# design 1

**config.mk**
```make
export PLATFORM = sky130hd
export DESIGN_NAME = text_entry_scheduler
export DESIGN_NICKNAME = d
export VERILOG_FILES = /design/src/rtl/text_entry_scheduler_pkg.sv /design/src/rtl/text_entry_scheduler_arb.sv /design/src/rtl/text_entry_scheduler.sv
export SDC_FILE = /design/constraint.sdc
export NUM_CORES = 1
export LEC_CHECK = 0
export ABC_AREA = 1
export CAP_MARGIN = 40
export CORE_ASPECT_RATIO = 0.75
export CORE_MARGIN = 2
export CORE_UTILIZATION = 25
export CTS_CLUSTER_DIAMETER = 50
export DETAILED_ROUTE_END_ITERATION = 16
export REMOVE_ABC_BUFFERS = 1
export SYNTH_ARGS = -nofsm -noshare
export SYNTH_HDL_FRONTEND = slang
export SYNTH_HIERARCHICAL = 1
export SYNTH_SLANG_ARGS = --single-unit
```
**constraint.sdc**
```tcl
create_clock -name clk_in -period 4.4 [get_ports clk_in]
set_input_delay 0.66 -clock clk_in [delete_from_list [all_inputs] [get_ports clk_in]]
set_output_delay 0.66 -clock clk_in [all_outputs]
set_load 0.05 [all_outputs]
```
**src/rtl/text_entry_scheduler_pkg.sv**
```systemverilog
// Shared types and constants for the text entry scheduler.
package text_pkg;

    // 5-bit letter code as carried on the display command interface
    typedef logic [4:0] letter_t;

    // Scroll direction; value 3 is reserved and passed through unchanged
    typedef enum logic [1:0] {
        DIR_NONE = 2'd0,
        DIR_UP   = 2'd1,
        DIR_DOWN = 2'd2,
        DIR_RSVD = 2'd3
    } scroll_dir_t;

    localparam int unsigned MAX_CODE_DEFAULT = 27;

    typedef enum logic [1:0] {
        ST_IDLE,
        ST_ISSUE,
        ST_HOLDOFF
    } state_t;

endpackage

```
**src/rtl/text_entry_scheduler_arb.sv**
```systemverilog
// Two-way round-robin arbiter. The last-grant register starts at B so
// that A wins the first tie after reset.
module rr_arb2 (
    input  logic clk,
    input  logic rst_n,
    input  logic enable,
    input  logic req_a,
    input  logic req_b,
    output logic grant_a,
    output logic grant_b
);

    logic last_b;

    // Grant the requester that was not served last when both are asking
    always_comb begin
        grant_a = enable && req_a && (!req_b || last_b);
        grant_b = enable && req_b && (!req_a || !last_b);
    end

    // Remember which side was served most recently
    always_ff @(posedge clk or negedge rst_n) begin
        if (!rst_n) begin
            last_b <= 1'b1;
        end else if (grant_a) begin
            last_b <= 1'b0;
        end else if (grant_b) begin
            last_b <= 1'b1;
        end
    end

endmodule

```
**src/rtl/text_entry_scheduler.sv**
```systemverilog
// Arbitrates letter requesters A/B and a scroll requester onto the display
// command port, issuing one-cycle strobes separated by a fixed hold-off gap.
module text_entry_scheduler
    import text_pkg::*;
#(
    parameter int unsigned GAP_CYCLES = 4,
    parameter int unsigned MAX_CODE   = MAX_CODE_DEFAULT
) (
    input  logic       clk_in,
    input  logic       rst_in,
    input  logic       a_valid_in,
    input  logic [4:0] a_data_in,
    output logic       a_ready_out,
    input  logic       b_valid_in,
    input  logic [4:0] b_data_in,
    output logic       b_ready_out,
    input  logic       scroll_valid_in,
    input  logic [1:0] scroll_dir_in,
    output logic       scroll_ready_out,
    output logic       data_valid_out,
    output logic [4:0] data_out,
    output logic [1:0] scroll_dir_out,
    output logic       busy_out,
    output logic [7:0] drop_count_out
);

    state_t     state, state_next;
    logic [7:0] cnt, cnt_next;
    letter_t    data_next;
    logic       dv_next;
    logic [1:0] dir_next;
    logic [7:0] drop_next;
    logic       idle;
    logic       grant_a, grant_b;
    letter_t    sel_code;

    assign idle = (state == ST_IDLE);

    // Scroll has strict priority, so letters only compete when no scroll is pending
    rr_arb2 u_arb (
        .clk     (clk_in),
        .rst_n   (rst_in),
        .enable  (idle && !scroll_valid_in),
        .req_a   (a_valid_in),
        .req_b   (b_valid_in),
        .grant_a (grant_a),
        .grant_b (grant_b)
    );

    // Handshake readies and the code of the granted letter
    always_comb begin
        a_ready_out      = grant_a;
        b_ready_out      = grant_b;
        scroll_ready_out = idle && scroll_valid_in;
        sel_code         = grant_a ? a_data_in : b_data_in;
        busy_out         = !idle;
    end

    // Next-state and next-output logic; strobes default low every cycle
    always_comb begin
        state_next = state;
        cnt_next   = cnt;
        data_next  = data_out;
        dv_next    = 1'b0;
        dir_next   = DIR_NONE;
        drop_next  = drop_count_out;
        case (state)
            ST_IDLE: begin
                if (scroll_ready_out) begin
                    if (scroll_dir_in != DIR_NONE) begin
                        dir_next   = scroll_dir_in;
                        state_next = ST_ISSUE;
                    end
                end else if (grant_a || grant_b) begin
                    if (32'(sel_code) > MAX_CODE) begin
                        if (drop_count_out != 8'hFF) begin
                            drop_next = drop_count_out + 8'd1;
                        end
                    end else begin
                        dv_next    = 1'b1;
                        data_next  = sel_code;
                        state_next = ST_ISSUE;
                    end
                end
            end
            ST_ISSUE: begin
                cnt_next   = 8'(GAP_CYCLES - 1);
                state_next = ST_HOLDOFF;
            end
            ST_HOLDOFF: begin
                if (cnt == 8'd0) begin
                    state_next = ST_IDLE;
                end else begin
                    cnt_next = cnt - 8'd1;
                end
            end
            default: state_next = ST_IDLE;
        endcase
    end

    // State, counter and registered display outputs
    always_ff @(posedge clk_in or negedge rst_in) begin
        if (!rst_in) begin
            state          <= ST_IDLE;
            cnt            <= '0;
            data_valid_out <= 1'b0;
            data_out       <= '0;
            scroll_dir_out <= '0;
            drop_count_out <= '0;
        end else begin
            state          <= state_next;
            cnt            <= cnt_next;
            data_valid_out <= dv_next;
            data_out       <= data_next;
            scroll_dir_out <= dir_next;
            drop_count_out <= drop_next;
        end
    end

endmodule

```
==> reports/metrics.yaml <==
critPathMaxStageDelay_ns: 0.90
rsz_0062_raised_after_global_routing: "false"
first_iter_violations: 85
finish.instance_area_um2: 2063
largestRegisters: "cnt (8), drop_count_out (8), data_out (5)"
outcome: "completed"
fp.coreArea_um2: 5886
post-route-period-util_pct: 77.38
placedInstanceArea_um2: 2014
cell_count_after_synthesis: 218
layout_min_cycle_time_ns: 3.405
holdPathStages: 2
post-cts-setup-buffer-count: 0
grtUsageMet2_pct: 16.78
io-pin-count: 37
hold-path-endpoint: "data_out[2]$_DFFE_PN0P_"
layout.sequential_cells: 27
filler_cell_count: 655
ctsResizeCount: 0
## layout by cell type (no fill, tap or decap)
| cell | synthesis | layout |
|---|---|---|
| clkinvlp_4 | 0 | 1 |
| o21ai_2 | 2 | 2 |
| a21oi_1 | 2 | 2 |
| nor3_2 | 1 | 1 |
| nor3_1 | 1 | 1 |
| nand2_2 | 1 | 1 |
| nor2_1 | 23 | 23 |
| dfrtp_1 | 26 | 26 |
| inv_2 | 3 | 3 |
| nand3b_1 | 1 | 1 |
| xor2_1 | 5 | 5 |
| nand3_2 | 2 | 2 |
| xnor2_1 | 1 | 1 |
| o21ai_0 | 8 | 8 |
| nand2_1 | 84 | 84 |
| nand4_2 | 1 | 1 |
| dfstp_2 | 1 | 1 |
| clkdlybuf4s50_1 | 0 | 36 |
| ha_1 | 3 | 3 |
| nand3_1 | 15 | 15 |
| buf_4 | 0 | 1 |
| o22ai_1 | 1 | 1 |
| nor2_4 | 1 | 1 |
| clkbuf_8 | 0 | 3 |
| nor2_2 | 2 | 2 |
| nand4_1 | 3 | 3 |
| inv_1 | 31 | 31 |
## report_power, final
group	internal (µW)	total, µW	switching [µW]
Sequential	326	383	56.9
Clock	64.4	146	82.0
Combinational	192	587	394
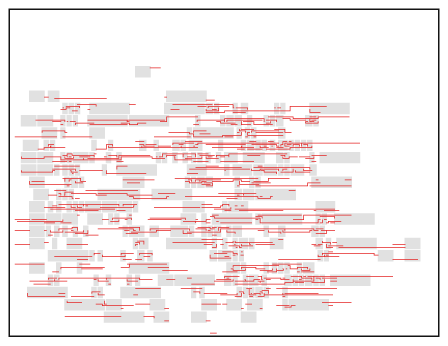
(design_1/m1.png)
longest straight run = 22.1 µm
nets with wire on the layer = 247

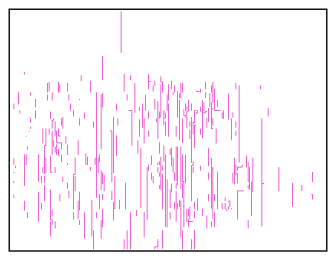
(design_1/m2.png)
wire length on this layer = 1320 µm
share of all routed wire = 39%
nets with wire on the layer = 206
main direction = vertical
longest straight run = 32.3 µm


# design 2

==> design_2/m2.png <==
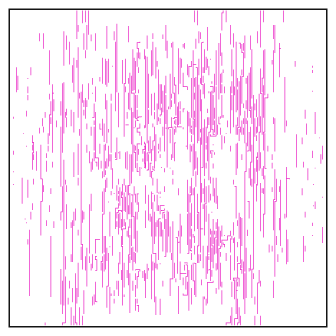
**src/rtl/vga_timing_gen_if.sv**
```systemverilog
// vga_timing_gen_if: video timing bundle from the raster generator to the
// frame-buffer reader and pixel mux.
//   master : driven by vga_timing_gen
//   slave  : consumed by downstream video logic
// Signals:
//   hsync, vsync         sync levels (polarity applied by the generator)
//   display_en, x, y     visible-area flag and current coordinates
//   line_start           one-clk pulse on the first pixel of each visible line
//   frame_start          one-clk pulse on pixel (0,0)
//   fetch_en, fetch_x/y  look-ahead position for the framebuffer read path
interface vga_timing_gen_if #(
  parameter int CW = 11
);
  logic          hsync;
  logic          vsync;
  logic          display_en;
  logic [CW-1:0] x;
  logic [CW-1:0] y;
  logic          line_start;
  logic          frame_start;
  logic          fetch_en;
  logic [CW-1:0] fetch_x;
  logic [CW-1:0] fetch_y;

  modport master (
    output hsync, vsync, display_en, x, y,
    output line_start, frame_start,
    output fetch_en, fetch_x, fetch_y
  );

  modport slave (
    input hsync, vsync, display_en, x, y,
    input line_start, frame_start,
    input fetch_en, fetch_x, fetch_y
  );
endinterface

```
**src/rtl/vga_timing_gen.sv**
```systemverilog
// vga_timing_gen: parametrised raster timing generator.
// Walks a horizontal/vertical counter pair on each pixel tick and produces
// registered sync, visible-area, coordinate, strobe and look-ahead fetch
// outputs, all one clk behind the counter value they describe.
// Ports:
//   clk     system or pixel clock
//   rst_n   asynchronous active-low reset
//   pix_ce  pixel tick enable (tie high when clk is the pixel clock)
//   vid     timing bundle (master side), see vga_timing_gen_if
//
// Phase FSM (one instance for H, one for V):
//   state     | meaning
//   PH_ACTIVE | counter inside the visible area
//   PH_FRONT  | front porch
//   PH_SYNC   | sync pulse asserted
//   PH_BACK   | back porch
module vga_timing_gen #(
  parameter int H_VISIBLE = 640,
  parameter int H_FRONT   = 16,
  parameter int H_SYNC    = 96,
  parameter int H_BACK    = 48,
  parameter int V_VISIBLE = 480,
  parameter int V_FRONT   = 10,
  parameter int V_SYNC    = 2,
  parameter int V_BACK    = 33,
  parameter bit HSYNC_POL = 1'b0,
  parameter bit VSYNC_POL = 1'b0,
  parameter int LOOKAHEAD = 2,
  parameter int CW        = 11
) (
  input  logic             clk,
  input  logic             rst_n,
  input  logic             pix_ce,
  vga_timing_gen_if.master vid
);

  localparam int H_TOTAL = H_VISIBLE + H_FRONT + H_SYNC + H_BACK;
  localparam int V_TOTAL = V_VISIBLE + V_FRONT + V_SYNC + V_BACK;

  localparam logic [CW-1:0] H_LAST     = CW'(H_TOTAL - 1);
  localparam logic [CW-1:0] H_VIS_C    = CW'(H_VISIBLE);
  localparam logic [CW-1:0] H_SYNC_BEG = CW'(H_VISIBLE + H_FRONT);
  localparam logic [CW-1:0] H_BACK_BEG = CW'(H_VISIBLE + H_FRONT + H_SYNC);

  localparam logic [CW-1:0] V_LAST     = CW'(V_TOTAL - 1);
  localparam logic [CW-1:0] V_VIS_C    = CW'(V_VISIBLE);
  localparam logic [CW-1:0] V_SYNC_BEG = CW'(V_VISIBLE + V_FRONT);
  localparam logic [CW-1:0] V_BACK_BEG = CW'(V_VISIBLE + V_FRONT + V_SYNC);

  // One extra bit so h_cnt + LOOKAHEAD cannot overflow before the wrap test.
  localparam logic [CW:0] LA_C      = (CW+1)'(LOOKAHEAD);
  localparam logic [CW:0] H_TOTAL_W = (CW+1)'(H_TOTAL);

  typedef enum logic [1:0] {
    PH_ACTIVE = 2'd0,
    PH_FRONT  = 2'd1,
    PH_SYNC   = 2'd2,
    PH_BACK   = 2'd3
  } phase_t;

  // Phase for the counter value about to be loaded. Later boundaries are
  // tested first so a zero-width porch collapses into the following phase.
  function automatic phase_t phase_at(
    input logic [CW-1:0] cnt,
    input logic [CW-1:0] vis,
    input logic [CW-1:0] sync_beg,
    input logic [CW-1:0] back_beg,
    input phase_t        cur
  );
    phase_t ph;
    ph = cur;
    if (cnt == back_beg)      ph = PH_BACK;
    else if (cnt == sync_beg) ph = PH_SYNC;
    else if (cnt == vis)      ph = PH_FRONT;
    else if (cnt == '0)       ph = PH_ACTIVE;
    return ph;
  endfunction

  logic [CW-1:0] h_cnt, h_cnt_nxt;
  logic [CW-1:0] v_cnt, v_cnt_nxt;
  logic [CW-1:0] v_inc;
  logic          h_wrap;
  phase_t        h_state, h_state_nxt;
  phase_t        v_state, v_state_nxt;

  // counters and phase next-state
  always_comb begin
    h_wrap      = (h_cnt == H_LAST);
    h_cnt_nxt   = h_wrap ? '0 : h_cnt + 1'b1;
    v_inc       = (v_cnt == V_LAST) ? '0 : v_cnt + 1'b1;
    v_cnt_nxt   = v_cnt;
    v_state_nxt = v_state;
    h_state_nxt = phase_at(h_cnt_nxt, H_VIS_C, H_SYNC_BEG, H_BACK_BEG, h_state);
    if (h_wrap) begin
      v_cnt_nxt   = v_inc;
      v_state_nxt = phase_at(v_inc, V_VIS_C, V_SYNC_BEG, V_BACK_BEG, v_state);
    end
  end

  always_ff @(posedge clk or negedge rst_n) begin
    if (!rst_n) begin
      h_cnt   <= '0;
      v_cnt   <= '0;
      h_state <= PH_ACTIVE;
      v_state <= PH_ACTIVE;
    end else if (pix_ce) begin
      h_cnt   <= h_cnt_nxt;
      v_cnt   <= v_cnt_nxt;
      h_state <= h_state_nxt;
      v_state <= v_state_nxt;
    end
  end

  // look-ahead position; crossing the line end moves to the next row
  logic [CW:0]   ha_sum;
  logic [CW-1:0] fa_x, fa_y;
  logic          fa_en;

  always_comb begin
    ha_sum = {1'b0, h_cnt} + LA_C;
    fa_x   = CW'(ha_sum);
    fa_y   = v_cnt;
    if (ha_sum >= H_TOTAL_W) begin
      fa_x = CW'(ha_sum - H_TOTAL_W);
      fa_y = v_inc;
    end
    fa_en = (fa_x < H_VIS_C) && (fa_y < V_VIS_C);
  end

  // values presented on the next pixel tick
  logic de_d, hsync_d, vsync_d, ls_d, fs_d;

  always_comb begin
    de_d    = (h_state == PH_ACTIVE) && (v_state == PH_ACTIVE);
    hsync_d = (h_state == PH_SYNC) ? HSYNC_POL : ~HSYNC_POL;
    vsync_d = (v_state == PH_SYNC) ? VSYNC_POL : ~VSYNC_POL;
    ls_d    = (h_cnt == '0) && (v_cnt < V_VIS_C);
    fs_d    = (h_cnt == '0) && (v_cnt == '0);
  end

  always_ff @(posedge clk or negedge rst_n) begin
    if (!rst_n) begin
      vid.hsync       <= ~HSYNC_POL;
      vid.vsync       <= ~VSYNC_POL;
      vid.display_en  <= 1'b0;
      vid.x           <= '0;
      vid.y           <= '0;
      vid.line_start  <= 1'b0;
      vid.frame_start <= 1'b0;
      vid.fetch_en    <= 1'b0;
      vid.fetch_x     <= '0;
      vid.fetch_y     <= '0;
    end else begin
      // strobes last one clk even when pix_ce stays low afterwards
      vid.line_start  <= 1'b0;
      vid.frame_start <= 1'b0;
      if (pix_ce) begin
        vid.hsync       <= hsync_d;
        vid.vsync       <= vsync_d;
        vid.display_en  <= de_d;
        vid.x           <= de_d ? h_cnt : '0;
        vid.y           <= de_d ? v_cnt : '0;
        vid.line_start  <= ls_d;
        vid.frame_start <= fs_d;
        vid.fetch_en    <= fa_en;
        vid.fetch_x     <= fa_en ? fa_x : '0;
        vid.fetch_y     <= fa_en ? fa_y : '0;
      end
    end
  end

endmodule

```
**src/flat_wrapper.sv**
```systemverilog
// flat-port wrapper written by rule: the top's interface ports become plain ports
module vga_timing_gen_flat 
#(
  parameter int H_VISIBLE = 640,
  parameter int H_FRONT   = 16,
  parameter int H_SYNC    = 96,
  parameter int H_BACK    = 48,
  parameter int V_VISIBLE = 480,
  parameter int V_FRONT   = 10,
  parameter int V_SYNC    = 2,
  parameter int V_BACK    = 33,
  parameter bit HSYNC_POL = 1'b0,
  parameter bit VSYNC_POL = 1'b0,
  parameter int LOOKAHEAD = 2,
  parameter int CW        = 11
)
  (clk, rst_n, pix_ce, vid_hsync, vid_vsync, vid_display_en, vid_x, vid_y, vid_line_start, vid_frame_start, vid_fetch_en, vid_fetch_x, vid_fetch_y);
  vga_timing_gen_if #(.CW(CW)) vid_i ();
  input  logic clk;
  input  logic rst_n;
  input  logic pix_ce;
  output wire logic [$bits(vid_i.hsync)-1:0] vid_hsync;
  output wire logic [$bits(vid_i.vsync)-1:0] vid_vsync;
  output wire logic [$bits(vid_i.display_en)-1:0] vid_display_en;
  output wire logic [$bits(vid_i.x)-1:0] vid_x;
  output wire logic [$bits(vid_i.y)-1:0] vid_y;
  output wire logic [$bits(vid_i.line_start)-1:0] vid_line_start;
  output wire logic [$bits(vid_i.frame_start)-1:0] vid_frame_start;
  output wire logic [$bits(vid_i.fetch_en)-1:0] vid_fetch_en;
  output wire logic [$bits(vid_i.fetch_x)-1:0] vid_fetch_x;
  output wire logic [$bits(vid_i.fetch_y)-1:0] vid_fetch_y;
  assign vid_hsync = vid_i.hsync;
  assign vid_vsync = vid_i.vsync;
  assign vid_display_en = vid_i.display_en;
  assign vid_x = vid_i.x;
  assign vid_y = vid_i.y;
  assign vid_line_start = vid_i.line_start;
  assign vid_frame_start = vid_i.frame_start;
  assign vid_fetch_en = vid_i.fetch_en;
  assign vid_fetch_x = vid_i.fetch_x;
  assign vid_fetch_y = vid_i.fetch_y;
  vga_timing_gen #(.H_VISIBLE(H_VISIBLE), .H_FRONT(H_FRONT), .H_SYNC(H_SYNC), .H_BACK(H_BACK), .V_VISIBLE(V_VISIBLE), .V_FRONT(V_FRONT), .V_SYNC(V_SYNC), .V_BACK(V_BACK), .HSYNC_POL(HSYNC_POL), .VSYNC_POL(VSYNC_POL), .LOOKAHEAD(LOOKAHEAD), .CW(CW)) u_core (.clk(clk), .rst_n(rst_n), .pix_ce(pix_ce), .vid(vid_i));
endmodule
```
**config.mk**
```make
export PLATFORM = sky130hd
export DESIGN_NAME = vga_timing_gen_flat
export DESIGN_NICKNAME = d
export VERILOG_FILES = /design/src/rtl/vga_timing_gen_if.sv /design/src/rtl/vga_timing_gen.sv /design/src/flat_wrapper.sv
export SDC_FILE = /design/constraint.sdc
export NUM_CORES = 1
export LEC_CHECK = 0
export ABC_CLOCK_PERIOD_IN_PS = 5600
export CAP_MARGIN = 40
export CORE_UTILIZATION = 45
export DETAILED_ROUTE_END_ITERATION = 6
export GPL_TIMING_DRIVEN = 0
export PLACE_DENSITY = 0.67
export SLEW_MARGIN = 15
export SYNTH_ARGS = -nofsm -noshare
export SYNTH_HDL_FRONTEND = slang
export SYNTH_SLANG_ARGS = --single-unit
```
**constraint.sdc**
```tcl
create_clock -name clk -period 5.6 [get_ports clk]
set_input_delay 1.12 -clock clk [delete_from_list [all_inputs] [get_ports clk]]
set_output_delay 1.12 -clock clk [all_outputs]
set_load 0.02 [all_outputs]
```
==> reports/metrics.yaml <==
outcome: "completed"
num-nonclk-buffers: 88
timing.hold.ws_ns: 0.4552
global_route.overflow_total: 0
tightest_slew_ns: 0.6469
simple_gate_share_pct: 18.10
clock_tree_from_tritoncts: "yes"
final_cell_mix: "dfrtp_1, clkdlybuf4s50_1, nand2_1"
cts_hold_buffers: 0
chipArea_um2: 10250
post_drt_wl_per_cell_um: 16.54
post-cts-setup-buffer-count: 0
ctsResizeCount: 0
rsz_0062_raised_after_global_routing: "false"
seq_share_pct: 35.91
fp.coreArea_um2: 9371
detailedPlacementHpwl_um: 7826
postSynthSeqShare_pct: 42.98
cell_count_after_synthesis: 456
post-synth-top-area-cell: "dfrtp_1"
About design_2/m2.png:
nets with wire on the layer = 437
wire length on this layer = 4710 µm
main direction = vertical

-- worst paths after layout --
kind / depth (start not counted) / startpoint / to / slack (ns)
worst max-delay path: 12 / u_core.v_cnt[0]$_DFFE_PN0P_ / u_core.vid.fetch_x[7]$_DFFE_PN0P_ / 2.18
worst min-delay path: 1 / u_core.h_state[1]$_DFFE_PN0P_ / u_core.vid.hsync$_DFFE_PN1P_ / 0.46
worst max register to register: 12 / u_core.v_cnt[0]$_DFFE_PN0P_ / u_core.vid.fetch_x[7]$_DFFE_PN0P_ / 2.18
worst min register to register: 1 / u_core.h_state[1]$_DFFE_PN0P_ / u_core.vid.hsync$_DFFE_PN1P_ / 0.46
max in group asynchronous: 2 / rst_n / u_core.vid.hsync$_DFFE_PN1P_ / 4.30
min in group asynchronous: 1 / rst_n / u_core.vid.fetch_y[4]$_DFFE_PN0P_ / 0.67
-- power by group through the flow --
stage | Clock (µW) | Sequential, µW | Combinational, µW
floorplan | 0 | 704 | 269
global route | 403 | 668 | 515
global placement | 0 | 670 | 462
finish | 373 | 659 | 471
CTS | 385 | 660 | 472
detailed placement | 0 | 669 | 469

# design 3

==> design_3/m1.png <==
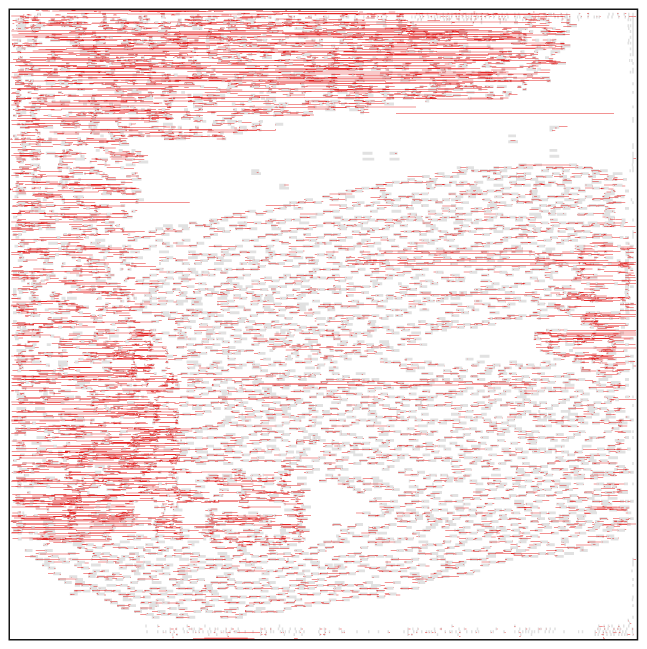
==> src/rtl/sha256_nonce_sched.sv <==
// Nonce sequencer for a looped SHA-256 core.
// Issues one nonce per LOOP cycles, tags it, and checks the returning hash.
module sha256_nonce_sched #(
  parameter int LOOP       = 4,
  parameter int NUM_ROUNDS = 64,
  parameter int RESULT_LAT = 65
) (
  input  logic         clk,
  input  logic         rst_n,
  input  logic         job_valid,
  output logic         job_ready,
  input  logic [255:0] job_midstate,
  input  logic [95:0]  job_data,
  input  logic [31:0]  job_nonce_start,
  input  logic [31:0]  job_nonce_end,
  input  logic         abort,
  output logic [5:0]   core_cnt,
  output logic         core_feedback,
  output logic [255:0] core_rx_state,
  output logic [511:0] core_rx_input,
  input  logic [255:0] core_tx_hash,
  output logic         gold_valid,
  input  logic         gold_ready,
  output logic [31:0]  gold_nonce,
  output logic         busy,
  output logic         done,
  output logic         overflow,
  output logic [31:0]  hash_count
);

  localparam bit CFG_OK = (LOOP >= 1) && (LOOP <= 32) &&
                          (NUM_ROUNDS % LOOP == 0) &&
                          (RESULT_LAT == NUM_ROUNDS + 1);

  if (!CFG_OK) begin : g_bad_cfg
    $error("sha256_nonce_sched: inconsistent LOOP/NUM_ROUNDS/RESULT_LAT");
  end

  typedef enum logic [1:0] {
    IDLE  = 2'd0,
    RUN   = 2'd1,
    DRAIN = 2'd2
  } state_t;

  state_t        state;
  logic [5:0]    phase;
  logic [5:0]    phase_nx;
  logic [255:0]  midstate;
  logic [95:0]   data;
  logic [31:0]   nonce;
  logic [31:0]   nonce_end;
  logic          fmt_en;

  logic [RESULT_LAT-1:0] tag_v;
  logic [31:0]           tag_n [RESULT_LAT];

  logic accept;
  logic issue;
  logic any_v;
  logic retire;
  logic golden;
  logic pop;
  logic [223:0] unused_hash;

  assign unused_hash = core_tx_hash[223:0];

  assign phase_nx = (phase == 6'(LOOP - 1)) ? 6'd0 : phase + 6'd1;
  assign accept   = job_valid && (state == IDLE) && !abort;
  assign issue    = (state == RUN) && (phase == 6'd0);
  assign any_v    = |tag_v;
  assign retire   = tag_v[RESULT_LAT-1] && !abort;
  assign golden   = retire && (core_tx_hash[255:224] == 32'd0);
  assign pop      = gold_valid && gold_ready;

  assign job_ready     = (state == IDLE);
  assign busy          = (state != IDLE);
  assign core_cnt      = phase;
  assign core_feedback = (phase != 6'd0);
  assign core_rx_state = midstate;
  assign core_rx_input = fmt_en ?
    {32'h0000_0280, 320'd0, 32'h8000_0000, nonce, data} : 512'd0;

  // Job FSM: accept, issue nonces, drain the line, abort.
  always_ff @(posedge clk or negedge rst_n) begin
    if (!rst_n) begin
      state     <= IDLE;
      phase     <= 6'd0;
      midstate  <= 256'd0;
      data      <= 96'd0;
      nonce     <= 32'd0;
      nonce_end <= 32'd0;
      fmt_en    <= 1'b0;
      done      <= 1'b0;
    end else begin
      done <= 1'b0;
      if (abort) begin
        state <= IDLE;
        phase <= 6'd0;
      end else begin
        unique case (state)
          IDLE: begin
            phase <= 6'd0;
            if (job_valid) begin
              midstate  <= job_midstate;
              data      <= job_data;
              nonce     <= job_nonce_start;
              nonce_end <= job_nonce_end;
              fmt_en    <= 1'b1;
              state     <= RUN;
            end
          end
          RUN: begin
            phase <= phase_nx;
            if (issue) begin
              if (nonce == nonce_end) state <= DRAIN;
              else nonce <= nonce + 32'd1;
            end
          end
          DRAIN: begin
            if (!any_v) begin
              done  <= 1'b1;
              state <= IDLE;
              phase <= 6'd0;
            end else begin
              phase <= phase_nx;
            end
          end
          default: begin
            state <= IDLE;
            phase <= 6'd0;
          end
        endcase
      end
    end
  end

  // Tag valid line: one push per cycle, wiped on abort.
  always_ff @(posedge clk or negedge rst_n) begin
    if (!rst_n) begin
      tag_v <= '0;
    end else if (abort) begin
      tag_v <= '0;
    end else begin
      tag_v <= {tag_v[RESULT_LAT-2:0], issue};
    end
  end

  // Tag nonce line: payload only, meaningful where tag_v is set.
  always_ff @(posedge clk) begin
    tag_n[0] <= nonce;
    for (int i = 1; i < RESULT_LAT; i++) begin
      tag_n[i] <= tag_n[i-1];
    end
  end

  // Retire: count hashes, hold one golden nonce, flag drops.
  always_ff @(posedge clk or negedge rst_n) begin
    if (!rst_n) begin
      gold_valid <= 1'b0;
      gold_nonce <= 32'd0;
      overflow   <= 1'b0;
      hash_count <= 32'd0;
    end else begin
      if (accept) overflow <= 1'b0;
      if (retire) hash_count <= hash_count + 32'd1;
      if (pop) gold_valid <= 1'b0;
      if (golden) begin
        if (!gold_valid || pop) begin
          gold_valid <= 1'b1;
          gold_nonce <= tag_n[RESULT_LAT-1];
        end else begin
          overflow <= 1'b1;
        end
      end
    end
  end

endmodule
==> config.mk <==
export PLATFORM = sky130hd
export DESIGN_NAME = sha256_nonce_sched
export DESIGN_NICKNAME = d
export VERILOG_FILES = /design/src/rtl/sha256_nonce_sched.sv
export SDC_FILE = /design/constraint.sdc
export NUM_CORES = 2
export LEC_CHECK = 0
export CELL_PAD_IN_SITES_DETAIL_PLACEMENT = 1
export CELL_PAD_IN_SITES_GLOBAL_PLACEMENT = 2
export CORE_AREA = 2 2 586 588
export DETAILED_ROUTE_END_ITERATION = 10
export DIE_AREA = 0 0 588 590
export GPL_ROUTABILITY_DRIVEN = 0
export HOLD_SLACK_MARGIN = 0.06
export MAX_ROUTING_LAYER = met4
export PLACE_DENSITY_LB_ADDON = 0.1
export SETUP_SLACK_MARGIN = 0.02
export SYNTH_ARGS = -nofsm -noshare
export SYNTH_HDL_FRONTEND = slang
export SYNTH_SLANG_ARGS = --single-unit
==> constraint.sdc <==
create_clock -name clk -period 3 [get_ports clk]
set_clock_uncertainty 0.05 [all_clocks]
set_input_delay 0.6 -clock clk [delete_from_list [all_inputs] [get_ports clk]]
set_output_delay 0.6 -clock clk [all_outputs]
set_load 0.02 [all_outputs]
==> reports/metrics.yaml <==
outcome: "completed"
die_width_um: 588
hold_path_class: "primary input to async pin"
netlist.top_cell.by_instances: "dfxtp_1"
tool_warnings: 256
detailedPlacementHpwl_um: 139200
power.density_cell_area_nw_per_um2: 1178
ctsResizeCount: 285
start_kind: "flop"
viasPerCell: 3.222
initial_core_util_pct: 19.85
finalPower_uw: 109500
post_drt_wl_per_cell_um: 18.41
cts_hold_buffers: 1
flow.area_growth_from_synthesis_pct: 37.29
synthAdderAreaFrac_pct: 0.1478
simple_gate_share_pct: 3.646
timing.critical_path.from: "fmt_en$_DFFE_PN0P_"
Notes on design_3/m1.png above:
main direction = horizontal
share of all routed wire = 40%
nets with wire on the layer = 5409
vias: 33270
Total Routed Length: 190000 µm
met1 usage: 12.10%

-- where the power goes --
part / leakage, µW / switching (µW) / internal (µW)
combinational: 0.00921 / 11800 / 8420
clock: 0.00521 / 14700 / 23200
sequential: 0.0241 / 3590 / 47700
total: 0.0386 / 30200 / 79400
-- final cells by class --
| type | count | area, µm² |
|---|---|---|
| fillers | 36320 | 248200 |
| flip-flops and latches | 2637 | 55580 |
| repair buffers | 1076 | 10710 |
| multi-input cells | 1419 | 10190 |
| clock buffers | 451 | 9231 |
| well taps | 4557 | 5702 |
| clock inverters | 104 | 1301 |
| diodes | 57 | 142.6 |
| inverters | 24 | 90.09 |
-- layer usage --
metal / vias to the layer above / GRT usage (%) / share of wire, %
met1: 16300 / 12.10 / 40
met3: 397 / 5.256 / 10
met4: 0 / 3.349 / 3.0
li1: 15530 / - / -
met5: - / - / 0
met2: 1039 / 17.49 / 47
-- through the flow --
step / cell area [µm²] / worst slack, ns / std cells
after floorplan: 69130 / 0.5241 / 4563
after global placement: 82180 / -0.005678 / 9707
after detailed placement: 82180 / -0.02979 / 9707
after CTS: 92860 / 0.01836 / 10270
after global routing: 92940 / 0.003513 / 10320
final: 92950 / 0.1596 / 10330

# design 4

===== src/rtl/text_renderer_8x8_if.sv =====
// rtl/text_renderer_8x8_if.sv - pixel, text RAM, font and video output signal bundle
interface text_renderer_8x8_if #(
    parameter int X_W    = 10,
    parameter int Y_W    = 10,
    parameter int ADDR_W = 12,
    parameter int RGB_W  = 12
) ();
    logic [X_W-1:0]    px_x;
    logic [Y_W-1:0]    px_y;
    logic              de_in;
    logic              hsync_in;
    logic              vsync_in;
    logic [ADDR_W-1:0] tx_addr;
    logic [7:0]        tx_data;
    logic [7:0]        char_code;
    logic [63:0]       glyph;
    logic              cursor_en;
    logic [6:0]        cursor_col;
    logic [4:0]        cursor_row;
    logic [RGB_W-1:0]  rgb;
    logic              hsync_out;
    logic              vsync_out;
    logic              de_out;

    modport slave (
        input  px_x, px_y, de_in, hsync_in, vsync_in, tx_data, glyph,
               cursor_en, cursor_col, cursor_row,
        output tx_addr, char_code, rgb, hsync_out, vsync_out, de_out
    );

    modport master (
        output px_x, px_y, de_in, hsync_in, vsync_in, tx_data, glyph,
               cursor_en, cursor_col, cursor_row,
        input  tx_addr, char_code, rgb, hsync_out, vsync_out, de_out
    );
endinterface


===== src/rtl/text_renderer_8x8.sv =====
// rtl/text_renderer_8x8.sv - 3-stage 8x8 text-mode pixel pipeline with blinking cursor
module text_renderer_8x8 #(
    parameter int               COLS      = 80,
    parameter int               ROWS      = 30,
    parameter int               X_W       = 10,
    parameter int               Y_W       = 10,
    parameter int               ADDR_W    = 12,
    parameter int               RGB_W     = 12,
    parameter logic [RGB_W-1:0] FG        = 12'hFFF,
    parameter logic [RGB_W-1:0] BG        = 12'h000,
    parameter int               BLINK_BIT = 4
) (
    input  logic               clk,
    input  logic               resetn,
    text_renderer_8x8_if.slave bus
);
    localparam int CW = X_W - 3;
    localparam int RW = Y_W - 3;

    // Cell decode on the raw timing-generator inputs
    logic [CW-1:0]     col;
    logic [RW-1:0]     row;
    logic [2:0]        bx;
    logic [2:0]        by;
    logic              oob_d;
    logic              hit_d;
    logic [ADDR_W-1:0] addr_d;

    assign col    = bus.px_x[X_W-1:3];
    assign row    = bus.px_y[Y_W-1:3];
    assign bx     = bus.px_x[2:0];
    assign by     = bus.px_y[2:0];
    assign oob_d  = (col >= CW'(COLS)) | (row >= RW'(ROWS));
    assign hit_d  = bus.cursor_en & (col == CW'(bus.cursor_col))
                  & (row == RW'(bus.cursor_row)) & by[2] & by[1];
    assign addr_d = ADDR_W'(row) * ADDR_W'(COLS) + ADDR_W'(col);

    logic [ADDR_W-1:0] addr_q;
    logic [2:0]        bx1_q, by1_q, bx2_q, by2_q;
    logic              oob1_q, de1_q, hs1_q, vs1_q, hit1_q;
    logic              oob2_q, de2_q, hs2_q, vs2_q, hit2_q;
    logic [RGB_W-1:0]  rgb_q;
    logic              hs3_q, vs3_q, de3_q;
    logic              vs_prev_q;
    logic [BLINK_BIT:0] frame_q;

    // Stage 1 issues the RAM address; stage 2 holds the sideband while RAM data arrives
    always_ff @(posedge clk or negedge resetn) begin
        if (!resetn) begin
            addr_q <= '0;
            bx1_q  <= '0;  by1_q <= '0;  oob1_q <= 1'b0;  de1_q <= 1'b0;
            hs1_q  <= 1'b0; vs1_q <= 1'b0; hit1_q <= 1'b0;
            bx2_q  <= '0;  by2_q <= '0;  oob2_q <= 1'b0;  de2_q <= 1'b0;
            hs2_q  <= 1'b0; vs2_q <= 1'b0; hit2_q <= 1'b0;
        end else begin
            addr_q <= addr_d;
            bx1_q  <= bx;        by1_q <= by;         oob1_q <= oob_d;
            de1_q  <= bus.de_in; hs1_q <= bus.hsync_in;
            vs1_q  <= bus.vsync_in; hit1_q <= hit_d;
            bx2_q  <= bx1_q;     by2_q <= by1_q;      oob2_q <= oob1_q;
            de2_q  <= de1_q;     hs2_q <= hs1_q;      vs2_q  <= vs1_q;
            hit2_q <= hit1_q;
        end
    end

    // Glyph bit select: row by lives in byte (7-by), pixel bx at bit (7-bx) of that byte
    logic             gbit;
    logic             blink_on;
    logic             on_d;
    logic [RGB_W-1:0] rgb_d;

    assign gbit     = bus.glyph[{~by2_q, ~bx2_q}];
    assign blink_on = frame_q[BLINK_BIT];
    assign on_d     = (gbit | (hit2_q & blink_on)) & ~oob2_q;
    assign rgb_d    = de2_q ? (on_d ? FG : BG) : '0;

    // Stage 3 registers the pixel colour and the aligned sync/enable
    always_ff @(posedge clk or negedge resetn) begin
        if (!resetn) begin
            rgb_q <= '0;
            hs3_q <= 1'b0;
            vs3_q <= 1'b0;
            de3_q <= 1'b0;
        end else begin
            rgb_q <= rgb_d;
            hs3_q <= hs2_q;
            vs3_q <= vs2_q;
            de3_q <= de2_q;
        end
    end

    // Frame counter advances on each vsync_in rising edge and wraps freely
    logic               vs_rise;
    logic [BLINK_BIT:0] frame_d;

    assign vs_rise = bus.vsync_in & ~vs_prev_q;
    assign frame_d = frame_q + {{BLINK_BIT{1'b0}}, vs_rise};

    // Blink state registers
    always_ff @(posedge clk or negedge resetn) begin
        if (!resetn) begin
            vs_prev_q <= 1'b0;
            frame_q   <= '0;
        end else begin
            vs_prev_q <= bus.vsync_in;
            frame_q   <= frame_d;
        end
    end

    assign bus.tx_addr   = addr_q;
    assign bus.char_code = bus.tx_data;
    assign bus.rgb       = rgb_q;
    assign bus.hsync_out = hs3_q;
    assign bus.vsync_out = vs3_q;
    assign bus.de_out    = de3_q;
endmodule


===== src/flat_wrapper.sv =====
// flat-port wrapper written by rule: the top's interface ports become plain ports
module text_renderer_8x8_flat 
#(
    parameter int               COLS      = 80,
    parameter int               ROWS      = 30,
    parameter int               X_W       = 10,
    parameter int               Y_W       = 10,
    parameter int               ADDR_W    = 12,
    parameter int               RGB_W     = 12,
    parameter logic [RGB_W-1:0] FG        = 12'hFFF,
    parameter logic [RGB_W-1:0] BG        = 12'h000,
    parameter int               BLINK_BIT = 4
)
  (clk, resetn, bus_px_x, bus_px_y, bus_de_in, bus_hsync_in, bus_vsync_in, bus_tx_data, bus_glyph, bus_cursor_en, bus_cursor_col, bus_cursor_row, bus_tx_addr, bus_char_code, bus_rgb, bus_hsync_out, bus_vsync_out, bus_de_out);
  text_renderer_8x8_if #(.X_W(X_W), .Y_W(Y_W), .ADDR_W(ADDR_W), .RGB_W(RGB_W)) bus_i ();
  input  logic clk;
  input  logic resetn;
  input wire logic [$bits(bus_i.px_x)-1:0] bus_px_x;
  input wire logic [$bits(bus_i.px_y)-1:0] bus_px_y;
  input wire logic [$bits(bus_i.de_in)-1:0] bus_de_in;
  input wire logic [$bits(bus_i.hsync_in)-1:0] bus_hsync_in;
  input wire logic [$bits(bus_i.vsync_in)-1:0] bus_vsync_in;
  input wire logic [$bits(bus_i.tx_data)-1:0] bus_tx_data;
  input wire logic [$bits(bus_i.glyph)-1:0] bus_glyph;
  input wire logic [$bits(bus_i.cursor_en)-1:0] bus_cursor_en;
  input wire logic [$bits(bus_i.cursor_col)-1:0] bus_cursor_col;
  input wire logic [$bits(bus_i.cursor_row)-1:0] bus_cursor_row;
  output wire logic [$bits(bus_i.tx_addr)-1:0] bus_tx_addr;
  output wire logic [$bits(bus_i.char_code)-1:0] bus_char_code;
  output wire logic [$bits(bus_i.rgb)-1:0] bus_rgb;
  output wire logic [$bits(bus_i.hsync_out)-1:0] bus_hsync_out;
  output wire logic [$bits(bus_i.vsync_out)-1:0] bus_vsync_out;
  output wire logic [$bits(bus_i.de_out)-1:0] bus_de_out;
  assign bus_i.px_x = bus_px_x;
  assign bus_i.px_y = bus_px_y;
  assign bus_i.de_in = bus_de_in;
  assign bus_i.hsync_in = bus_hsync_in;
  assign bus_i.vsync_in = bus_vsync_in;
  assign bus_i.tx_data = bus_tx_data;
  assign bus_i.glyph = bus_glyph;
  assign bus_i.cursor_en = bus_cursor_en;
  assign bus_i.cursor_col = bus_cursor_col;
  assign bus_i.cursor_row = bus_cursor_row;
  assign bus_tx_addr = bus_i.tx_addr;
  assign bus_char_code = bus_i.char_code;
  assign bus_rgb = bus_i.rgb;
  assign bus_hsync_out = bus_i.hsync_out;
  assign bus_vsync_out = bus_i.vsync_out;
  assign bus_de_out = bus_i.de_out;
  text_renderer_8x8 #(.COLS(COLS), .ROWS(ROWS), .X_W(X_W), .Y_W(Y_W), .ADDR_W(ADDR_W), .RGB_W(RGB_W), .FG(FG), .BG(BG), .BLINK_BIT(BLINK_BIT)) u_core (.clk(clk), .resetn(resetn), .bus(bus_i));
endmodule

===== config.mk =====
export PLATFORM = sky130hd
export DESIGN_NAME = text_renderer_8x8_flat
export DESIGN_NICKNAME = d
export VERILOG_FILES = /design/src/rtl/text_renderer_8x8_if.sv /design/src/rtl/text_renderer_8x8.sv /design/src/flat_wrapper.sv
export SDC_FILE = /design/constraint.sdc
export NUM_CORES = 1
export LEC_CHECK = 0
export CORE_MARGIN = 2
export CORE_UTILIZATION = 35
export CTS_BUF_LIST = sky130_fd_sc_hd__clkbuf_4 sky130_fd_sc_hd__clkbuf_8
export CTS_CLUSTER_DIAMETER = 60
export CTS_CLUSTER_SIZE = 12
export DETAILED_ROUTE_END_ITERATION = 10
export PLACE_DENSITY = 0.87
export SLEW_MARGIN = 20
export SYNTH_ARGS = -nofsm -noshare
export SYNTH_HDL_FRONTEND = slang
export SYNTH_SLANG_ARGS = --single-unit

===== constraint.sdc =====
create_clock -name clk -period 1.8 [get_ports clk]
set_input_delay 0.36 -clock clk [delete_from_list [all_inputs] [get_ports clk]]
set_output_delay 0.36 -clock clk [all_outputs]
set_load 0.02 [all_outputs]

==> reports/metrics.yaml <==
outcome: "complete, but fails checks"
violations_in_the_final_reports: "setup timing"
critPathTopFamily: "multiplexers"
tightest_slew_ns: 0.4446
timing.critical_path.from: "u_core.bx2_q[0]$_DFF_PN0_"
gp_congestion: 0.7638
post-route-period-util_pct: 102.6
layout_min_cycle_time_ns: 1.847
cp_data_arrival_time_ns: 1.99
final-setup-viol-count: 1
critPathBufInv: 1
post-cts-setup-buffer-count: 1
synthesized_cell_area_um2: 2484
ir_worst_vdd_uv: 379.6
netlist.area_leader.share_pct: 43.32
layout_setup_ws_ns: -0.04654
clk_root_buffer_cell: "clkbuf_8"
ctsResizeCount: 23
[layout make-up]
type | instances | area (µm²)
Clock buffer | 6 | 76.32
Clock inverter | 2 | 60.06
Inverter | 9 | 33.78
Sequential cell | 43 | 1080
Timing Repair Buffer | 159 | 1539
Multi-Input combinational cell | 114 | 1287
Fill cell | 578 | 2635
Tap cell | 96 | 120.1
[Yosys cell counts, types with 2 or more instances]
cell / count
a21o_1: 3
a21oi_1: 4
and2b_1: 2
buf_2: 3
buf_4: 20
dfrtp_1: 43
fa_1: 2
ha_1: 14
inv_1: 9
mux2_2: 5
mux2i_1: 4
mux4_1: 8
mux4_2: 5
nand2_1: 3
nand3_1: 5
nand4_1: 6
nor2_1: 3
nor2b_1: 3
nor3_1: 2
nor3b_1: 3
o21ai_0: 3
o22ai_1: 3
xnor2_1: 20
xor2_1: 5
[cells by family (layout without fill, tap and decap cells)]
family | Yosys count | in the layout | synth area share, %
buf+inv | 34 | 176 | 9.067
fa+ha+maj | 16 | 16 | 8.665
xor+xnor | 25 | 25 | 8.816
flops | 43 | 43 | 43.32
simple gates | 33 | 33 | 8.061
mux | 22 | 22 | 16.88
compound gates | 18 | 18 | 5.189
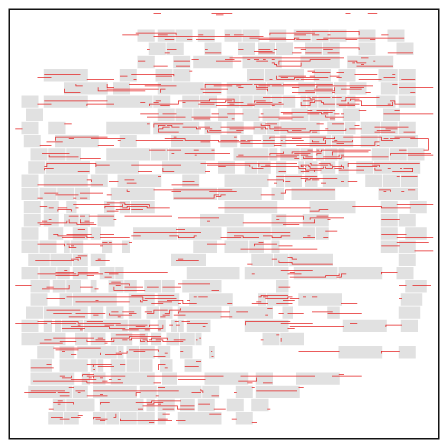
(design_4/m1.png)
wire length on this layer = 2530 µm
longest straight run = 23.5 µm
share of all routed wire = 37%
met1 usage: 19.19%
Total Routed Length: 6798 µm
vias: 2000


# design 5

==> design_5/m1.png <==
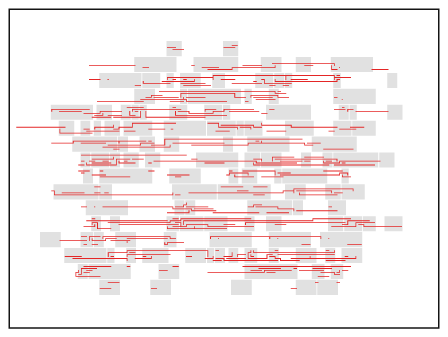
<file path="src/rtl/serial_adder.sv">
`default_nettype none
// ============================================================================
// Module      : serial_adder
// Description : Bit-serial LSB-first adder built from two half adders per bit.
// Revision    : 1.0 - initial release
// ============================================================================

module half_adder (
    input  logic x,
    input  logic y,
    output logic s,
    output logic c
);
    assign s = x ^ y;
    assign c = x & y;
endmodule

module serial_adder #(
    parameter int WIDTH = 4
) (
    input  logic             clk,
    input  logic             reset,
    input  logic             start,
    input  logic [WIDTH-1:0] a,
    input  logic [WIDTH-1:0] b,
    output logic             busy,
    output logic             done,
    output logic [WIDTH-1:0] sum,
    output logic             cout
);
    localparam int               CNT_W  = $clog2(WIDTH);
    localparam logic [CNT_W-1:0] C_LAST = CNT_W'(WIDTH - 1);

    typedef enum logic [1:0] {
        S_IDLE = 2'd0,
        S_ADD  = 2'd1,
        S_DONE = 2'd2
    } state_t;

    state_t             r_state;
    logic [WIDTH-1:0]   r_a;
    logic [WIDTH-1:0]   r_b;
    logic [WIDTH-2:0]   r_psum;
    logic [CNT_W-1:0]   r_count;
    logic               r_carry;

    logic               w_s1;
    logic               w_c1;
    logic               w_s;
    logic               w_c2;
    logic               w_c;
    logic [WIDTH-1:0]   w_cat;

    half_adder u_ha_ab (
        .x (r_a[0]),
        .y (r_b[0]),
        .s (w_s1),
        .c (w_c1)
    );

    half_adder u_ha_cin (
        .x (w_s1),
        .y (r_carry),
        .s (w_s),
        .c (w_c2)
    );

    assign w_c   = w_c1 | w_c2;
    // Partial sum holds the WIDTH-1 bits already produced; the new bit joins at the MSB.
    assign w_cat = {w_s, r_psum};

    always_ff @(posedge clk) begin
        if (reset) begin
            r_state <= S_IDLE;
            r_a     <= '0;
            r_b     <= '0;
            r_psum  <= '0;
            r_count <= '0;
            r_carry <= 1'b0;
            busy    <= 1'b0;
            done    <= 1'b0;
            sum     <= '0;
            cout    <= 1'b0;
        end else begin
            done <= 1'b0;
            case (r_state)
                S_IDLE, S_DONE: begin
                    if (start) begin
                        r_a     <= a;
                        r_b     <= b;
                        r_carry <= 1'b0;
                        r_count <= '0;
                        busy    <= 1'b1;
                        r_state <= S_ADD;
                    end else begin
                        busy    <= 1'b0;
                        r_state <= S_IDLE;
                    end
                end
                S_ADD: begin
                    r_a     <= r_a >> 1;
                    r_b     <= r_b >> 1;
                    r_psum  <= w_cat[WIDTH-1:1];
                    r_carry <= w_c;
                    r_count <= r_count + 1'b1;
                    if (r_count == C_LAST) begin
                        sum     <= w_cat;
                        cout    <= w_c;
                        busy    <= 1'b0;
                        done    <= 1'b1;
                        r_state <= S_DONE;
                    end
                end
                default: begin
                    busy    <= 1'b0;
                    r_state <= S_IDLE;
                end
            endcase
        end
    end

endmodule
`default_nettype wire

</file>
<file path="config.mk">
export PLATFORM = sky130hd
export DESIGN_NAME = serial_adder
export DESIGN_NICKNAME = d
export VERILOG_FILES = /design/src/rtl/serial_adder.sv
export SDC_FILE = /design/constraint.sdc
export NUM_CORES = 1
export LEC_CHECK = 0
export CAP_MARGIN = 20
export CELL_PAD_IN_SITES_DETAIL_PLACEMENT = 0
export CELL_PAD_IN_SITES_GLOBAL_PLACEMENT = 1
export CORE_ASPECT_RATIO = 0.7
export CORE_MARGIN = 5
export CORE_UTILIZATION = 32
export DETAILED_ROUTE_END_ITERATION = 16
export GPL_TIMING_DRIVEN = 0
export PLACE_DENSITY_LB_ADDON = 0.1
export SYNTH_ARGS = -nofsm -noshare
export SYNTH_HDL_FRONTEND = slang
export SYNTH_HIERARCHICAL = 1
export SYNTH_SLANG_ARGS = --single-unit
</file>
<file path="constraint.sdc">
create_clock -name clk -period 1.12 [get_ports clk]
set_input_delay 0.336 -clock clk [delete_from_list [all_inputs] [get_ports clk]]
set_output_delay 0.336 -clock clk [all_outputs]
set_load 0.02 [all_outputs]
</file>
==> reports/metrics.yaml <==
cp_data_arrival_time_ns: 1.31
pwr.group.combinational_uw: 317
critPathMaxStageDelay_ns: 0.33
yosys_stat_area_um2: 893.4
clock_pin_slew_on_the_worst_setup_and_hold_paths_ns: 0.08
post-synth-top-area-cell: "dfxtp_1"
timing.critical_path.to_type: "flop"
layout.sequential_cells: 23
worst_skew_pair.late_latency_ns: 0.26
largest_net_degree_at_the_start_of_global_routing: 14
cell_count_after_synthesis: 102
post_drt_wl_per_cell_um: 14.40
cts_buffer_depth: 2
outcome: "completed"
gr-usage-all-layers_pct: 12.76
fp.coreArea_um2: 2743
detail_route.drc_violations: 0
gp_congestion: 0.7147
filler_cell_count: 262
layout_min_cycle_time_ns: 1.108
synth.yosys.warnings: 6
groute.layer.met1.usage_pct: 17.89
dominant_register_cell_in_the_synthesized_netlist: "dfxtp_1"
clock_net_power_uw: 513
postSynthSeqShare_pct: 51.54
top_layer: "met4"
finish.instance_area_um2: 1354
## Picture notes: design_5/m1.png
longest straight run = 23.5 µm
share of all routed wire = 53%
nets with wire on the layer = 131

-- worst paths after layout --
| path | startpoint | end | slack [ns] | cells past startpoint |
|---|---|---|---|---|
| setup / recovery | r_state[1]$_SDFFE_PP0P_ | sum[1]$_SDFFE_PP0P_ | 0.01 | 5 |
| hold / removal | reset | cout$_SDFFE_PP0P_ | 0.40 | 2 |
| setup reg to reg | r_state[1]$_SDFFE_PP0P_ | sum[1]$_SDFFE_PP0P_ | 0.01 | 5 |
| hold reg to reg | sum[3]$_SDFFE_PP0P_ | sum[3]$_SDFFE_PP0P_ | 0.46 | 2 |
-- through the flow --
| step | worst slack, ns | utilization, % |
|---|---|---|
| 3_5_place_dp | -0.4883 | 40.42 |
| 6_report | 0.01179 | 49.36 |
| 4_1_cts | 0.004867 | 44.21 |
| 3_3_place_gp | -0.5038 | 40.42 |
| 5_1_grt | -0.04778 | 49.36 |
| 2_1_floorplan | 0.006719 | - |
-- logic make-up (layout without fill, tap and decap cells) --
group,count (synthesis),count (layout),synth area share [%]
DFF,23,23,51.54
and+or+nand+nor,46,46,25.21
buffers and inverters,8,36,5.601
adders and majority gates,3,3,4.202
AOI/OAI and AO/OA,22,22,13.45

# design 6

==> design_6/m1.png <==
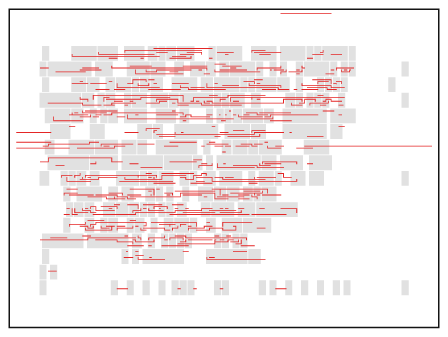
==> design_6/m2.png <==
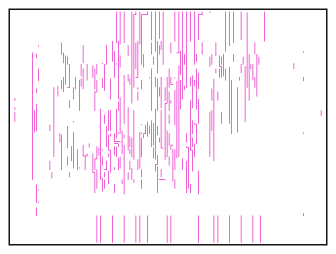
==> design_6/m3.png <==
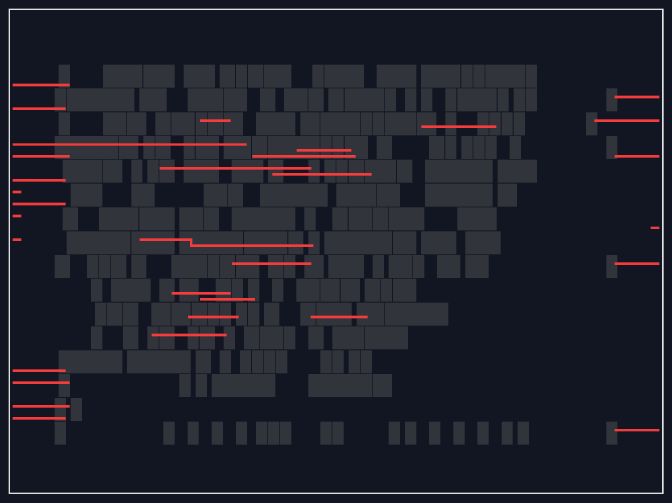
==> src/rtl/pipeline_hazard_ctrl.sv <==
// Hazard/stall controller for the 5-stage WISC pipeline: load-use stall, branch squash,
// memory-busy freeze and memory-timeout watchdog. Define HAZARD_PERF_CNT_EN to build the stall/flush counters.
module pipeline_hazard_ctrl #(
  parameter int REG_W       = 4,
  parameter int MEM_TIMEOUT = 64,
  parameter int CNT_W       = 16
) (
  input  logic             clk,
  input  logic             rst,
  input  logic             id_valid,
  input  logic [REG_W-1:0] id_rs,
  input  logic [REG_W-1:0] id_rt,
  input  logic             id_uses_rs,
  input  logic             id_uses_rt,
  input  logic             id_is_load,
  input  logic [REG_W-1:0] id_rd,
  input  logic             id_branch_taken,
  input  logic             mem_busy,
  output logic             PC_stall,
  output logic             IF_ID_stall,
  output logic             IF_flush,
  output logic             ID_EX_flush,
  output logic             EX_MEM_stall,
  output logic             MEM_WB_flush,
  output logic             hazard_err,
  output logic [CNT_W-1:0] stall_cnt,
  output logic [CNT_W-1:0] flush_cnt
);

  localparam int WAIT_W = (MEM_TIMEOUT < 2) ? 1 : $clog2(MEM_TIMEOUT + 1);
  localparam logic [WAIT_W-1:0] WAIT_LAST = WAIT_W'((MEM_TIMEOUT < 1) ? 0 : MEM_TIMEOUT - 1);

  typedef enum logic [1:0] {
    S_RUN      = 2'd0,
    S_MEM_WAIT = 2'd1,
    S_ERR      = 2'd2
  } state_t;

  state_t             r_state;
  state_t             w_state_nxt;
  logic [WAIT_W-1:0]  r_wait_cnt;
  logic [WAIT_W-1:0]  w_wait_cnt_nxt;
  logic               r_ex_load_vld;
  logic [REG_W-1:0]   r_ex_rd;
  logic               w_lu;
  logic               w_mem_hold;
  logic               w_err;

  assign w_err      = (r_state == S_ERR);
  assign w_mem_hold = (r_state != S_ERR) && mem_busy;

  // R0 is hardwired zero, so a load targeting it can never create a real dependency.
  assign w_lu = id_valid && r_ex_load_vld && (r_ex_rd != '0) &&
                ((id_uses_rs && (id_rs == r_ex_rd)) || (id_uses_rt && (id_rt == r_ex_rd)));

  always_ff @(posedge clk) begin
    if (rst) begin
      r_ex_load_vld <= 1'b0;
      r_ex_rd       <= '0;
    end else if (!EX_MEM_stall) begin
      r_ex_load_vld <= id_valid && id_is_load && !ID_EX_flush;
      r_ex_rd       <= id_rd;
    end
  end

  always_ff @(posedge clk) begin
    if (rst) begin
      r_state    <= S_RUN;
      r_wait_cnt <= '0;
    end else begin
      r_state    <= w_state_nxt;
      r_wait_cnt <= w_wait_cnt_nxt;
    end
  end

  // The counter holds the number of busy cycles already completed before the current one.
  always_comb begin
    w_state_nxt    = r_state;
    w_wait_cnt_nxt = r_wait_cnt;
    case (r_state)
      S_RUN: begin
        if (mem_busy) begin
          if (MEM_TIMEOUT <= 1) begin
            w_state_nxt = S_ERR;
          end else begin
            w_state_nxt    = S_MEM_WAIT;
            w_wait_cnt_nxt = WAIT_W'(1);
          end
        end
      end
      S_MEM_WAIT: begin
        if (!mem_busy) begin
          w_state_nxt    = S_RUN;
          w_wait_cnt_nxt = '0;
        end else if (r_wait_cnt >= WAIT_LAST) begin
          w_state_nxt = S_ERR;
        end else begin
          w_wait_cnt_nxt = r_wait_cnt + WAIT_W'(1);
        end
      end
      S_ERR: begin
        w_state_nxt = S_ERR;
      end
      default: begin
        w_state_nxt    = S_RUN;
        w_wait_cnt_nxt = '0;
      end
    endcase
  end

  // Priority: memory freeze / error, then load-use bubble, then branch squash.
  always_comb begin
    PC_stall     = 1'b0;
    IF_ID_stall  = 1'b0;
    IF_flush     = 1'b0;
    ID_EX_flush  = 1'b0;
    EX_MEM_stall = 1'b0;
    MEM_WB_flush = 1'b0;
    if (rst) begin
      PC_stall = 1'b0;
    end else if (w_mem_hold || w_err) begin
      PC_stall     = 1'b1;
      IF_ID_stall  = 1'b1;
      EX_MEM_stall = 1'b1;
      MEM_WB_flush = 1'b1;
    end else if (w_lu) begin
      PC_stall    = 1'b1;
      IF_ID_stall = 1'b1;
      ID_EX_flush = 1'b1;
    end else begin
      IF_flush = id_branch_taken;
    end
  end

  assign hazard_err = w_err;

`ifdef HAZARD_PERF_CNT_EN
  logic [CNT_W-1:0] r_stall_cnt;
  logic [CNT_W-1:0] r_flush_cnt;

  always_ff @(posedge clk) begin
    if (rst) begin
      r_stall_cnt <= '0;
      r_flush_cnt <= '0;
    end else begin
      if (PC_stall && (r_stall_cnt != {CNT_W{1'b1}})) begin
        r_stall_cnt <= r_stall_cnt + CNT_W'(1);
      end
      if (IF_flush && (r_flush_cnt != {CNT_W{1'b1}})) begin
        r_flush_cnt <= r_flush_cnt + CNT_W'(1);
      end
    end
  end

  assign stall_cnt = r_stall_cnt;
  assign flush_cnt = r_flush_cnt;
`else
  assign stall_cnt = '0;
  assign flush_cnt = '0;
`endif

endmodule

==> config.mk <==
export PLATFORM = sky130hd
export DESIGN_NAME = pipeline_hazard_ctrl
export DESIGN_NICKNAME = d
export VERILOG_FILES = /design/src/rtl/pipeline_hazard_ctrl.sv
export SDC_FILE = /design/constraint.sdc
export NUM_CORES = 1
export LEC_CHECK = 0
export ABC_AREA = 1
export CORE_ASPECT_RATIO = 0.7
export CORE_MARGIN = 5
export CORE_UTILIZATION = 40
export DETAILED_ROUTE_END_ITERATION = 8
export HOLD_SLACK_MARGIN = 0.12
export PLACE_DENSITY = 0.79
export SKIP_CTS_REPAIR_TIMING = 1
export SYNTH_ARGS = -nofsm -noshare
export SYNTH_HDL_FRONTEND = slang
export SYNTH_SLANG_ARGS = --single-unit
==> constraint.sdc <==
create_clock -name clk -period 1.6 [get_ports clk]
set_input_delay 0.4 -clock clk [delete_from_list [all_inputs] [get_ports clk]]
set_output_delay 0.4 -clock clk [all_outputs]
set_load 0.005 [all_outputs]
==> reports/metrics.yaml <==
viasPerCell: 4.426
violations_in_the_final_reports: "setup timing"
clock_pin_slew_on_the_worst_setup_and_hold_paths_ns: 0.06
layout_setup_ws_ns: -0.2466
critical_path.most_common_cell: "nand2_2"
final-setup-viol-count: 4
tool_warnings: 27
seq_power_share_pct: 42.9
syn_avg_cell_area_um2: 6.544
power.net_switching_uw: 251.7
final_antenna_net_count: 0
number_of_flip_flops_under_the_largest_register_name: 7
cp_data_arrival_time_ns: 1.45
detailedPlacementHpwl_um: 2146
clock_net_power_uw: 289
critPathBufInv: 2
switching_share_pct: 28.27
outcome: "complete, but fails checks"
postSynthSeqShare_pct: 24.06
largest_register: "r_wait_cnt"
layout_min_cycle_time_ns: 1.847
setup.worst_path.end: "IF_ID_stall"
finalPower_uw: 890.3
vias_in_the_first_global_route: 914
top_logic_kind: "simple AND/OR/NAND/NOR gates"
yosys_stat_area_um2: 1165
Notes on design_6/m1.png above:
main direction = horizontal
share of all routed wire = 45%
longest straight run = 22.1 µm

Notes on design_6/m2.png above:
share of all routed wire = 47%
longest straight run = 29.9 µm
wire length on this layer = 1320 µm
nets with wire on the layer = 203

Notes on design_6/m3.png above:
nets with wire on the layer = 31
wire length on this layer = 228 µm
vias: 1142
Global Route met3 Usage: 3.249%
Total Routed Length: 2810 µm

-- area by class of cell --
type                            count  area (µm²)  share of cell area, %
Clock buffer                        3       41.29                  2.623
Inverter                           18       72.57                  4.610
Multi-Input combinational cell    141       705.7                  44.83
Sequential cell                    14       286.5                  18.20
Tap cell                           36       45.04                  2.862
Timing Repair Buffer               46       422.9                  26.87
-- cell usage in the layout (no fill, tap or decap), types with 2 or more instances in the layout --
master / n
buf_4: 18
nand3_1: 19
nand4_1: 3
a21oi_1: 9
dfxtp_2: 5
clkbuf_8: 3
inv_2: 6
buf_2: 3
nor2_1: 15
conb_1: 32
dlymetal6s2s_1: 14
inv_4: 2
xnor2_1: 2
clkdlybuf4s50_1: 6
buf_6: 2
nor2_4: 4
clkbuf_2: 3
nand2_4: 3
dfxtp_1: 9
nand2_1: 33
o21ai_0: 5
inv_1: 9
a21oi_2: 2
nand2_2: 5
-- worst register-to-register path: stages, from the launching register on --
cell and delay [ns]:
dfxtp_1 0.41, ha_1 0.23, nand2_1 0.09, nor2_1 0.11
nand2_1 0.09, nand3_2 0.10, nand2_4 0.10, nand2_4 0.10
nand2_1 0.05, a21oi_1 0.13

# design 7

==> design_7/m2.png <==
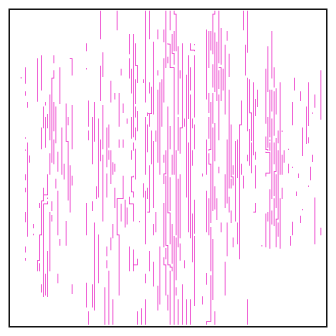
==> design_7/congestion_map.png <==
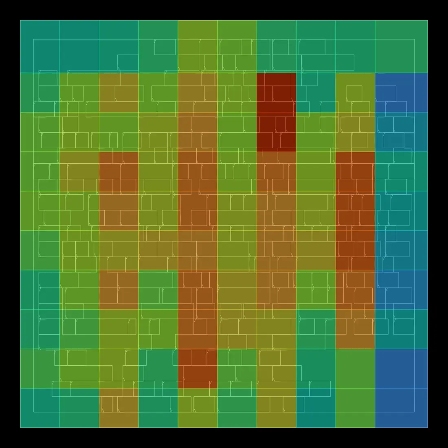
==> src/rtl/ctrl_pipe.sv <==
// Control and hazard logic for the 5-stage MIPS pipeline. It carries the decode control bundle
// through ID/EX, EX/MEM and MEM/WB, and generates the stall, flush and forwarding controls.
module ctrl_pipe #(
  parameter int REG_W = 5
) (
  input  logic             d_clk,
  input  logic             d_rst_n,
  input  logic             id_regdst,
  input  logic             id_branch,
  input  logic             id_memread,
  input  logic             id_memwrite,
  input  logic             id_memtoreg,
  input  logic             id_alusrc,
  input  logic             id_regwrite,
  input  logic [REG_W-1:0] id_rs,
  input  logic [REG_W-1:0] id_rt,
  input  logic [REG_W-1:0] id_rd,
  input  logic             ex_branch_taken,
  output logic             ex_regdst,
  output logic             ex_branch,
  output logic             ex_memread,
  output logic             ex_memwrite,
  output logic             ex_memtoreg,
  output logic             ex_alusrc,
  output logic             ex_regwrite,
  output logic [REG_W-1:0] ex_rs,
  output logic [REG_W-1:0] ex_rt,
  output logic             mem_memread,
  output logic             mem_memwrite,
  output logic             mem_memtoreg,
  output logic             mem_regwrite,
  output logic [REG_W-1:0] mem_wreg,
  output logic             wb_memtoreg,
  output logic             wb_regwrite,
  output logic [REG_W-1:0] wb_wreg,
  output logic             pc_write,
  output logic             ifid_write,
  output logic             ifid_flush,
  output logic [1:0]       fwd_a,
  output logic [1:0]       fwd_b
);

  logic [REG_W-1:0] exRd;
  logic [REG_W-1:0] exWreg;
  logic             stall;
  logic             bubble;

  assign exWreg = ex_regdst ? exRd : ex_rt;

  assign stall  = ex_memread && (ex_rt != '0) && ((ex_rt == id_rs) || (ex_rt == id_rt));
  assign bubble = stall || ex_branch_taken;

  // A taken branch overrides the stall: the held instruction is squashed anyway.
  assign pc_write   = !stall || ex_branch_taken;
  assign ifid_write = !stall || ex_branch_taken;
  assign ifid_flush = ex_branch_taken;

  always_ff @(posedge d_clk or negedge d_rst_n) begin
    if (!d_rst_n) begin
      ex_regdst   <= 1'b0;
      ex_branch   <= 1'b0;
      ex_memread  <= 1'b0;
      ex_memwrite <= 1'b0;
      ex_memtoreg <= 1'b0;
      ex_alusrc   <= 1'b0;
      ex_regwrite <= 1'b0;
      ex_rs       <= '0;
      ex_rt       <= '0;
      exRd        <= '0;
    end else if (bubble) begin
      ex_regdst   <= 1'b0;
      ex_branch   <= 1'b0;
      ex_memread  <= 1'b0;
      ex_memwrite <= 1'b0;
      ex_memtoreg <= 1'b0;
      ex_alusrc   <= 1'b0;
      ex_regwrite <= 1'b0;
      ex_rs       <= '0;
      ex_rt       <= '0;
      exRd        <= '0;
    end else begin
      ex_regdst   <= id_regdst;
      ex_branch   <= id_branch;
      ex_memread  <= id_memread;
      ex_memwrite <= id_memwrite;
      ex_memtoreg <= id_memtoreg;
      ex_alusrc   <= id_alusrc;
      ex_regwrite <= id_regwrite;
      ex_rs       <= id_rs;
      ex_rt       <= id_rt;
      exRd        <= id_rd;
    end
  end

  always_ff @(posedge d_clk or negedge d_rst_n) begin
    if (!d_rst_n) begin
      mem_memread  <= 1'b0;
      mem_memwrite <= 1'b0;
      mem_memtoreg <= 1'b0;
      mem_regwrite <= 1'b0;
      mem_wreg     <= '0;
      wb_memtoreg  <= 1'b0;
      wb_regwrite  <= 1'b0;
      wb_wreg      <= '0;
    end else begin
      mem_memread  <= ex_memread;
      mem_memwrite <= ex_memwrite;
      mem_memtoreg <= ex_memtoreg;
      mem_regwrite <= ex_regwrite;
      mem_wreg     <= exWreg;
      wb_memtoreg  <= mem_memtoreg;
      wb_regwrite  <= mem_regwrite;
      wb_wreg      <= mem_wreg;
    end
  end

  // The nearer producer (EX/MEM) holds the newer value, so it wins over MEM/WB.
  always_comb begin
    fwd_a = 2'b00;
    fwd_b = 2'b00;
    if (mem_regwrite && (mem_wreg != '0) && (mem_wreg == ex_rs))
      fwd_a = 2'b10;
    else if (wb_regwrite && (wb_wreg != '0) && (wb_wreg == ex_rs))
      fwd_a = 2'b01;
    if (mem_regwrite && (mem_wreg != '0) && (mem_wreg == ex_rt))
      fwd_b = 2'b10;
    else if (wb_regwrite && (wb_wreg != '0) && (wb_wreg == ex_rt))
      fwd_b = 2'b01;
  end

endmodule

==> config.mk <==
export PLATFORM = sky130hd
export DESIGN_NAME = ctrl_pipe
export DESIGN_NICKNAME = d
export VERILOG_FILES = /design/src/rtl/ctrl_pipe.sv
export SDC_FILE = /design/constraint.sdc
export NUM_CORES = 1
export LEC_CHECK = 0
export CAP_MARGIN = 20
export CORE_MARGIN = 2
export CORE_UTILIZATION = 40
export DETAILED_ROUTE_END_ITERATION = 10
export PLACE_DENSITY = 0.83
export REMOVE_ABC_BUFFERS = 1
export SYNTH_ARGS = -nofsm -noshare
export SYNTH_HDL_FRONTEND = slang
export SYNTH_SLANG_ARGS = --single-unit
export TNS_END_PERCENT = 50
==> constraint.sdc <==
create_clock -name d_clk -period 1.99 [get_ports d_clk]
set_input_delay 0.4975 -clock d_clk [delete_from_list [all_inputs] [get_ports d_clk]]
set_output_delay 0.4975 -clock d_clk [all_outputs]
set_load 0.02 [all_outputs]
==> reports/metrics.yaml <==
outcome: "complete, but fails checks"
violations_in_the_final_reports: "setup timing"
post-route-period-util_pct: 120.3
cts_hold_buffers: 0
combAreaFraction_pct: 29.25
chipArea_um2: 5084
layout_setup_ws_ns: -0.4044
initial_core_util_pct: 41.61
p_clk_share_pct: 26.5
synth.top_cells.by_count: "dfrtp_1, nand2b_1, a21oi_2"
simple_gate_share_pct: 13.33
antenna_cells: 0
final-setup-viol-count: 6
cell_count_after_synthesis: 150
dr_wl_met3_um: 232
detailedPlacementHpwl_um: 3290
tapcell.inserted: 52
io-pin-count: 65
About design_7/m2.png:
longest straight run = 32.3 µm
share of all routed wire = 53%
met2 global-route usage: 32.92%
Total Routed Length: 4377 µm
vias: 1447

About design_7/congestion_map.png:
met1 usage: 22.67%
Total GRT Usage: 19.12%
Global Route met3 Usage: 4.501%
Layout Utilization: 66.81%

==> final timing paths <==
| check | from | endpoint | slack, ns |
|---|---|---|---|
| max reg2reg | ex_rt[0]$_DFF_PN0_ | ex_regdst$_DFF_PN0_ | 0.27 |
| min | d_rst_n | ex_alusrc$_DFF_PN0_ | 0.14 |
| min reg2reg | mem_memtoreg$_DFF_PN0_ | wb_memtoreg$_DFF_PN0_ | 0.37 |
| max in group asynchronous | d_rst_n | ex_rt[0]$_DFF_PN0_ | 1.39 |
| max | mem_wreg[3]$_DFF_PN0_ | fwd_b[0] | -0.40 |
| min in group d_clk | mem_memtoreg$_DFF_PN0_ | wb_memtoreg$_DFF_PN0_ | 0.37 |
==> power groups by stage <==
stage          Combinational, µW  Clock, µW  Sequential, µW
3_5_place_dp                 467          0             870
4_1_cts                      489        508             857
2_1_floorplan                135          0             928
3_3_place_gp                 455          0             868
5_1_grt                      529        541             864
6_report                     491        488             860
==> through the flow <==
step,instance area (µm²),hold WS [ns],power (µW)
2_1_floorplan,1718,0.2019,1063
3_3_place_gp,2715,0.3561,1323
3_5_place_dp,2715,0.3617,1336
4_1_cts,2858,0.1385,1854
5_1_grt,2909,0.1494,1935
6_report,2909,0.1368,1838

# design 8

## src/rtl/opb_reg_pkg.sv

```systemverilog
// Shared definitions for the OPB register blocks:
// word indices, register bit positions, bus FSM states, bit-order helpers.
package opb_reg_pkg;

  localparam logic [1:0] IDX_DATA   = 2'd0;
  localparam logic [1:0] IDX_STATUS = 2'd1;
  localparam logic [1:0] IDX_CTRL   = 2'd2;

  localparam int ST_NEW     = 0;
  localparam int ST_OVF     = 1;
  localparam int ST_FROZEN  = 2;
  localparam int ST_CNT_LSB = 3;

  localparam int CTRL_CLR    = 0;
  localparam int CTRL_FREEZE = 1;

  typedef enum logic [1:0] {
    IDLE,
    ACK,
    HOLD
  } opb_state_t;

  // OPB numbers bit 0 as the MSB.
  function automatic logic [31:0] opb_to_reg(input logic [0:31] d);
    logic [31:0] r;
    for (int i = 0; i < 32; i++)
      r[31-i] = d[i];
    return r;
  endfunction

  function automatic logic [0:31] reg_to_opb(input logic [31:0] d);
    logic [0:31] r;
    for (int i = 0; i < 32; i++)
      r[i] = d[31-i];
    return r;
  endfunction

endpackage

```

## src/rtl/opb_slave_fsm.sv

```systemverilog
// Generic OPB slave front end: window decode, IDLE/ACK/HOLD handshake,
// request latching and read-data gating for a 4-word register block.
module opb_slave_fsm
  import opb_reg_pkg::*;
#(
  parameter logic [31:0] C_BASEADDR   = 32'h0000_0000,
  parameter logic [31:0] C_HIGHADDR   = 32'h0000_000F,
  parameter int          C_OPB_AWIDTH = 32,
  parameter int          C_OPB_DWIDTH = 32
) (
  input  logic                    clk,
  input  logic                    rst_n,
  input  logic [0:C_OPB_AWIDTH-1] opb_abus,
  input  logic [0:C_OPB_DWIDTH-1] opb_dbus,
  input  logic                    opb_rnw,
  input  logic                    opb_select,
  input  logic [31:0]             rdata,
  output logic                    rd_stb,
  output logic                    wr_stb,
  output logic [1:0]              idx,
  output logic [31:0]             wdata,
  output logic [0:C_OPB_DWIDTH-1] sl_dbus,
  output logic                    sl_xferack
);

  localparam int IDX_POS = C_OPB_AWIDTH - 4;

  opb_state_t state_q, state_d;

  logic [C_OPB_AWIDTH:0] lo_d;
  logic [C_OPB_AWIDTH:0] hi_d;
  logic                  hit;
  logic                  rnw_q;

  // Borrow-out of the subtraction flags an address outside the window.
  assign lo_d = {1'b0, opb_abus} - {1'b0, C_BASEADDR[C_OPB_AWIDTH-1:0]};
  assign hi_d = {1'b0, C_HIGHADDR[C_OPB_AWIDTH-1:0]} - {1'b0, opb_abus};
  assign hit  = opb_select & ~lo_d[C_OPB_AWIDTH] & ~hi_d[C_OPB_AWIDTH];

  always_comb begin
    state_d = state_q;
    unique case (state_q)
      IDLE:    if (hit) state_d = ACK;
      ACK:     state_d = HOLD;
      HOLD:    if (!opb_select) state_d = IDLE;
      default: state_d = IDLE;
    endcase
  end

  always_ff @(posedge clk or negedge rst_n) begin
    if (!rst_n) begin
      state_q <= IDLE;
      idx     <= '0;
      rnw_q   <= 1'b0;
      wdata   <= '0;
    end else begin
      state_q <= state_d;
      if (state_q == IDLE && hit) begin
        idx   <= opb_abus[IDX_POS +: 2];
        rnw_q <= opb_rnw;
        wdata <= opb_to_reg(opb_dbus);
      end
    end
  end

  assign sl_xferack = (state_q == ACK);
  assign rd_stb     = sl_xferack & rnw_q;
  assign wr_stb     = sl_xferack & ~rnw_q;
  assign sl_dbus    = rd_stb ? reg_to_opb(rdata) : '0;

endmodule

```

## src/rtl/opb_register_simulink2ppc_latched.sv

```systemverilog
// Fabric-to-PPC readback register: latched capture word with NEW flag,
// capture counter, sticky overflow and a freeze control.
module opb_register_simulink2ppc_latched
  import opb_reg_pkg::*;
#(
  parameter logic [31:0] C_BASEADDR   = 32'h0000_0000,
  parameter logic [31:0] C_HIGHADDR   = 32'h0000_000F,
  parameter int          C_OPB_AWIDTH = 32,
  parameter int          C_OPB_DWIDTH = 32,
  parameter int          C_CNT_WIDTH  = 16
) (
  input  logic                    OPB_Clk,
  input  logic                    OPB_Rst_n,
  input  logic [0:C_OPB_AWIDTH-1] OPB_ABus,
  input  logic [0:3]              OPB_BE,
  input  logic [0:C_OPB_DWIDTH-1] OPB_DBus,
  input  logic                    OPB_RNW,
  input  logic                    OPB_select,
  input  logic                    OPB_seqAddr,
  output logic [0:C_OPB_DWIDTH-1] Sl_DBus,
  output logic                    Sl_xferAck,
  output logic                    Sl_errAck,
  output logic                    Sl_retry,
  output logic                    Sl_toutSup,
  input  logic [31:0]             user_data_in,
  input  logic                    user_valid
);

  localparam logic [C_CNT_WIDTH-1:0] CNT_ONE = 1;

  logic                   rd_stb;
  logic                   wr_stb;
  logic [1:0]             idx;
  logic [31:0]            wdata;
  logic [31:0]            rdata;
  logic [31:0]            status;
  logic [31:0]            data_q;
  logic [C_CNT_WIDTH-1:0] cnt_q;
  logic                   new_q;
  logic                   ovf_q;
  logic                   frz_q;
  logic                   ctrl_wr;
  logic                   clr;
  logic                   data_rd;
  logic                   cap;
  logic                   new_base;
  logic                   ovf_base;
  logic [C_CNT_WIDTH-1:0] cnt_base;
  logic                   unused_ok;

  opb_slave_fsm #(
    .C_BASEADDR   (C_BASEADDR),
    .C_HIGHADDR   (C_HIGHADDR),
    .C_OPB_AWIDTH (C_OPB_AWIDTH),
    .C_OPB_DWIDTH (C_OPB_DWIDTH)
  ) u_fsm (
    .clk        (OPB_Clk),
    .rst_n      (OPB_Rst_n),
    .opb_abus   (OPB_ABus),
    .opb_dbus   (OPB_DBus),
    .opb_rnw    (OPB_RNW),
    .opb_select (OPB_select),
    .rdata      (rdata),
    .rd_stb     (rd_stb),
    .wr_stb     (wr_stb),
    .idx        (idx),
    .wdata      (wdata),
    .sl_dbus    (Sl_DBus),
    .sl_xferack (Sl_xferAck)
  );

  assign Sl_errAck  = 1'b0;
  assign Sl_retry   = 1'b0;
  assign Sl_toutSup = 1'b0;
  assign unused_ok  = ^{OPB_BE, OPB_seqAddr, wdata[31:2]};

  assign ctrl_wr = wr_stb & (idx == IDX_CTRL);
  assign clr     = ctrl_wr & wdata[CTRL_CLR];
  assign data_rd = rd_stb & (idx == IDX_DATA);
  assign cap     = user_valid & ~frz_q;

  // Clears and reads apply first; a same-cycle capture lands on top.
  assign new_base = new_q & ~data_rd & ~clr;
  assign ovf_base = ovf_q & ~clr;
  assign cnt_base = clr ? '0 : cnt_q;

  always_ff @(posedge OPB_Clk or negedge OPB_Rst_n) begin
    if (!OPB_Rst_n) begin
      data_q <= '0;
      cnt_q  <= '0;
      new_q  <= 1'b0;
      ovf_q  <= 1'b0;
      frz_q  <= 1'b0;
    end else begin
      if (cap) begin
        data_q <= user_data_in;
        cnt_q  <= cnt_base + CNT_ONE;
        new_q  <= 1'b1;
        ovf_q  <= ovf_base | new_base;
      end else begin
        cnt_q  <= cnt_base;
        new_q  <= new_base;
        ovf_q  <= ovf_base;
      end
      if (ctrl_wr)
        frz_q <= wdata[CTRL_FREEZE];
    end
  end

  always_comb begin
    status                            = '0;
    status[ST_NEW]                    = new_q;
    status[ST_OVF]                    = ovf_q;
    status[ST_FROZEN]                 = frz_q;
    status[ST_CNT_LSB +: C_CNT_WIDTH] = cnt_q;
  end

  always_comb begin
    rdata = '0;
    unique case (idx)
      IDX_DATA:   rdata = data_q;
      IDX_STATUS: rdata = status;
      default:    rdata = '0;
    endcase
  end

endmodule

```

## config.mk

```make
export PLATFORM = sky130hd
export DESIGN_NAME = opb_register_simulink2ppc_latched
export DESIGN_NICKNAME = d
export VERILOG_FILES = /design/src/rtl/opb_reg_pkg.sv /design/src/rtl/opb_slave_fsm.sv /design/src/rtl/opb_register_simulink2ppc_latched.sv
export SDC_FILE = /design/constraint.sdc
export NUM_CORES = 1
export LEC_CHECK = 0
export CORE_ASPECT_RATIO = 0.9
export CORE_UTILIZATION = 43
export CTS_CLUSTER_DIAMETER = 30
export CTS_CLUSTER_SIZE = 25
export DETAILED_ROUTE_END_ITERATION = 10
export PLACE_DENSITY = 0.95
export SYNTH_ARGS = -nofsm -noshare
export SYNTH_HDL_FRONTEND = slang
export SYNTH_SLANG_ARGS = --single-unit
```

## constraint.sdc

```tcl
create_clock -name OPB_Clk -period 5 [get_ports OPB_Clk]
set_input_delay 0.5 -clock OPB_Clk [delete_from_list [all_inputs] [get_ports OPB_Clk]]
set_output_delay 0.5 -clock OPB_Clk [all_outputs]
set_load 0.01 [all_outputs]
```

==> reports/metrics.yaml <==
outcome: "completed"
critical_path.cell_chain: "nand4bb_1 > nor2_1 > and2_1 > clkdlybuf4s50_1"
worstSetupPathType: "flop to output pin"
post_drt_wl_per_cell_um: 15.49
row_count: 27
sequential_cell_power_consumption_uw: 566
antenna_found_initial: 0
timing.hold.ws_ns: 0.2995
clock_pin_slew_on_the_worst_setup_and_hold_paths_ns: 0.07
p_clk_share_pct: 39.0
r2r_slack_ns: 2.46
placedInstanceArea_um2: 3909
report.final.slew_viol_count: 0
postSynthSeqShare_pct: 51.17
routed_wl_um: 6847
number_of_flip_flops_under_the_largest_register_name: 32
start_kind: "flop"
cp_data_arrival_time_ns: 3.26
finalPower_uw: 1231
largest_net_degree_at_the_start_of_global_routing: 59
clock_tree_from_tritoncts: "yes"
detail_route.drc_violations: 0
synth-cells-yosys: 250
power.combinational.fraction_pct: 15.0
fin_util_pct: 66.05
initial_core_util_pct: 45.39
ir_worst_vdd_uv: 201.0
area.sequential_um2: 1451
timing.slew.headroom_pct: 30.00
routing by layer:
metal | global-route usage [%] | routed length [µm] | up-vias
li1 | - | - | 1078
met1 | 26.32 | 2901 | 1128
met2 | 37.11 | 3453 | 80
met3 | 7.173 | 340 | 18
met4 | 10.16 | 151 | 0
met5 | 0 | 0 | -
logic make-up after synthesis:
logic type,after synthesis,share of synthesized area (%)
simple gates,90,17.78
other cells,1,0.1322
fa+ha+maj,1,0.4410
flops,58,51.17
compound gates,16,3.000
xor+xnor,8,2.470
buf+inv,18,2.823
mux,58,22.19
cell type report:
class                   instances  area share [%]
flip-flops and latches         58           35.16
multi-input cells             176           31.98
repair buffers                103           24.73
inverters                       2          0.1819
well taps                      87           2.637
clock inverters                 5           1.879
clock buffers                  11           3.425
cells in the mapped netlist (all sizes together):
cell     count
and3         1
nor2        28
and4         1
and4b        1
clkbuf       7
nor4b        2
mux2        39
or3          7
a31o         1
nand4bb      1
nand2        7
or4          1
or2          1
mux2i       19
a21oi        7
xnor2        4
conb         1
nor4         6
nor2b        2
or4b         1
nor3         3
nand3b       2
nand2b       1
xor2         4
nand4        5
ha           1
nand3        4
nor3b        1
a31oi        1
o21ai        7
dfrtp       58
inv          2
buf          9
and2        15
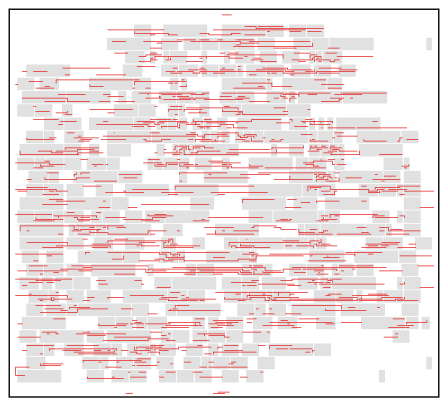
(design_8/m1.png)
wire length on this layer = 2900 µm
main direction = horizontal
nets with wire on the layer = 366
share of all routed wire = 42%
longest straight run = 21.2 µm


# design 9

==> design_9/m1.png <==
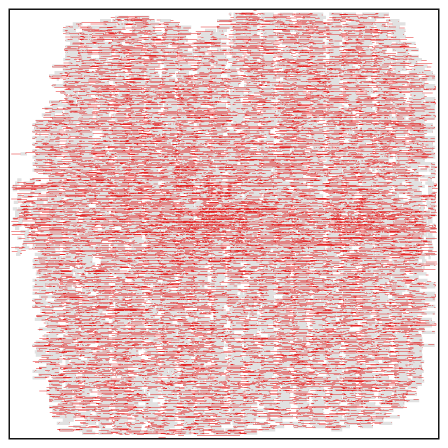
### src/rtl/dmem_ctrl.sv
// -----------------------------------------------------------------------------
// dmem_ctrl
// Word-organised RV32 data RAM behind a valid/ready request port. Supports
// LB/LH/LW/LBU/LHU loads and SB/SH/SW stores selected by funct3, with byte-lane
// write enables. Loads return one cycle after acceptance. Misaligned,
// out-of-range and illegal-funct3 accesses are flagged. A clear sequencer
// zeroes the whole array after reset or when clear_req is pulsed.
//
// Ports:
//   clk         rising-edge clock
//   reset_n     asynchronous active-low reset
//   clear_req   one-cycle pulse that starts a full-array clear sweep
//   init_done   array cleared and requests are being accepted
//   req_valid   request present
//   req_ready   block accepts a request this cycle
//   req_we      1 = store, 0 = load
//   req_funct3  RV32 funct3 (width / signedness)
//   req_addr    byte address
//   req_wdata   store data, LSB-aligned
//   resp_valid  response for the request accepted in the previous cycle
//   resp_rdata  extended load result; 0 for stores and errors
//   resp_err    access was misaligned, out of range or used an illegal funct3
// -----------------------------------------------------------------------------
module dmem_ctrl #(
  parameter int unsigned DEPTH       = 64,
  parameter int unsigned ADDR_W      = 32,
  parameter bit          RANGE_CHECK = 1'b1
) (
  input  logic              clk,
  input  logic              reset_n,
  input  logic              clear_req,
  output logic              init_done,
  input  logic              req_valid,
  output logic              req_ready,
  input  logic              req_we,
  input  logic [2:0]        req_funct3,
  input  logic [ADDR_W-1:0] req_addr,
  input  logic [31:0]       req_wdata,
  output logic              resp_valid,
  output logic [31:0]       resp_rdata,
  output logic              resp_err
);

  localparam int unsigned IDX_W = $clog2(DEPTH);

  // First byte address past the array; one extra bit so DEPTH*4 always fits.
  localparam logic [ADDR_W:0] ADDR_LIMIT = (ADDR_W+1)'(DEPTH * 4);

  localparam logic [IDX_W-1:0] IDX_LAST = IDX_W'(DEPTH - 1);

  typedef enum logic [0:0] {
    ST_CLEAR = 1'b0,
    ST_IDLE  = 1'b1
  } state_e;

  // ---------------------------------------------------------------------------
  // Access helpers
  // ---------------------------------------------------------------------------

  // funct3 legality: loads allow 000/001/010/100/101, stores only 000/001/010.
  function automatic logic funct3_illegal(input logic we, input logic [2:0] f3);
    logic bad;
    case (f3)
      3'b000, 3'b001, 3'b010: bad = 1'b0;
      3'b100, 3'b101:         bad = we;
      default:                bad = 1'b1;
    endcase
    return bad;
  endfunction

  // Alignment check keyed on the size field f3[1:0].
  function automatic logic misaligned(input logic [2:0] f3, input logic [1:0] lane);
    logic bad;
    case (f3[1:0])
      2'b01:   bad = lane[0];
      2'b10:   bad = |lane;
      default: bad = 1'b0;
    endcase
    return bad;
  endfunction

  // Byte-lane write mask for a store of the given size at the given lane.
  function automatic logic [3:0] lane_mask(input logic [2:0] f3, input logic [1:0] lane);
    logic [3:0] m;
    case (f3[1:0])
      2'b00:   m = 4'b0001 << lane;
      2'b01:   m = lane[1] ? 4'b1100 : 4'b0011;
      2'b10:   m = 4'b1111;
      default: m = 4'b0000;
    endcase
    return m;
  endfunction

  // Replicate the LSB-aligned store data across lanes; the mask picks the lanes.
  function automatic logic [31:0] store_data(input logic [2:0] f3, input logic [31:0] wd);
    logic [31:0] d;
    case (f3[1:0])
      2'b00:   d = {4{wd[7:0]}};
      2'b01:   d = {2{wd[15:0]}};
      2'b10:   d = wd;
      default: d = 32'h0000_0000;
    endcase
    return d;
  endfunction

  // Select the addressed byte/half from a word and sign- or zero-extend it.
  function automatic logic [31:0] load_extend(input logic [31:0] word,
                                              input logic [1:0]  lane,
                                              input logic [2:0]  f3);
    logic [31:0] sh;
    logic [7:0]  b;
    logic [15:0] h;
    logic [31:0] r;
    sh = word >> {lane, 3'b000};
    b  = sh[7:0];
    h  = sh[15:0];
    case (f3)
      3'b000:  r = {{24{b[7]}}, b};
      3'b001:  r = {{16{h[15]}}, h};
      3'b010:  r = word;
      3'b100:  r = {24'h00_0000, b};
      3'b101:  r = {16'h0000, h};
      default: r = 32'h0000_0000;
    endcase
    return r;
  endfunction

  // ---------------------------------------------------------------------------
  // Storage and state
  // ---------------------------------------------------------------------------
  logic [31:0]      mem_r [DEPTH];
  state_e           state_r;
  state_e           state_nx_s;
  logic [IDX_W-1:0] clr_idx_r;
  logic [IDX_W-1:0] clr_idx_nx_s;
  logic             ready_s;
  logic             done_s;

  logic             resp_valid_r;
  logic             resp_err_r;
  logic [31:0]      resp_rdata_r;

  logic [IDX_W-1:0] word_idx_s;
  logic [1:0]       lane_s;
  logic             oor_s;
  logic             err_s;
  logic             accept_s;
  logic             wr_en_s;
  logic [3:0]       wr_mask_s;
  logic [31:0]      wr_data_s;
  logic [31:0]      rd_word_s;
  logic [31:0]      load_val_s;

  // Out-of-range decode; with the check disabled the index simply wraps.
  always_comb begin
    if (RANGE_CHECK) begin
      oor_s = ({1'b0, req_addr} >= ADDR_LIMIT);
    end else begin
      oor_s = 1'b0;
    end
  end

  assign word_idx_s = req_addr[IDX_W+1:2];
  assign lane_s     = req_addr[1:0];
  assign err_s      = funct3_illegal(req_we, req_funct3)
                    | misaligned(req_funct3, lane_s)
                    | oor_s;
  assign accept_s   = req_valid & ready_s;
  assign wr_en_s    = accept_s & req_we & ~err_s;
  assign wr_mask_s  = lane_mask(req_funct3, lane_s);
  assign wr_data_s  = store_data(req_funct3, req_wdata);
  assign rd_word_s  = mem_r[word_idx_s];
  assign load_val_s = load_extend(rd_word_s, lane_s, req_funct3);

  // FSM state and clear-index register.
  always_ff @(posedge clk or negedge reset_n) begin
    if (!reset_n) begin
      state_r   <= ST_CLEAR;
      clr_idx_r <= {IDX_W{1'b0}};
    end else begin
      state_r   <= state_nx_s;
      clr_idx_r <= clr_idx_nx_s;
    end
  end

  // FSM next state; ready/done drop in the same cycle clear_req is seen in
  // IDLE so no request can slip in ahead of the sweep.
  always_comb begin
    state_nx_s   = state_r;
    clr_idx_nx_s = clr_idx_r;
    ready_s      = 1'b0;
    done_s       = 1'b0;
    case (state_r)
      ST_CLEAR: begin
        if (clr_idx_r == IDX_LAST) begin
          state_nx_s   = ST_IDLE;
          clr_idx_nx_s = {IDX_W{1'b0}};
        end else begin
          clr_idx_nx_s = clr_idx_r + IDX_W'(1);
        end
      end
      ST_IDLE: begin
        if (clear_req) begin
          state_nx_s   = ST_CLEAR;
          clr_idx_nx_s = {IDX_W{1'b0}};
        end else begin
          ready_s = 1'b1;
          done_s  = 1'b1;
        end
      end
      default: begin
        state_nx_s   = ST_CLEAR;
        clr_idx_nx_s = {IDX_W{1'b0}};
      end
    endcase
  end

  // Array write port: sweep zeroes one word per cycle, otherwise masked stores.
  always_ff @(posedge clk) begin
    if (state_r == ST_CLEAR) begin
      mem_r[clr_idx_r] <= 32'h0000_0000;
    end else if (wr_en_s) begin
      for (int b = 0; b < 4; b++) begin
        if (wr_mask_s[b]) begin
          mem_r[word_idx_s][8*b +: 8] <= wr_data_s[8*b +: 8];
        end
      end
    end
  end

  // Response register: one response per accepted request, zero otherwise.
  always_ff @(posedge clk or negedge reset_n) begin
    if (!reset_n) begin
      resp_valid_r <= 1'b0;
      resp_err_r   <= 1'b0;
      resp_rdata_r <= 32'h0000_0000;
    end else begin
      resp_valid_r <= accept_s;
      resp_err_r   <= accept_s & err_s;
      if (accept_s && !err_s && !req_we) begin
        resp_rdata_r <= load_val_s;
      end else begin
        resp_rdata_r <= 32'h0000_0000;
      end
    end
  end

  assign req_ready  = ready_s;
  assign init_done  = done_s;
  assign resp_valid = resp_valid_r;
  assign resp_err   = resp_err_r;
  assign resp_rdata = resp_rdata_r;

endmodule

### config.mk
export PLATFORM = sky130hd
export DESIGN_NAME = dmem_ctrl
export DESIGN_NICKNAME = d
export VERILOG_FILES = /design/src/rtl/dmem_ctrl.sv
export SDC_FILE = /design/constraint.sdc
export NUM_CORES = 2
export LEC_CHECK = 0
export CAP_MARGIN = 20
export CORE_MARGIN = 2
export CORE_UTILIZATION = 65
export DETAILED_ROUTE_END_ITERATION = 16
export PLACE_DENSITY = 0.82
export SLEW_MARGIN = 0
export SYNTH_ARGS = -nofsm -noshare
export SYNTH_HDL_FRONTEND = slang
export SYNTH_SLANG_ARGS = --single-unit
### constraint.sdc
create_clock -name clk -period 5.91 [get_ports clk]
set_input_delay 1.4775 -clock clk [delete_from_list [all_inputs] [get_ports clk]]
set_output_delay 1.4775 -clock clk [all_outputs]
set_load 0.1 [all_outputs]
==> reports/metrics.yaml <==
layer_with_the_highest_usage_after_global_routing: "met2"
r2r.worst_path.cells: 11
gr-usage-all-layers_pct: 36.02
cts-buffers-inserted: 193
cp_data_arrival_time_ns: 6.30
top_layer: "met5"
crit_required_ns: 6.44
synth-seq-cells: 2089
final_antenna_net_count: 0
max_clock_freq_mhz: 173.3
finalPower_uw: 33480
combAreaFraction_pct: 19.63
postSynthNetCount: 3752
postSynthSeqShare_pct: 76.59
power.density_cell_area_nw_per_um2: 357.4
p_leak_uw: 0.02901
syn_avg_cell_area_um2: 22.21
r2r_slack_ns: 1.87
critical_path.max_fanout: 8
worst_r2r_endpoint: "mem_r[32][21]$_DFFE_PP_"
outcome: "completed"
dr_wl_met3_um: 33650
post-cts-setup-buffer-count: 0
reg2reg_from: "state_r$_DFF_PN0_"
netlist.area_leader.share_pct: 75.34
detailroute.wirelength.met2_um: 106100
timing.critical_path.from: "req_addr[20]"
total_number_of_clock_tree_sinks: 2089
tapcell.inserted: 1650
## Picture notes: design_9/m1.png
main direction = horizontal
wire length on this layer = 73.5 mm
longest straight run = 127 µm
Total Routed Length: 225100 µm
vias: 42760
met1 usage: 48.18%

[worst max-delay path, stage by stage]
cell and delay [ns]:
clkdlybuf4s50_1 0.86, nor4_2 0.61, buf_4 0.30, nand4_1 0.12, nor4_1 0.26, clkbuf_2 0.24, buf_4 0.16, nand2_1 0.11
nor3b_2 0.46, nand4_1 0.18, o21ai_1 0.38, nand2_1 0.58, nor2_1 0.33, buf_4 0.21
[power by group]
part           internal, µW  leakage [µW]  switching (µW)
Clock                  7500       0.00319            5430
Sequential            16800        0.0186             253
Combinational          1120       0.00727            2350
[per-stage QoR]
step / TNS [ns] / cells / hold slack (ns)
detailed placement: -513.04 / 5550 / 0.6725
CTS: 0 / 5903 / 0.6923
floorplan: 0 / 3675 / 0.5620
global placement: -5078.29 / 5549 / 0.6822
finish: 0 / 5910 / 0.6960
global route: 0 / 5905 / 0.7109
[sequential cells by signal, summed over array words and instances, names as in the netlist]
register and cells:
mem_r 2048, resp_rdata 32, clr_idx_r 6, resp_err 1, resp_valid 1, state_r 1

# design 10

==> src/rtl/beta_redirect_ctrl.sv <==
// beta_redirect_ctrl: turns taken branches/jumps in EXE into a handshaked fetch
// redirect with a wrong-path flush window, or a trap request on a misaligned target.
module beta_redirect_ctrl #(
   parameter int DATAWIDTH    = 32,
   parameter int FLUSH_CYCLES = 2
) (
   input  logic                 clk_i,
   input  logic                 rst_i,
   input  logic                 exe_valid_i,
   input  logic [1:0]           bju_en_i,
   input  logic                 bju_taken_i,
   input  logic                 bju_misalig_i,
   input  logic [DATAWIDTH-1:0] bju_next_pc_i,
   input  logic [DATAWIDTH-1:0] bju_pc_i,
   input  logic                 redir_ready_i,
   input  logic                 exc_ack_i,
   output logic                 redir_valid_o,
   output logic [DATAWIDTH-1:0] redir_pc_o,
   output logic                 flush_o,
   output logic                 exc_req_o,
   output logic [DATAWIDTH-1:0] exc_epc_o,
   output logic                 busy_o
);
   typedef enum logic [1:0] {IDLE, REDIR, DRAIN, TRAP} state_t;
   localparam logic [2:0] FC = 3'(FLUSH_CYCLES);
   state_t     state;
   logic [2:0] cnt;
   logic       redirect;
   assign redirect = exe_valid_i & ((bju_en_i == 2'b01 & bju_taken_i) | bju_en_i[1]);
   // Outputs are flops updated together with the state, never decoded from inputs.
   always_ff @(posedge clk_i) begin
      if (rst_i) begin
         state         <= IDLE;
         cnt           <= '0;
         redir_valid_o <= 1'b0;
         flush_o       <= 1'b0;
         exc_req_o     <= 1'b0;
         busy_o        <= 1'b0;
         redir_pc_o    <= '0;
         exc_epc_o     <= '0;
      end else begin
         case (state)
            IDLE: if (redirect) begin
               flush_o <= 1'b1;
               busy_o  <= 1'b1;
               if (bju_misalig_i) begin
                  state     <= TRAP;
                  exc_epc_o <= bju_pc_i;
                  exc_req_o <= 1'b1;
               end else begin
                  state         <= REDIR;
                  redir_pc_o    <= bju_next_pc_i;
                  redir_valid_o <= 1'b1;
               end
            end
            REDIR: if (redir_ready_i) begin
               redir_valid_o <= 1'b0;
               if (FC == 3'd0) begin
                  state   <= IDLE;
                  flush_o <= 1'b0;
                  busy_o  <= 1'b0;
               end else begin
                  state <= DRAIN;
                  cnt   <= FC;
               end
            end
            DRAIN: begin
               cnt <= (cnt != 3'd0) ? cnt - 3'd1 : 3'd0;
               if (cnt <= 3'd1) begin
                  state   <= IDLE;
                  flush_o <= 1'b0;
                  busy_o  <= 1'b0;
               end
            end
            TRAP: if (exc_ack_i) begin
               state     <= IDLE;
               exc_req_o <= 1'b0;
               flush_o   <= 1'b0;
               busy_o    <= 1'b0;
            end
            default: state <= IDLE;
         endcase
      end
   end
endmodule

==> config.mk <==
export PLATFORM = sky130hd
export DESIGN_NAME = beta_redirect_ctrl
export DESIGN_NICKNAME = d
export VERILOG_FILES = /design/src/rtl/beta_redirect_ctrl.sv
export SDC_FILE = /design/constraint.sdc
export NUM_CORES = 1
export LEC_CHECK = 0
export CAP_MARGIN = 0
export CORE_ASPECT_RATIO = 1.5
export CORE_MARGIN = 2
export CORE_UTILIZATION = 46
export CTS_CLUSTER_SIZE = 10
export DETAILED_ROUTE_END_ITERATION = 6
export PLACE_DENSITY = 0.94
export SLEW_MARGIN = 20
export SYNTH_ARGS = -nofsm -noshare
export SYNTH_HDL_FRONTEND = slang
export SYNTH_SLANG_ARGS = --single-unit
==> constraint.sdc <==
create_clock -name clk_i -period 3.1 [get_ports clk_i]
set_input_delay 0.465 -clock clk_i [delete_from_list [all_inputs] [get_ports clk_i]]
set_output_delay 0.465 -clock clk_i [all_outputs]
set_load 0.05 [all_outputs]
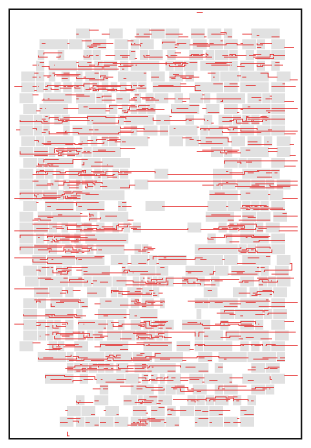
(design_10/m1.png)
share of all routed wire = 41%
longest straight run = 37.7 µm
wire length on this layer = 3120 µm

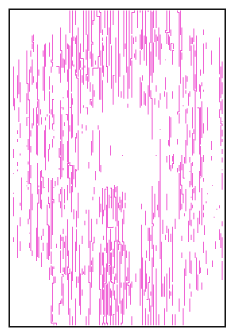
(design_10/m2.png)
longest straight run = 40.8 µm
main direction = vertical
wire length on this layer = 3900 µm
nets with wire on the layer = 465
share of all routed wire = 51%
Total Routed Length: 7654 µm
met2 global-route usage: 33.91%
vias: 2900

==> reports/metrics.yaml <==
total_number_of_clock_tree_sinks: 72
power.net_switching_uw: 634.7
clock_tree_from_tritoncts: "yes"
netlist.area_leader.share_pct: 43.54
final-setup-viol-count: 0
cts-buffers-inserted: 9
postSynthNetCount: 444
ctsHtreeMaxLevel: 3
ctsResizeCount: 0
outcome: "completed"
first_iter_violations: 61
detail_route.drc_violations: 0
p_clk_share_pct: 37.4
post-synth-top-area-cell: "dfxtp_1"
timing.slew.headroom_pct: 54.03
timing_hold_violations_final: 0
setup.worst_path.end: "redir_pc_o[31]$_SDFFE_PP0P_"
grt_first_pass_wirelength_um: 12330
initial_core_util_pct: 48.00
number_of_violations_of_the_max_capacitance_limit: 0
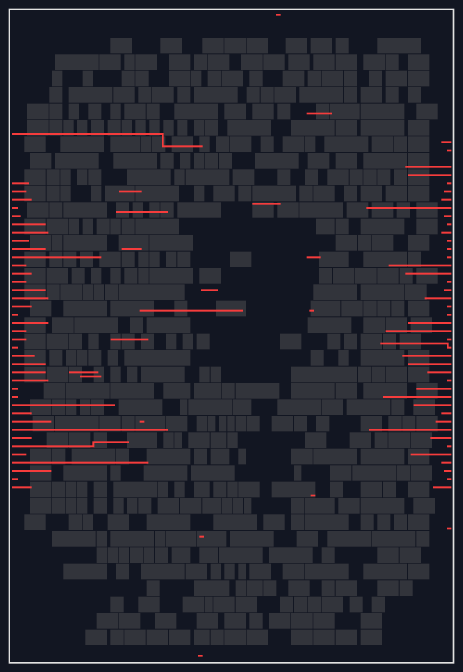
(design_10/m3.png)
wire length on this layer = 461 µm
share of all routed wire = 6.0%
longest straight run = 25.5 µm

==> cells by family after synthesis <==
| kind of cell | Yosys count | synth area share, % |
|---|---|---|
| buffers and inverters | 33 | 4.951 |
| flip-flops | 72 | 43.54 |
| AND/OR/NAND/NOR | 148 | 27.97 |
| multiplexers | 33 | 9.977 |
| AND-OR/OR-AND | 81 | 12.81 |
| adder cells (fa/ha/maj) | 2 | 0.7557 |
==> critical path: stages <==
cell,delay [ns]
clkdlybuf4s50_1,0.55
or4b_4,0.65
nand2b_4,0.36
o21ai_0,0.25
==> state kept, by name, indices dropped and copies added, names as in the netlist <==
| name | flops |
|---|---|
| redir_valid_o | 1 |
| redir_pc_o | 32 |
| cnt | 3 |
| busy_o | 1 |
| state | 2 |
| exc_epc_o | 32 |
| exc_req_o | 1 |
==> area by class of cell <==
| type | count | area [µm²] | area share, % |
|---|---|---|---|
| flip-flops and latches | 72 | 1441 | 29.22 |
| inverters | 2 | 7.507 | 0.1522 |
| clock inverters | 5 | 103.9 | 2.105 |
| well taps | 78 | 97.59 | 1.978 |
| repair buffers | 142 | 1424 | 28.86 |
| multi-input cells | 264 | 1718 | 34.82 |
| clock buffers | 11 | 141.4 | 2.866 |

# design 11

`src/rtl/shift_collector_two_if.sv`:
```
// Handshake bundle for shift_collector_two.
//   start        : clear the accumulator and begin a new word
//   digit_in     : next radix-4 digit, least-significant digit first
//   digit_valid  : digit_in is valid this cycle
//   digit_ready  : collector accepts a digit this cycle
//   out_number   : accumulator contents (WIDTH bits)
//   out_valid    : out_number holds a complete word
//   out_ready    : consumer takes the word this cycle
//   busy         : collector is not idle
// master = producer/consumer side, slave = collector side.
interface shift_collector_two_if #(
  parameter int unsigned WIDTH = 1028
);

  logic             start;
  logic [1:0]       digit_in;
  logic             digit_valid;
  logic             digit_ready;
  logic [WIDTH-1:0] out_number;
  logic             out_valid;
  logic             out_ready;
  logic             busy;

  modport master (
    output start,
    output digit_in,
    output digit_valid,
    output out_ready,
    input  digit_ready,
    input  out_number,
    input  out_valid,
    input  busy
  );

  modport slave (
    input  start,
    input  digit_in,
    input  digit_valid,
    input  out_ready,
    output digit_ready,
    output out_number,
    output out_valid,
    output busy
  );

endinterface

```
`src/rtl/shift_collector_two.sv`:
```
// Radix-4 digit collector: assembles a WIDTH-bit word from WIDTH/2 two-bit
// digits presented least-significant first, then offers the word with a
// valid/ready handshake.
//   clk   : clock, rising edge
//   restn : asynchronous active-low reset
//   bus   : shift_collector_two_if.slave (start, digit stream in,
//           assembled word out, busy)
module shift_collector_two #(
  parameter int unsigned WIDTH  = 1028,
  parameter int unsigned DIGITS = WIDTH / 2
) (
  input  logic                 clk,
  input  logic                 restn,
  shift_collector_two_if.slave bus
);

  // Counter must be able to hold DIGITS itself (the value reached in DONE).
  localparam int unsigned CW = $clog2(DIGITS + 1);
  localparam logic [CW-1:0] LAST_CNT = CW'(DIGITS - 1);

  // Elaboration-time parameter sanity.
  if ((WIDTH % 2) != 0 || WIDTH < 4 || DIGITS != WIDTH / 2) begin : g_param_check
    $error("shift_collector_two: WIDTH must be even and >= 4, DIGITS must equal WIDTH/2");
  end

  typedef enum logic [1:0] {
    ST_IDLE    = 2'd0,
    ST_COLLECT = 2'd1,
    ST_DONE    = 2'd2
  } state_t;

  state_t           state_q;
  state_t           state_d;
  logic [WIDTH-1:0] acc_q;
  logic [CW-1:0]    cnt_q;

  logic digit_ready_c;
  logic out_valid_c;
  logic busy_c;
  logic accept_c;
  logic clear_c;

  // State register.
  always_ff @(posedge clk or negedge restn) begin
    if (!restn) begin
      state_q <= ST_IDLE;
    end else begin
      state_q <= state_d;
    end
  end

  // Next-state logic.
  always_comb begin
    state_d = state_q;
    case (state_q)
      ST_IDLE: begin
        if (bus.start) begin
          state_d = ST_COLLECT;
        end
      end
      ST_COLLECT: begin
        // Final digit accepted: word complete on the next edge.
        if (bus.digit_valid && (cnt_q == LAST_CNT)) begin
          state_d = ST_DONE;
        end
      end
      ST_DONE: begin
        // start only counts together with the handshake.
        if (bus.out_ready) begin
          state_d = bus.start ? ST_COLLECT : ST_IDLE;
        end
      end
      default: begin
        state_d = ST_IDLE;
      end
    endcase
  end

  // Outputs and datapath controls, decoded from the current state.
  always_comb begin
    digit_ready_c = 1'b0;
    out_valid_c   = 1'b0;
    busy_c        = 1'b0;
    accept_c      = 1'b0;
    clear_c       = 1'b0;
    case (state_q)
      ST_IDLE: begin
        clear_c = bus.start;
      end
      ST_COLLECT: begin
        digit_ready_c = 1'b1;
        busy_c        = 1'b1;
        accept_c      = bus.digit_valid;
      end
      ST_DONE: begin
        out_valid_c = 1'b1;
        busy_c      = 1'b1;
        clear_c     = bus.start && bus.out_ready;
      end
      default: begin
        digit_ready_c = 1'b0;
      end
    endcase
  end

  // Accumulator and digit counter; new digits enter at the top and shift
  // down so the first digit lands in bits [1:0] after DIGITS accepts.
  always_ff @(posedge clk or negedge restn) begin
    if (!restn) begin
      acc_q <= '0;
      cnt_q <= '0;
    end else if (clear_c) begin
      acc_q <= '0;
      cnt_q <= '0;
    end else if (accept_c) begin
      acc_q <= {bus.digit_in, acc_q[WIDTH-1:2]};
      cnt_q <= cnt_q + CW'(1);
    end
  end

  assign bus.digit_ready = digit_ready_c;
  assign bus.out_valid   = out_valid_c;
  assign bus.busy        = busy_c;
  assign bus.out_number  = acc_q;

  // Counter never runs past the digit count.
  a_cnt_bound: assert property (@(posedge clk) disable iff (!restn)
    cnt_q <= CW'(DIGITS));

  // Completed word is held while the consumer stalls.
  a_done_stable: assert property (@(posedge clk) disable iff (!restn)
    (state_q == ST_DONE && !bus.out_ready) |=> $stable(acc_q));

  // DONE is only ever entered with a full digit count.
  a_done_full: assert property (@(posedge clk) disable iff (!restn)
    (state_q == ST_DONE) |-> (cnt_q == CW'(DIGITS)));

endmodule

```
`src/flat_wrapper.sv`:
```
// flat-port wrapper written by rule: the top's interface ports become plain ports
module shift_collector_two_flat 
#(
  parameter int unsigned WIDTH  = 1028,
  parameter int unsigned DIGITS = WIDTH / 2
)
  (clk, restn, bus_start, bus_digit_in, bus_digit_valid, bus_out_ready, bus_digit_ready, bus_out_number, bus_out_valid, bus_busy);
  shift_collector_two_if #(.WIDTH(WIDTH)) bus_i ();
  input  logic clk;
  input  logic restn;
  input wire logic [$bits(bus_i.start)-1:0] bus_start;
  input wire logic [$bits(bus_i.digit_in)-1:0] bus_digit_in;
  input wire logic [$bits(bus_i.digit_valid)-1:0] bus_digit_valid;
  input wire logic [$bits(bus_i.out_ready)-1:0] bus_out_ready;
  output wire logic [$bits(bus_i.digit_ready)-1:0] bus_digit_ready;
  output wire logic [$bits(bus_i.out_number)-1:0] bus_out_number;
  output wire logic [$bits(bus_i.out_valid)-1:0] bus_out_valid;
  output wire logic [$bits(bus_i.busy)-1:0] bus_busy;
  assign bus_i.start = bus_start;
  assign bus_i.digit_in = bus_digit_in;
  assign bus_i.digit_valid = bus_digit_valid;
  assign bus_i.out_ready = bus_out_ready;
  assign bus_digit_ready = bus_i.digit_ready;
  assign bus_out_number = bus_i.out_number;
  assign bus_out_valid = bus_i.out_valid;
  assign bus_busy = bus_i.busy;
  shift_collector_two #(.WIDTH(WIDTH), .DIGITS(DIGITS)) u_core (.clk(clk), .restn(restn), .bus(bus_i));
endmodule
```
`config.mk`:
```
export PLATFORM = sky130hd
export DESIGN_NAME = shift_collector_two_flat
export DESIGN_NICKNAME = d
export VERILOG_FILES = /design/src/rtl/shift_collector_two_if.sv /design/src/rtl/shift_collector_two.sv /design/src/flat_wrapper.sv
export SDC_FILE = /design/constraint.sdc
export NUM_CORES = 1
export LEC_CHECK = 0
export CAP_MARGIN = 25
export CORE_AREA = 2 2 399 401
export DETAILED_ROUTE_END_ITERATION = 6
export DIE_AREA = 0 0 401 403
export PLACE_DENSITY_LB_ADDON = 0.12
export RECOVER_POWER = 25
export SYNTH_ARGS = -nofsm -noshare
export SYNTH_HDL_FRONTEND = slang
export SYNTH_SLANG_ARGS = --single-unit
export TNS_END_PERCENT = 1
```
`constraint.sdc`:
```
create_clock -name clk -period 3 [get_ports clk]
set_input_delay 0.3 -clock clk [delete_from_list [all_inputs] [get_ports clk]]
set_output_delay 0.3 -clock clk [all_outputs]
set_load 0.01 [all_outputs]
```
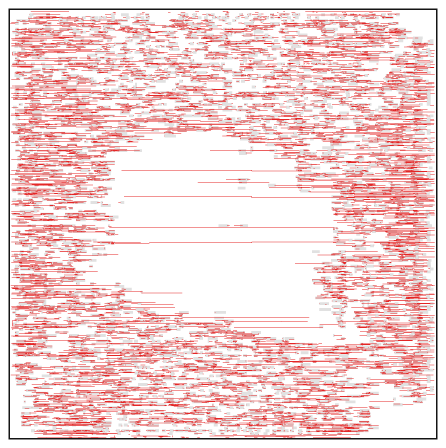
(design_11/m1.png)
wire length on this layer = 58.6 mm
longest straight run = 212 µm
nets with wire on the layer = 3140

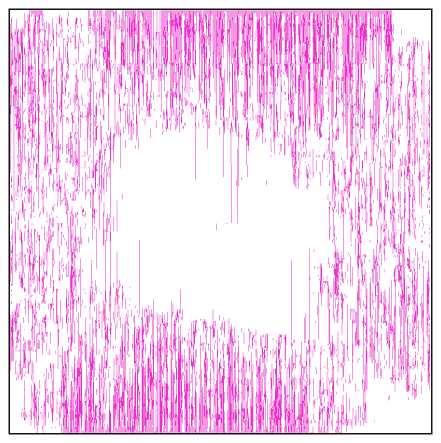
(design_11/m2.png)
longest straight run = 179 µm
main direction = vertical
nets with wire on the layer = 3141
wire length on this layer = 70.1 mm

==> reports/metrics.yaml <==
r2r.worst_path.cells: 7
area.sequential_um2: 26030
post-synth-top-area-cell: "dfrtp_1"
post-cts-setup-buffer-count: 0
layout_setup_ws_ns: 0.4177
outcome: "complete, but fails checks"
violations_in_the_final_reports: "capacitance limit, slew limit"
multiInputGateArea_um2: 9666
tapcell.inserted: 2072
clock_area_share_pct: 7.507
cts-buffers-inserted: 118
routed_wl_um: 142800
dominant_register_cell_in_the_synthesized_netlist: "dfrtp_1"
synth.yosys.warnings: 0
detail_route.first_pass.iterations: 5
yosys-top-cells-area: "dfrtp_1, a22o_1, buf_2"
holdPathStages: 2
fin_util_pct: 34.22
report.final.slew_viol_count: 41
number_of_violations_of_the_max_capacitance_limit: 1
power.net_switching_uw: 10540
worst_clock_skew_ns: 0.06725
holdCritStartpoint: "bus_digit_in[1]"
total_number_of_clock_tree_sinks: 1040
io-pin-count: 1038
max_clock_freq_mhz: 387.3
-- routing by layer --
metal | GRT usage (%) | up-vias | wire (µm)
met4 | 5.290 | 2 | 3655
met3 | 5.421 | 166 | 10330
met1 | 21.02 | 13900 | 58630
met2 | 28.55 | 773 | 70140
li1 | - | 11560 | -
met5 | 0 | - | 11
-- kinds of logic after synthesis --
group / Yosys count / share of synthesized area (%)
buf+inv: 241 / 3.143
compound gates: 1039 / 24.12
mux: 3 / 0.08833
fa+ha+maj: 7 / 0.2378
xor+xnor: 6 / 0.1427
flops: 1040 / 70.67
simple gates: 144 / 1.604
-- sequential cells by signal, indices dropped and copies added, names as in the netlist --
signal	count
u_core.state_q	2
u_core.bus.out_number	1028
u_core.cnt_q	10
-- cells in the final DEF (no fill, tap or decap), drive strengths merged, types with 8 or more instances in the layout --
cell           instances
a21oi                 60
buf                   75
bufinv                 9
nand2                121
a22o                 972
clkbuf               197
nor2                   8
clkinv                31
clkdlybuf4s50       1036
dfrtp               1040
-- worst max-delay path, cell delays in order, from the launching register on --
cell	delay [ns]
dfrtp_1	0.42
inv_1	0.10
ha_1	0.26
clkdlybuf4s50_1	0.81

# design 12

==> design_12/m1.png <==
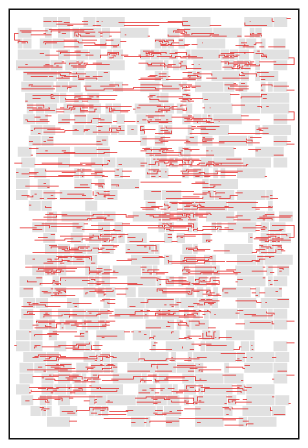
File: config.mk
export PLATFORM = sky130hd
export DESIGN_NAME = chien_root_search
export DESIGN_NICKNAME = d
export VERILOG_FILES = /design/src/rtl/chien_root_search.sv
export SDC_FILE = /design/constraint.sdc
export NUM_CORES = 1
export LEC_CHECK = 0
export CORE_ASPECT_RATIO = 1.5
export CORE_UTILIZATION = 59
export CTS_BUF_LIST = sky130_fd_sc_hd__clkbuf_8 sky130_fd_sc_hd__clkbuf_16
export CTS_CLUSTER_DIAMETER = 120
export DETAILED_ROUTE_END_ITERATION = 7
export MAX_ROUTING_LAYER = met4
export PLACE_DENSITY_LB_ADDON = 0.15
export SETUP_SLACK_MARGIN = 0.5
export SYNTH_ARGS = -nofsm -noshare
export SYNTH_HDL_FRONTEND = slang
export SYNTH_SLANG_ARGS = --single-unit
export TNS_END_PERCENT = 10
File: constraint.sdc
create_clock -name aclk -period 4.9 [get_ports aclk]
set_input_delay 0.49 -clock aclk [delete_from_list [all_inputs] [get_ports aclk]]
set_output_delay 0.49 -clock aclk [all_outputs]
set_load 0.02 [all_outputs]
File: src/rtl/chien_root_search.sv
// Purpose : Chien root search for a Reed-Solomon decoder over GF(2^SYMB_WIDTH).
//           Evaluates the error locator at every non-zero field element in
//           parallel, extracts up to T_LEN roots, maps them to codeword error
//           positions and flags locators whose root count differs from their degree.
// Latency : 3 cycles, fully pipelined, one locator accepted per clock.
// Backpr. : none; error_locator_vld is always accepted and each accepted
//           locator yields exactly one error_positions_vld pulse.
//
// Ports:
//   aclk, aresetn (sync, active-low)   clock / reset
//   error_locator[T_LEN:0]             Lambda coefficients, [k] multiplies x^k
//   error_locator_vld                  input qualifier
//   error_positions[T_LEN-1:0]         error position per slot (descending order)
//   error_positions_mask               slot j holds a valid position
//   root_count                         number of roots found among alpha^0..alpha^(N-1)
//   error_positions_vld                one-cycle pulse qualifying all outputs
//   rs_chien_err                       root count does not match locator degree

module chien_root_search #(
    parameter int                  SYMB_WIDTH = 4,
    parameter int                  T_LEN      = 2,
    parameter logic [SYMB_WIDTH:0] PRIM_POLY  = 'h13
) (
    input  logic                                 aclk,
    input  logic                                 aresetn,
    input  logic [T_LEN:0][SYMB_WIDTH-1:0]       error_locator,
    input  logic                                 error_locator_vld,
    output logic [T_LEN-1:0][SYMB_WIDTH-1:0]     error_positions,
    output logic [T_LEN-1:0]                     error_positions_mask,
    output logic [SYMB_WIDTH-1:0]                root_count,
    output logic                                 error_positions_vld,
    output logic                                 rs_chien_err
);

    // Number of non-zero field elements.
    localparam int N = (1 << SYMB_WIDTH) - 1;

    // Reduction term applied when a shift overflows the x^m position.
    localparam logic [SYMB_WIDTH-1:0] POLY_LOW = PRIM_POLY[SYMB_WIDTH-1:0];

    // Position of root index i is (2^m - 2) - i, i.e. the exponent of alpha^-i
    // expressed as a distance from the last codeword symbol.
    localparam logic [SYMB_WIDTH-1:0] POS_BASE = SYMB_WIDTH'((1 << SYMB_WIDTH) - 2);

    // ------------------------------------------------------------------
    // Field arithmetic helpers
    // ------------------------------------------------------------------

    // Shift-and-add GF multiply: carry-less product reduced on the fly.
    function automatic logic [SYMB_WIDTH-1:0] gf_mul(
        input logic [SYMB_WIDTH-1:0] a,
        input logic [SYMB_WIDTH-1:0] b
    );
        logic [SYMB_WIDTH-1:0] acc;
        logic [SYMB_WIDTH-1:0] aa;
        acc = '0;
        aa  = a;
        for (int k = 0; k < SYMB_WIDTH; k++) begin
            if (b[k]) begin
                acc = acc ^ aa;
            end
            if (aa[SYMB_WIDTH-1]) begin
                aa = (aa << 1) ^ POLY_LOW;
            end else begin
                aa = aa << 1;
            end
        end
        return acc;
    endfunction

    // alpha^i for i = 0..N-1, alpha = x (encoded 2). Built at elaboration.
    function automatic logic [N-1:0][SYMB_WIDTH-1:0] gen_roots();
        logic [N-1:0][SYMB_WIDTH-1:0] tbl;
        logic [SYMB_WIDTH-1:0]        p;
        tbl = '0;
        p   = SYMB_WIDTH'(1);
        for (int i = 0; i < N; i++) begin
            tbl[i] = p;
            p      = gf_mul(p, SYMB_WIDTH'(2));
        end
        return tbl;
    endfunction

    localparam logic [N-1:0][SYMB_WIDTH-1:0] ROOTS = gen_roots();

    // Horner evaluation of Lambda at x. Leading zero coefficients only
    // multiply a zero accumulator, so they drop out naturally.
    function automatic logic [SYMB_WIDTH-1:0] gf_poly_eval(
        input logic [T_LEN:0][SYMB_WIDTH-1:0] coef,
        input logic [SYMB_WIDTH-1:0]          x
    );
        logic [SYMB_WIDTH-1:0] acc;
        acc = '0;
        for (int k = T_LEN; k >= 0; k--) begin
            acc = gf_mul(acc, x) ^ coef[k];
        end
        return acc;
    endfunction

    // Peel the lowest T_LEN set bits off v, one one-hot vector per slot.
    // Slots left without a bit come out all-zero; extra bits are dropped.
    function automatic logic [T_LEN-1:0][N-1:0] lib_decmps_to_pow2(
        input logic [N-1:0] v
    );
        logic [N-1:0]            rem;
        logic [T_LEN-1:0][N-1:0] oh;
        rem = v;
        oh  = '0;
        for (int j = 0; j < T_LEN; j++) begin
            // Two's-complement trick isolates the lowest set bit.
            oh[j] = rem & (~rem + N'(1));
            rem   = rem & ~oh[j];
        end
        return oh;
    endfunction

    // Encode a one-hot vector back to its bit index (0 for an empty vector).
    function automatic logic [SYMB_WIDTH-1:0] lib_mux_onehot(
        input logic [N-1:0] oh
    );
        logic [SYMB_WIDTH-1:0] idx;
        idx = '0;
        for (int i = 0; i < N; i++) begin
            idx = idx | ({SYMB_WIDTH{oh[i]}} & SYMB_WIDTH'(i));
        end
        return idx;
    endfunction

    // ------------------------------------------------------------------
    // Stage 1: parallel evaluation -> root vector, locator degree
    // ------------------------------------------------------------------
    logic [N-1:0]          w_hit;
    logic [SYMB_WIDTH-1:0] w_deg;

    always_comb begin
        w_hit = '0;
        for (int i = 0; i < N; i++) begin
            w_hit[i] = (gf_poly_eval(error_locator, ROOTS[i]) == '0);
        end
    end

    // Highest non-zero coefficient; constant or all-zero locators give 0.
    always_comb begin
        w_deg = '0;
        for (int k = 0; k <= T_LEN; k++) begin
            if (error_locator[k] != '0) begin
                w_deg = SYMB_WIDTH'(k);
            end
        end
    end

    logic                  r_s1_vld;
    logic [N-1:0]          r_s1_hit;
    logic [SYMB_WIDTH-1:0] r_s1_deg;

    always_ff @(posedge aclk) begin
        if (!aresetn) begin
            r_s1_vld <= 1'b0;
            r_s1_hit <= '0;
            r_s1_deg <= '0;
        end else begin
            r_s1_vld <= error_locator_vld;
            if (error_locator_vld) begin
                r_s1_hit <= w_hit;
                r_s1_deg <= w_deg;
            end else begin
                r_s1_hit <= '0;
                r_s1_deg <= '0;
            end
        end
    end

    // ------------------------------------------------------------------
    // Stage 2: slot decomposition, root count, degree check
    // ------------------------------------------------------------------
    logic [T_LEN-1:0][N-1:0] w_onehot;
    logic [T_LEN-1:0]        w_mask;
    logic [SYMB_WIDTH-1:0]   w_cnt;
    logic                    w_err;

    always_comb begin
        w_onehot = lib_decmps_to_pow2(r_s1_hit);
        w_mask   = '0;
        for (int j = 0; j < T_LEN; j++) begin
            w_mask[j] = |w_onehot[j];
        end
    end

    // N < 2^m, so the count always fits without saturation.
    always_comb begin
        w_cnt = '0;
        for (int i = 0; i < N; i++) begin
            w_cnt = w_cnt + SYMB_WIDTH'(r_s1_hit[i]);
        end
    end

    // A zero locator reports every element as a root and lands here too.
    assign w_err = (w_cnt != r_s1_deg);

    logic                    r_s2_vld;
    logic [T_LEN-1:0][N-1:0] r_s2_onehot;
    logic [T_LEN-1:0]        r_s2_mask;
    logic [SYMB_WIDTH-1:0]   r_s2_cnt;
    logic                    r_s2_err;

    always_ff @(posedge aclk) begin
        if (!aresetn) begin
            r_s2_vld    <= 1'b0;
            r_s2_onehot <= '0;
            r_s2_mask   <= '0;
            r_s2_cnt    <= '0;
            r_s2_err    <= 1'b0;
        end else begin
            r_s2_vld <= r_s1_vld;
            if (r_s1_vld) begin
                r_s2_onehot <= w_onehot;
                r_s2_mask   <= w_mask;
                r_s2_cnt    <= w_cnt;
                r_s2_err    <= w_err;
            end else begin
                r_s2_onehot <= '0;
                r_s2_mask   <= '0;
                r_s2_cnt    <= '0;
                r_s2_err    <= 1'b0;
            end
        end
    end

    // ------------------------------------------------------------------
    // Stage 3: index selection and conversion to codeword positions
    // ------------------------------------------------------------------
    logic [T_LEN-1:0][SYMB_WIDTH-1:0] w_pos;

    always_comb begin
        w_pos = '0;
        for (int j = 0; j < T_LEN; j++) begin
            if (r_s2_mask[j]) begin
                w_pos[j] = POS_BASE - lib_mux_onehot(r_s2_onehot[j]);
            end
        end
    end

    logic                             r_s3_vld;
    logic [T_LEN-1:0][SYMB_WIDTH-1:0] r_s3_pos;
    logic [T_LEN-1:0]                 r_s3_mask;
    logic [SYMB_WIDTH-1:0]            r_s3_cnt;
    logic                             r_s3_err;

    always_ff @(posedge aclk) begin
        if (!aresetn) begin
            r_s3_vld  <= 1'b0;
            r_s3_pos  <= '0;
            r_s3_mask <= '0;
            r_s3_cnt  <= '0;
            r_s3_err  <= 1'b0;
        end else begin
            r_s3_vld <= r_s2_vld;
            if (r_s2_vld) begin
                r_s3_pos  <= w_pos;
                r_s3_mask <= r_s2_mask;
                r_s3_cnt  <= r_s2_cnt;
                r_s3_err  <= r_s2_err;
            end else begin
                r_s3_pos  <= '0;
                r_s3_mask <= '0;
                r_s3_cnt  <= '0;
                r_s3_err  <= 1'b0;
            end
        end
    end

    assign error_positions      = r_s3_pos;
    assign error_positions_mask = r_s3_mask;
    assign root_count           = r_s3_cnt;
    assign error_positions_vld  = r_s3_vld;
    assign rs_chien_err         = r_s3_err;

endmodule

==> reports/metrics.yaml <==
outcome: "completed"
worst_r2r_endpoint: "r_s2_err$_SDFF_PN0_"
postSynthNetCount: 517
synth-seq-cells: 70
timing.hold.ws_ns: 0.4653
ctsHtreeMaxLevel: 3
post-route-period-util_pct: 76.29
async_reset_ff_share_pct: 0
finish.instance_area_um2: 4923
buffer_ports.inserted: 30
post-cts-setup-buffer-count: 0
vias_in_the_first_global_route: 3365
power.density_cell_area_nw_per_um2: 299.8
simple_gate_share_pct: 20.46
synth-edff-count: 0
Notes on design_12/m1.png above:
share of all routed wire = 35%
longest straight run = 21.6 µm
main direction = horizontal
nets with wire on the layer = 495
wire length on this layer = 3630 µm

[worst max-delay path, delay by kind of cell (launching register included)]
family,cells,cell delay (ns)
buffers and inverters,2,0.14
xor gates and xnor gates,1,0.20
adders and majority gates,5,2.21
DFF,1,0.53
AOI/OAI and AO/OA,3,0.48
[routing by layer]
layer  share of wire (%)  global-route usage (%)
met4                 5.4                   18.21
met5                   0                       -
met3                 2.8                   5.056
met2                  57                   55.81
met1                  35                   26.08
[placed cells by master (no fill, tap or decap), types with 4 or more instances in the layout]
cell / netlist / final
xnor3_1: 5 / 5
xnor2_1: 67 / 67
clkdlybuf4s50_1: 0 / 30
and3_1: 12 / 12
xor2_1: 30 / 30
a21oi_1: 11 / 11
nand3_1: 19 / 19
nor2b_1: 4 / 4
clkbuf_8: 0 / 11
nor4_1: 17 / 17
and4_1: 4 / 4
or4_1: 6 / 6
a211oi_1: 6 / 6
inv_1: 33 / 35
o21ai_0: 11 / 11
ha_1: 15 / 15
or3_1: 16 / 16
nand2_1: 24 / 24
dfxtp_1: 70 / 70
fa_1: 9 / 9
nor2_1: 28 / 28
nor3_1: 17 / 17


## Gallery

The metal 3 layer.
shot_01.png
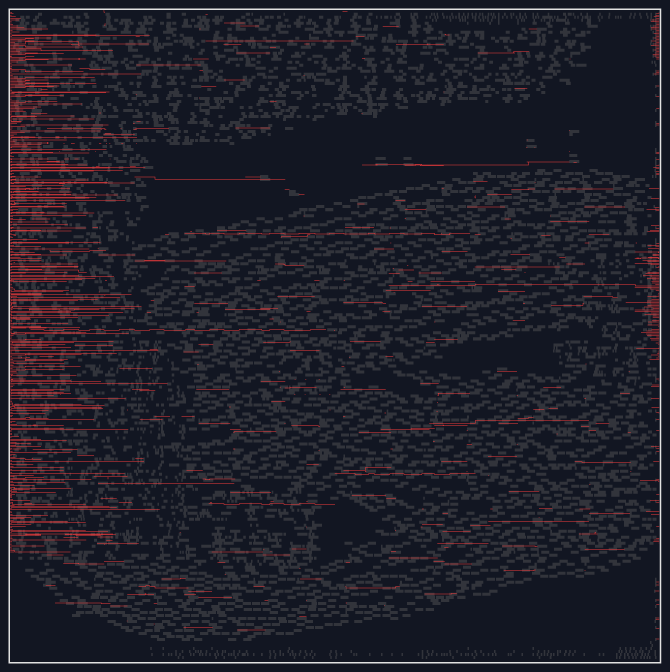
shot_02.png
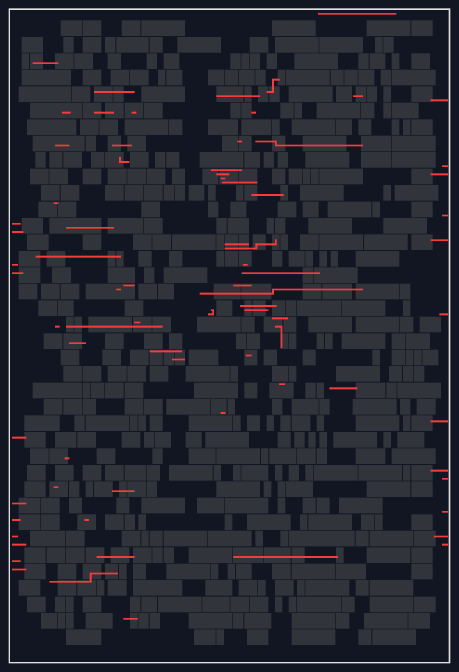
shot_03.png
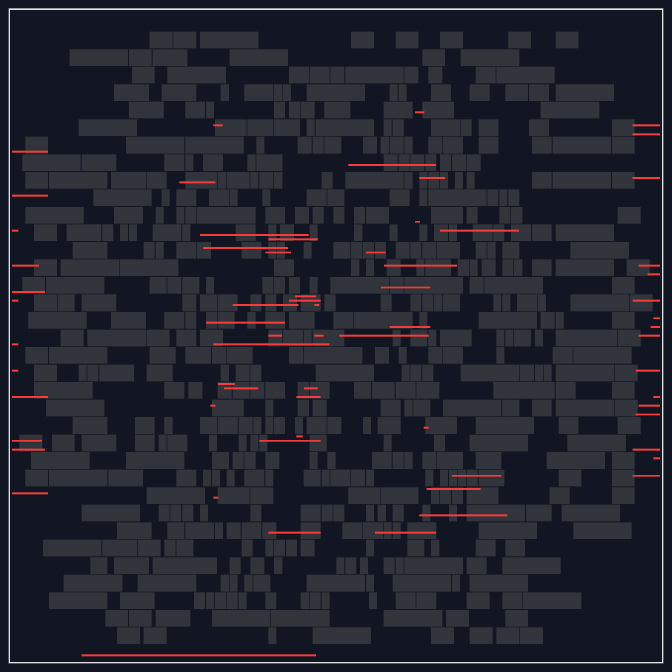
shot_04.png
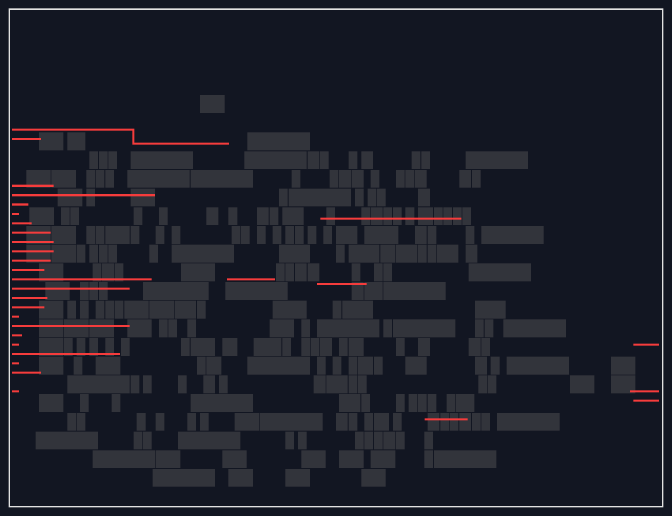
shot_05.png
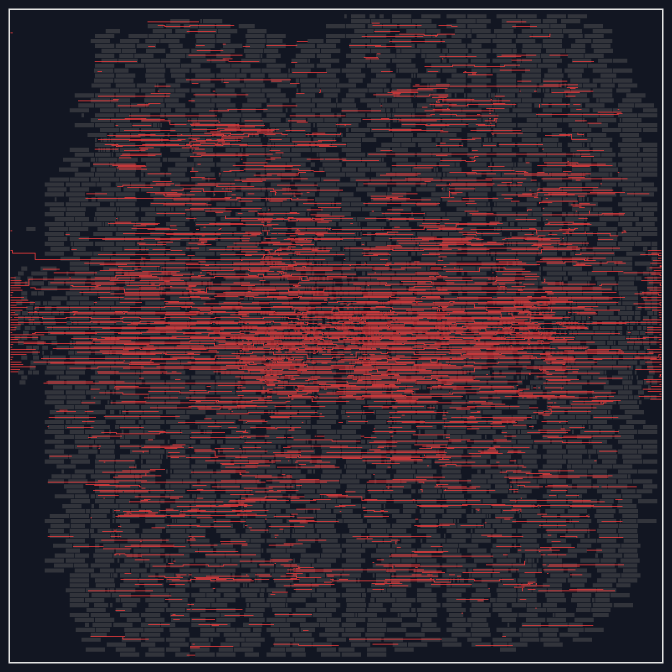
shot_06.png
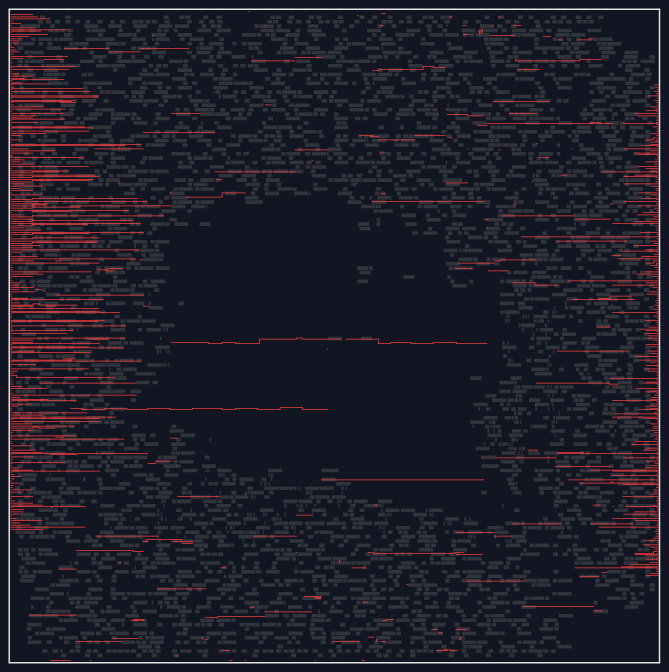
design 1: shot_04.png
design 2: shot_03.png
design 12: shot_02.png
design 3: shot_01.png
design 9: shot_05.png
design 11: shot_06.png

Key to shot_03.png:
nets with wire on the layer = 53
share of all routed wire = 3.3%
longest straight run = 36.1 µm
main direction = horizontal


==> layout pictures side by side <==
Where the registers sit.
The bar under the picture is 20 µm long.
image #1
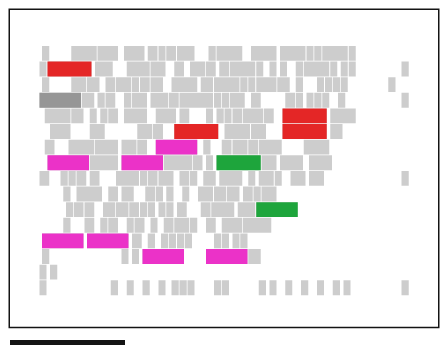
image #2
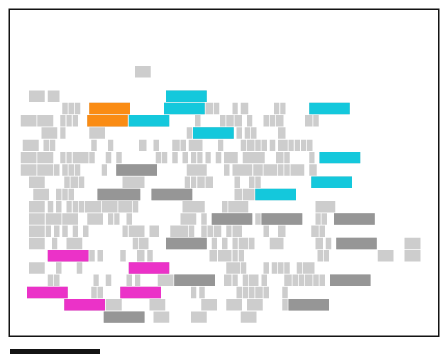
image #3
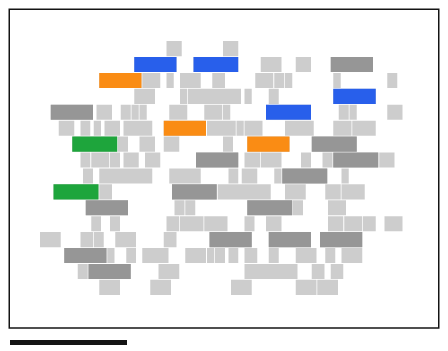
image #4
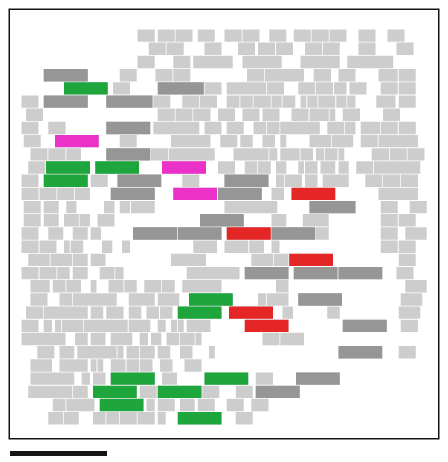
- most cells: image #4
| from | picture |
|---|---|
| design 1 | image #2 |
| design 6 | image #1 |
| design 5 | image #3 |
| design 4 | image #4 |

Power figures rest on the tool's default switching activity, not on a simulated workload.
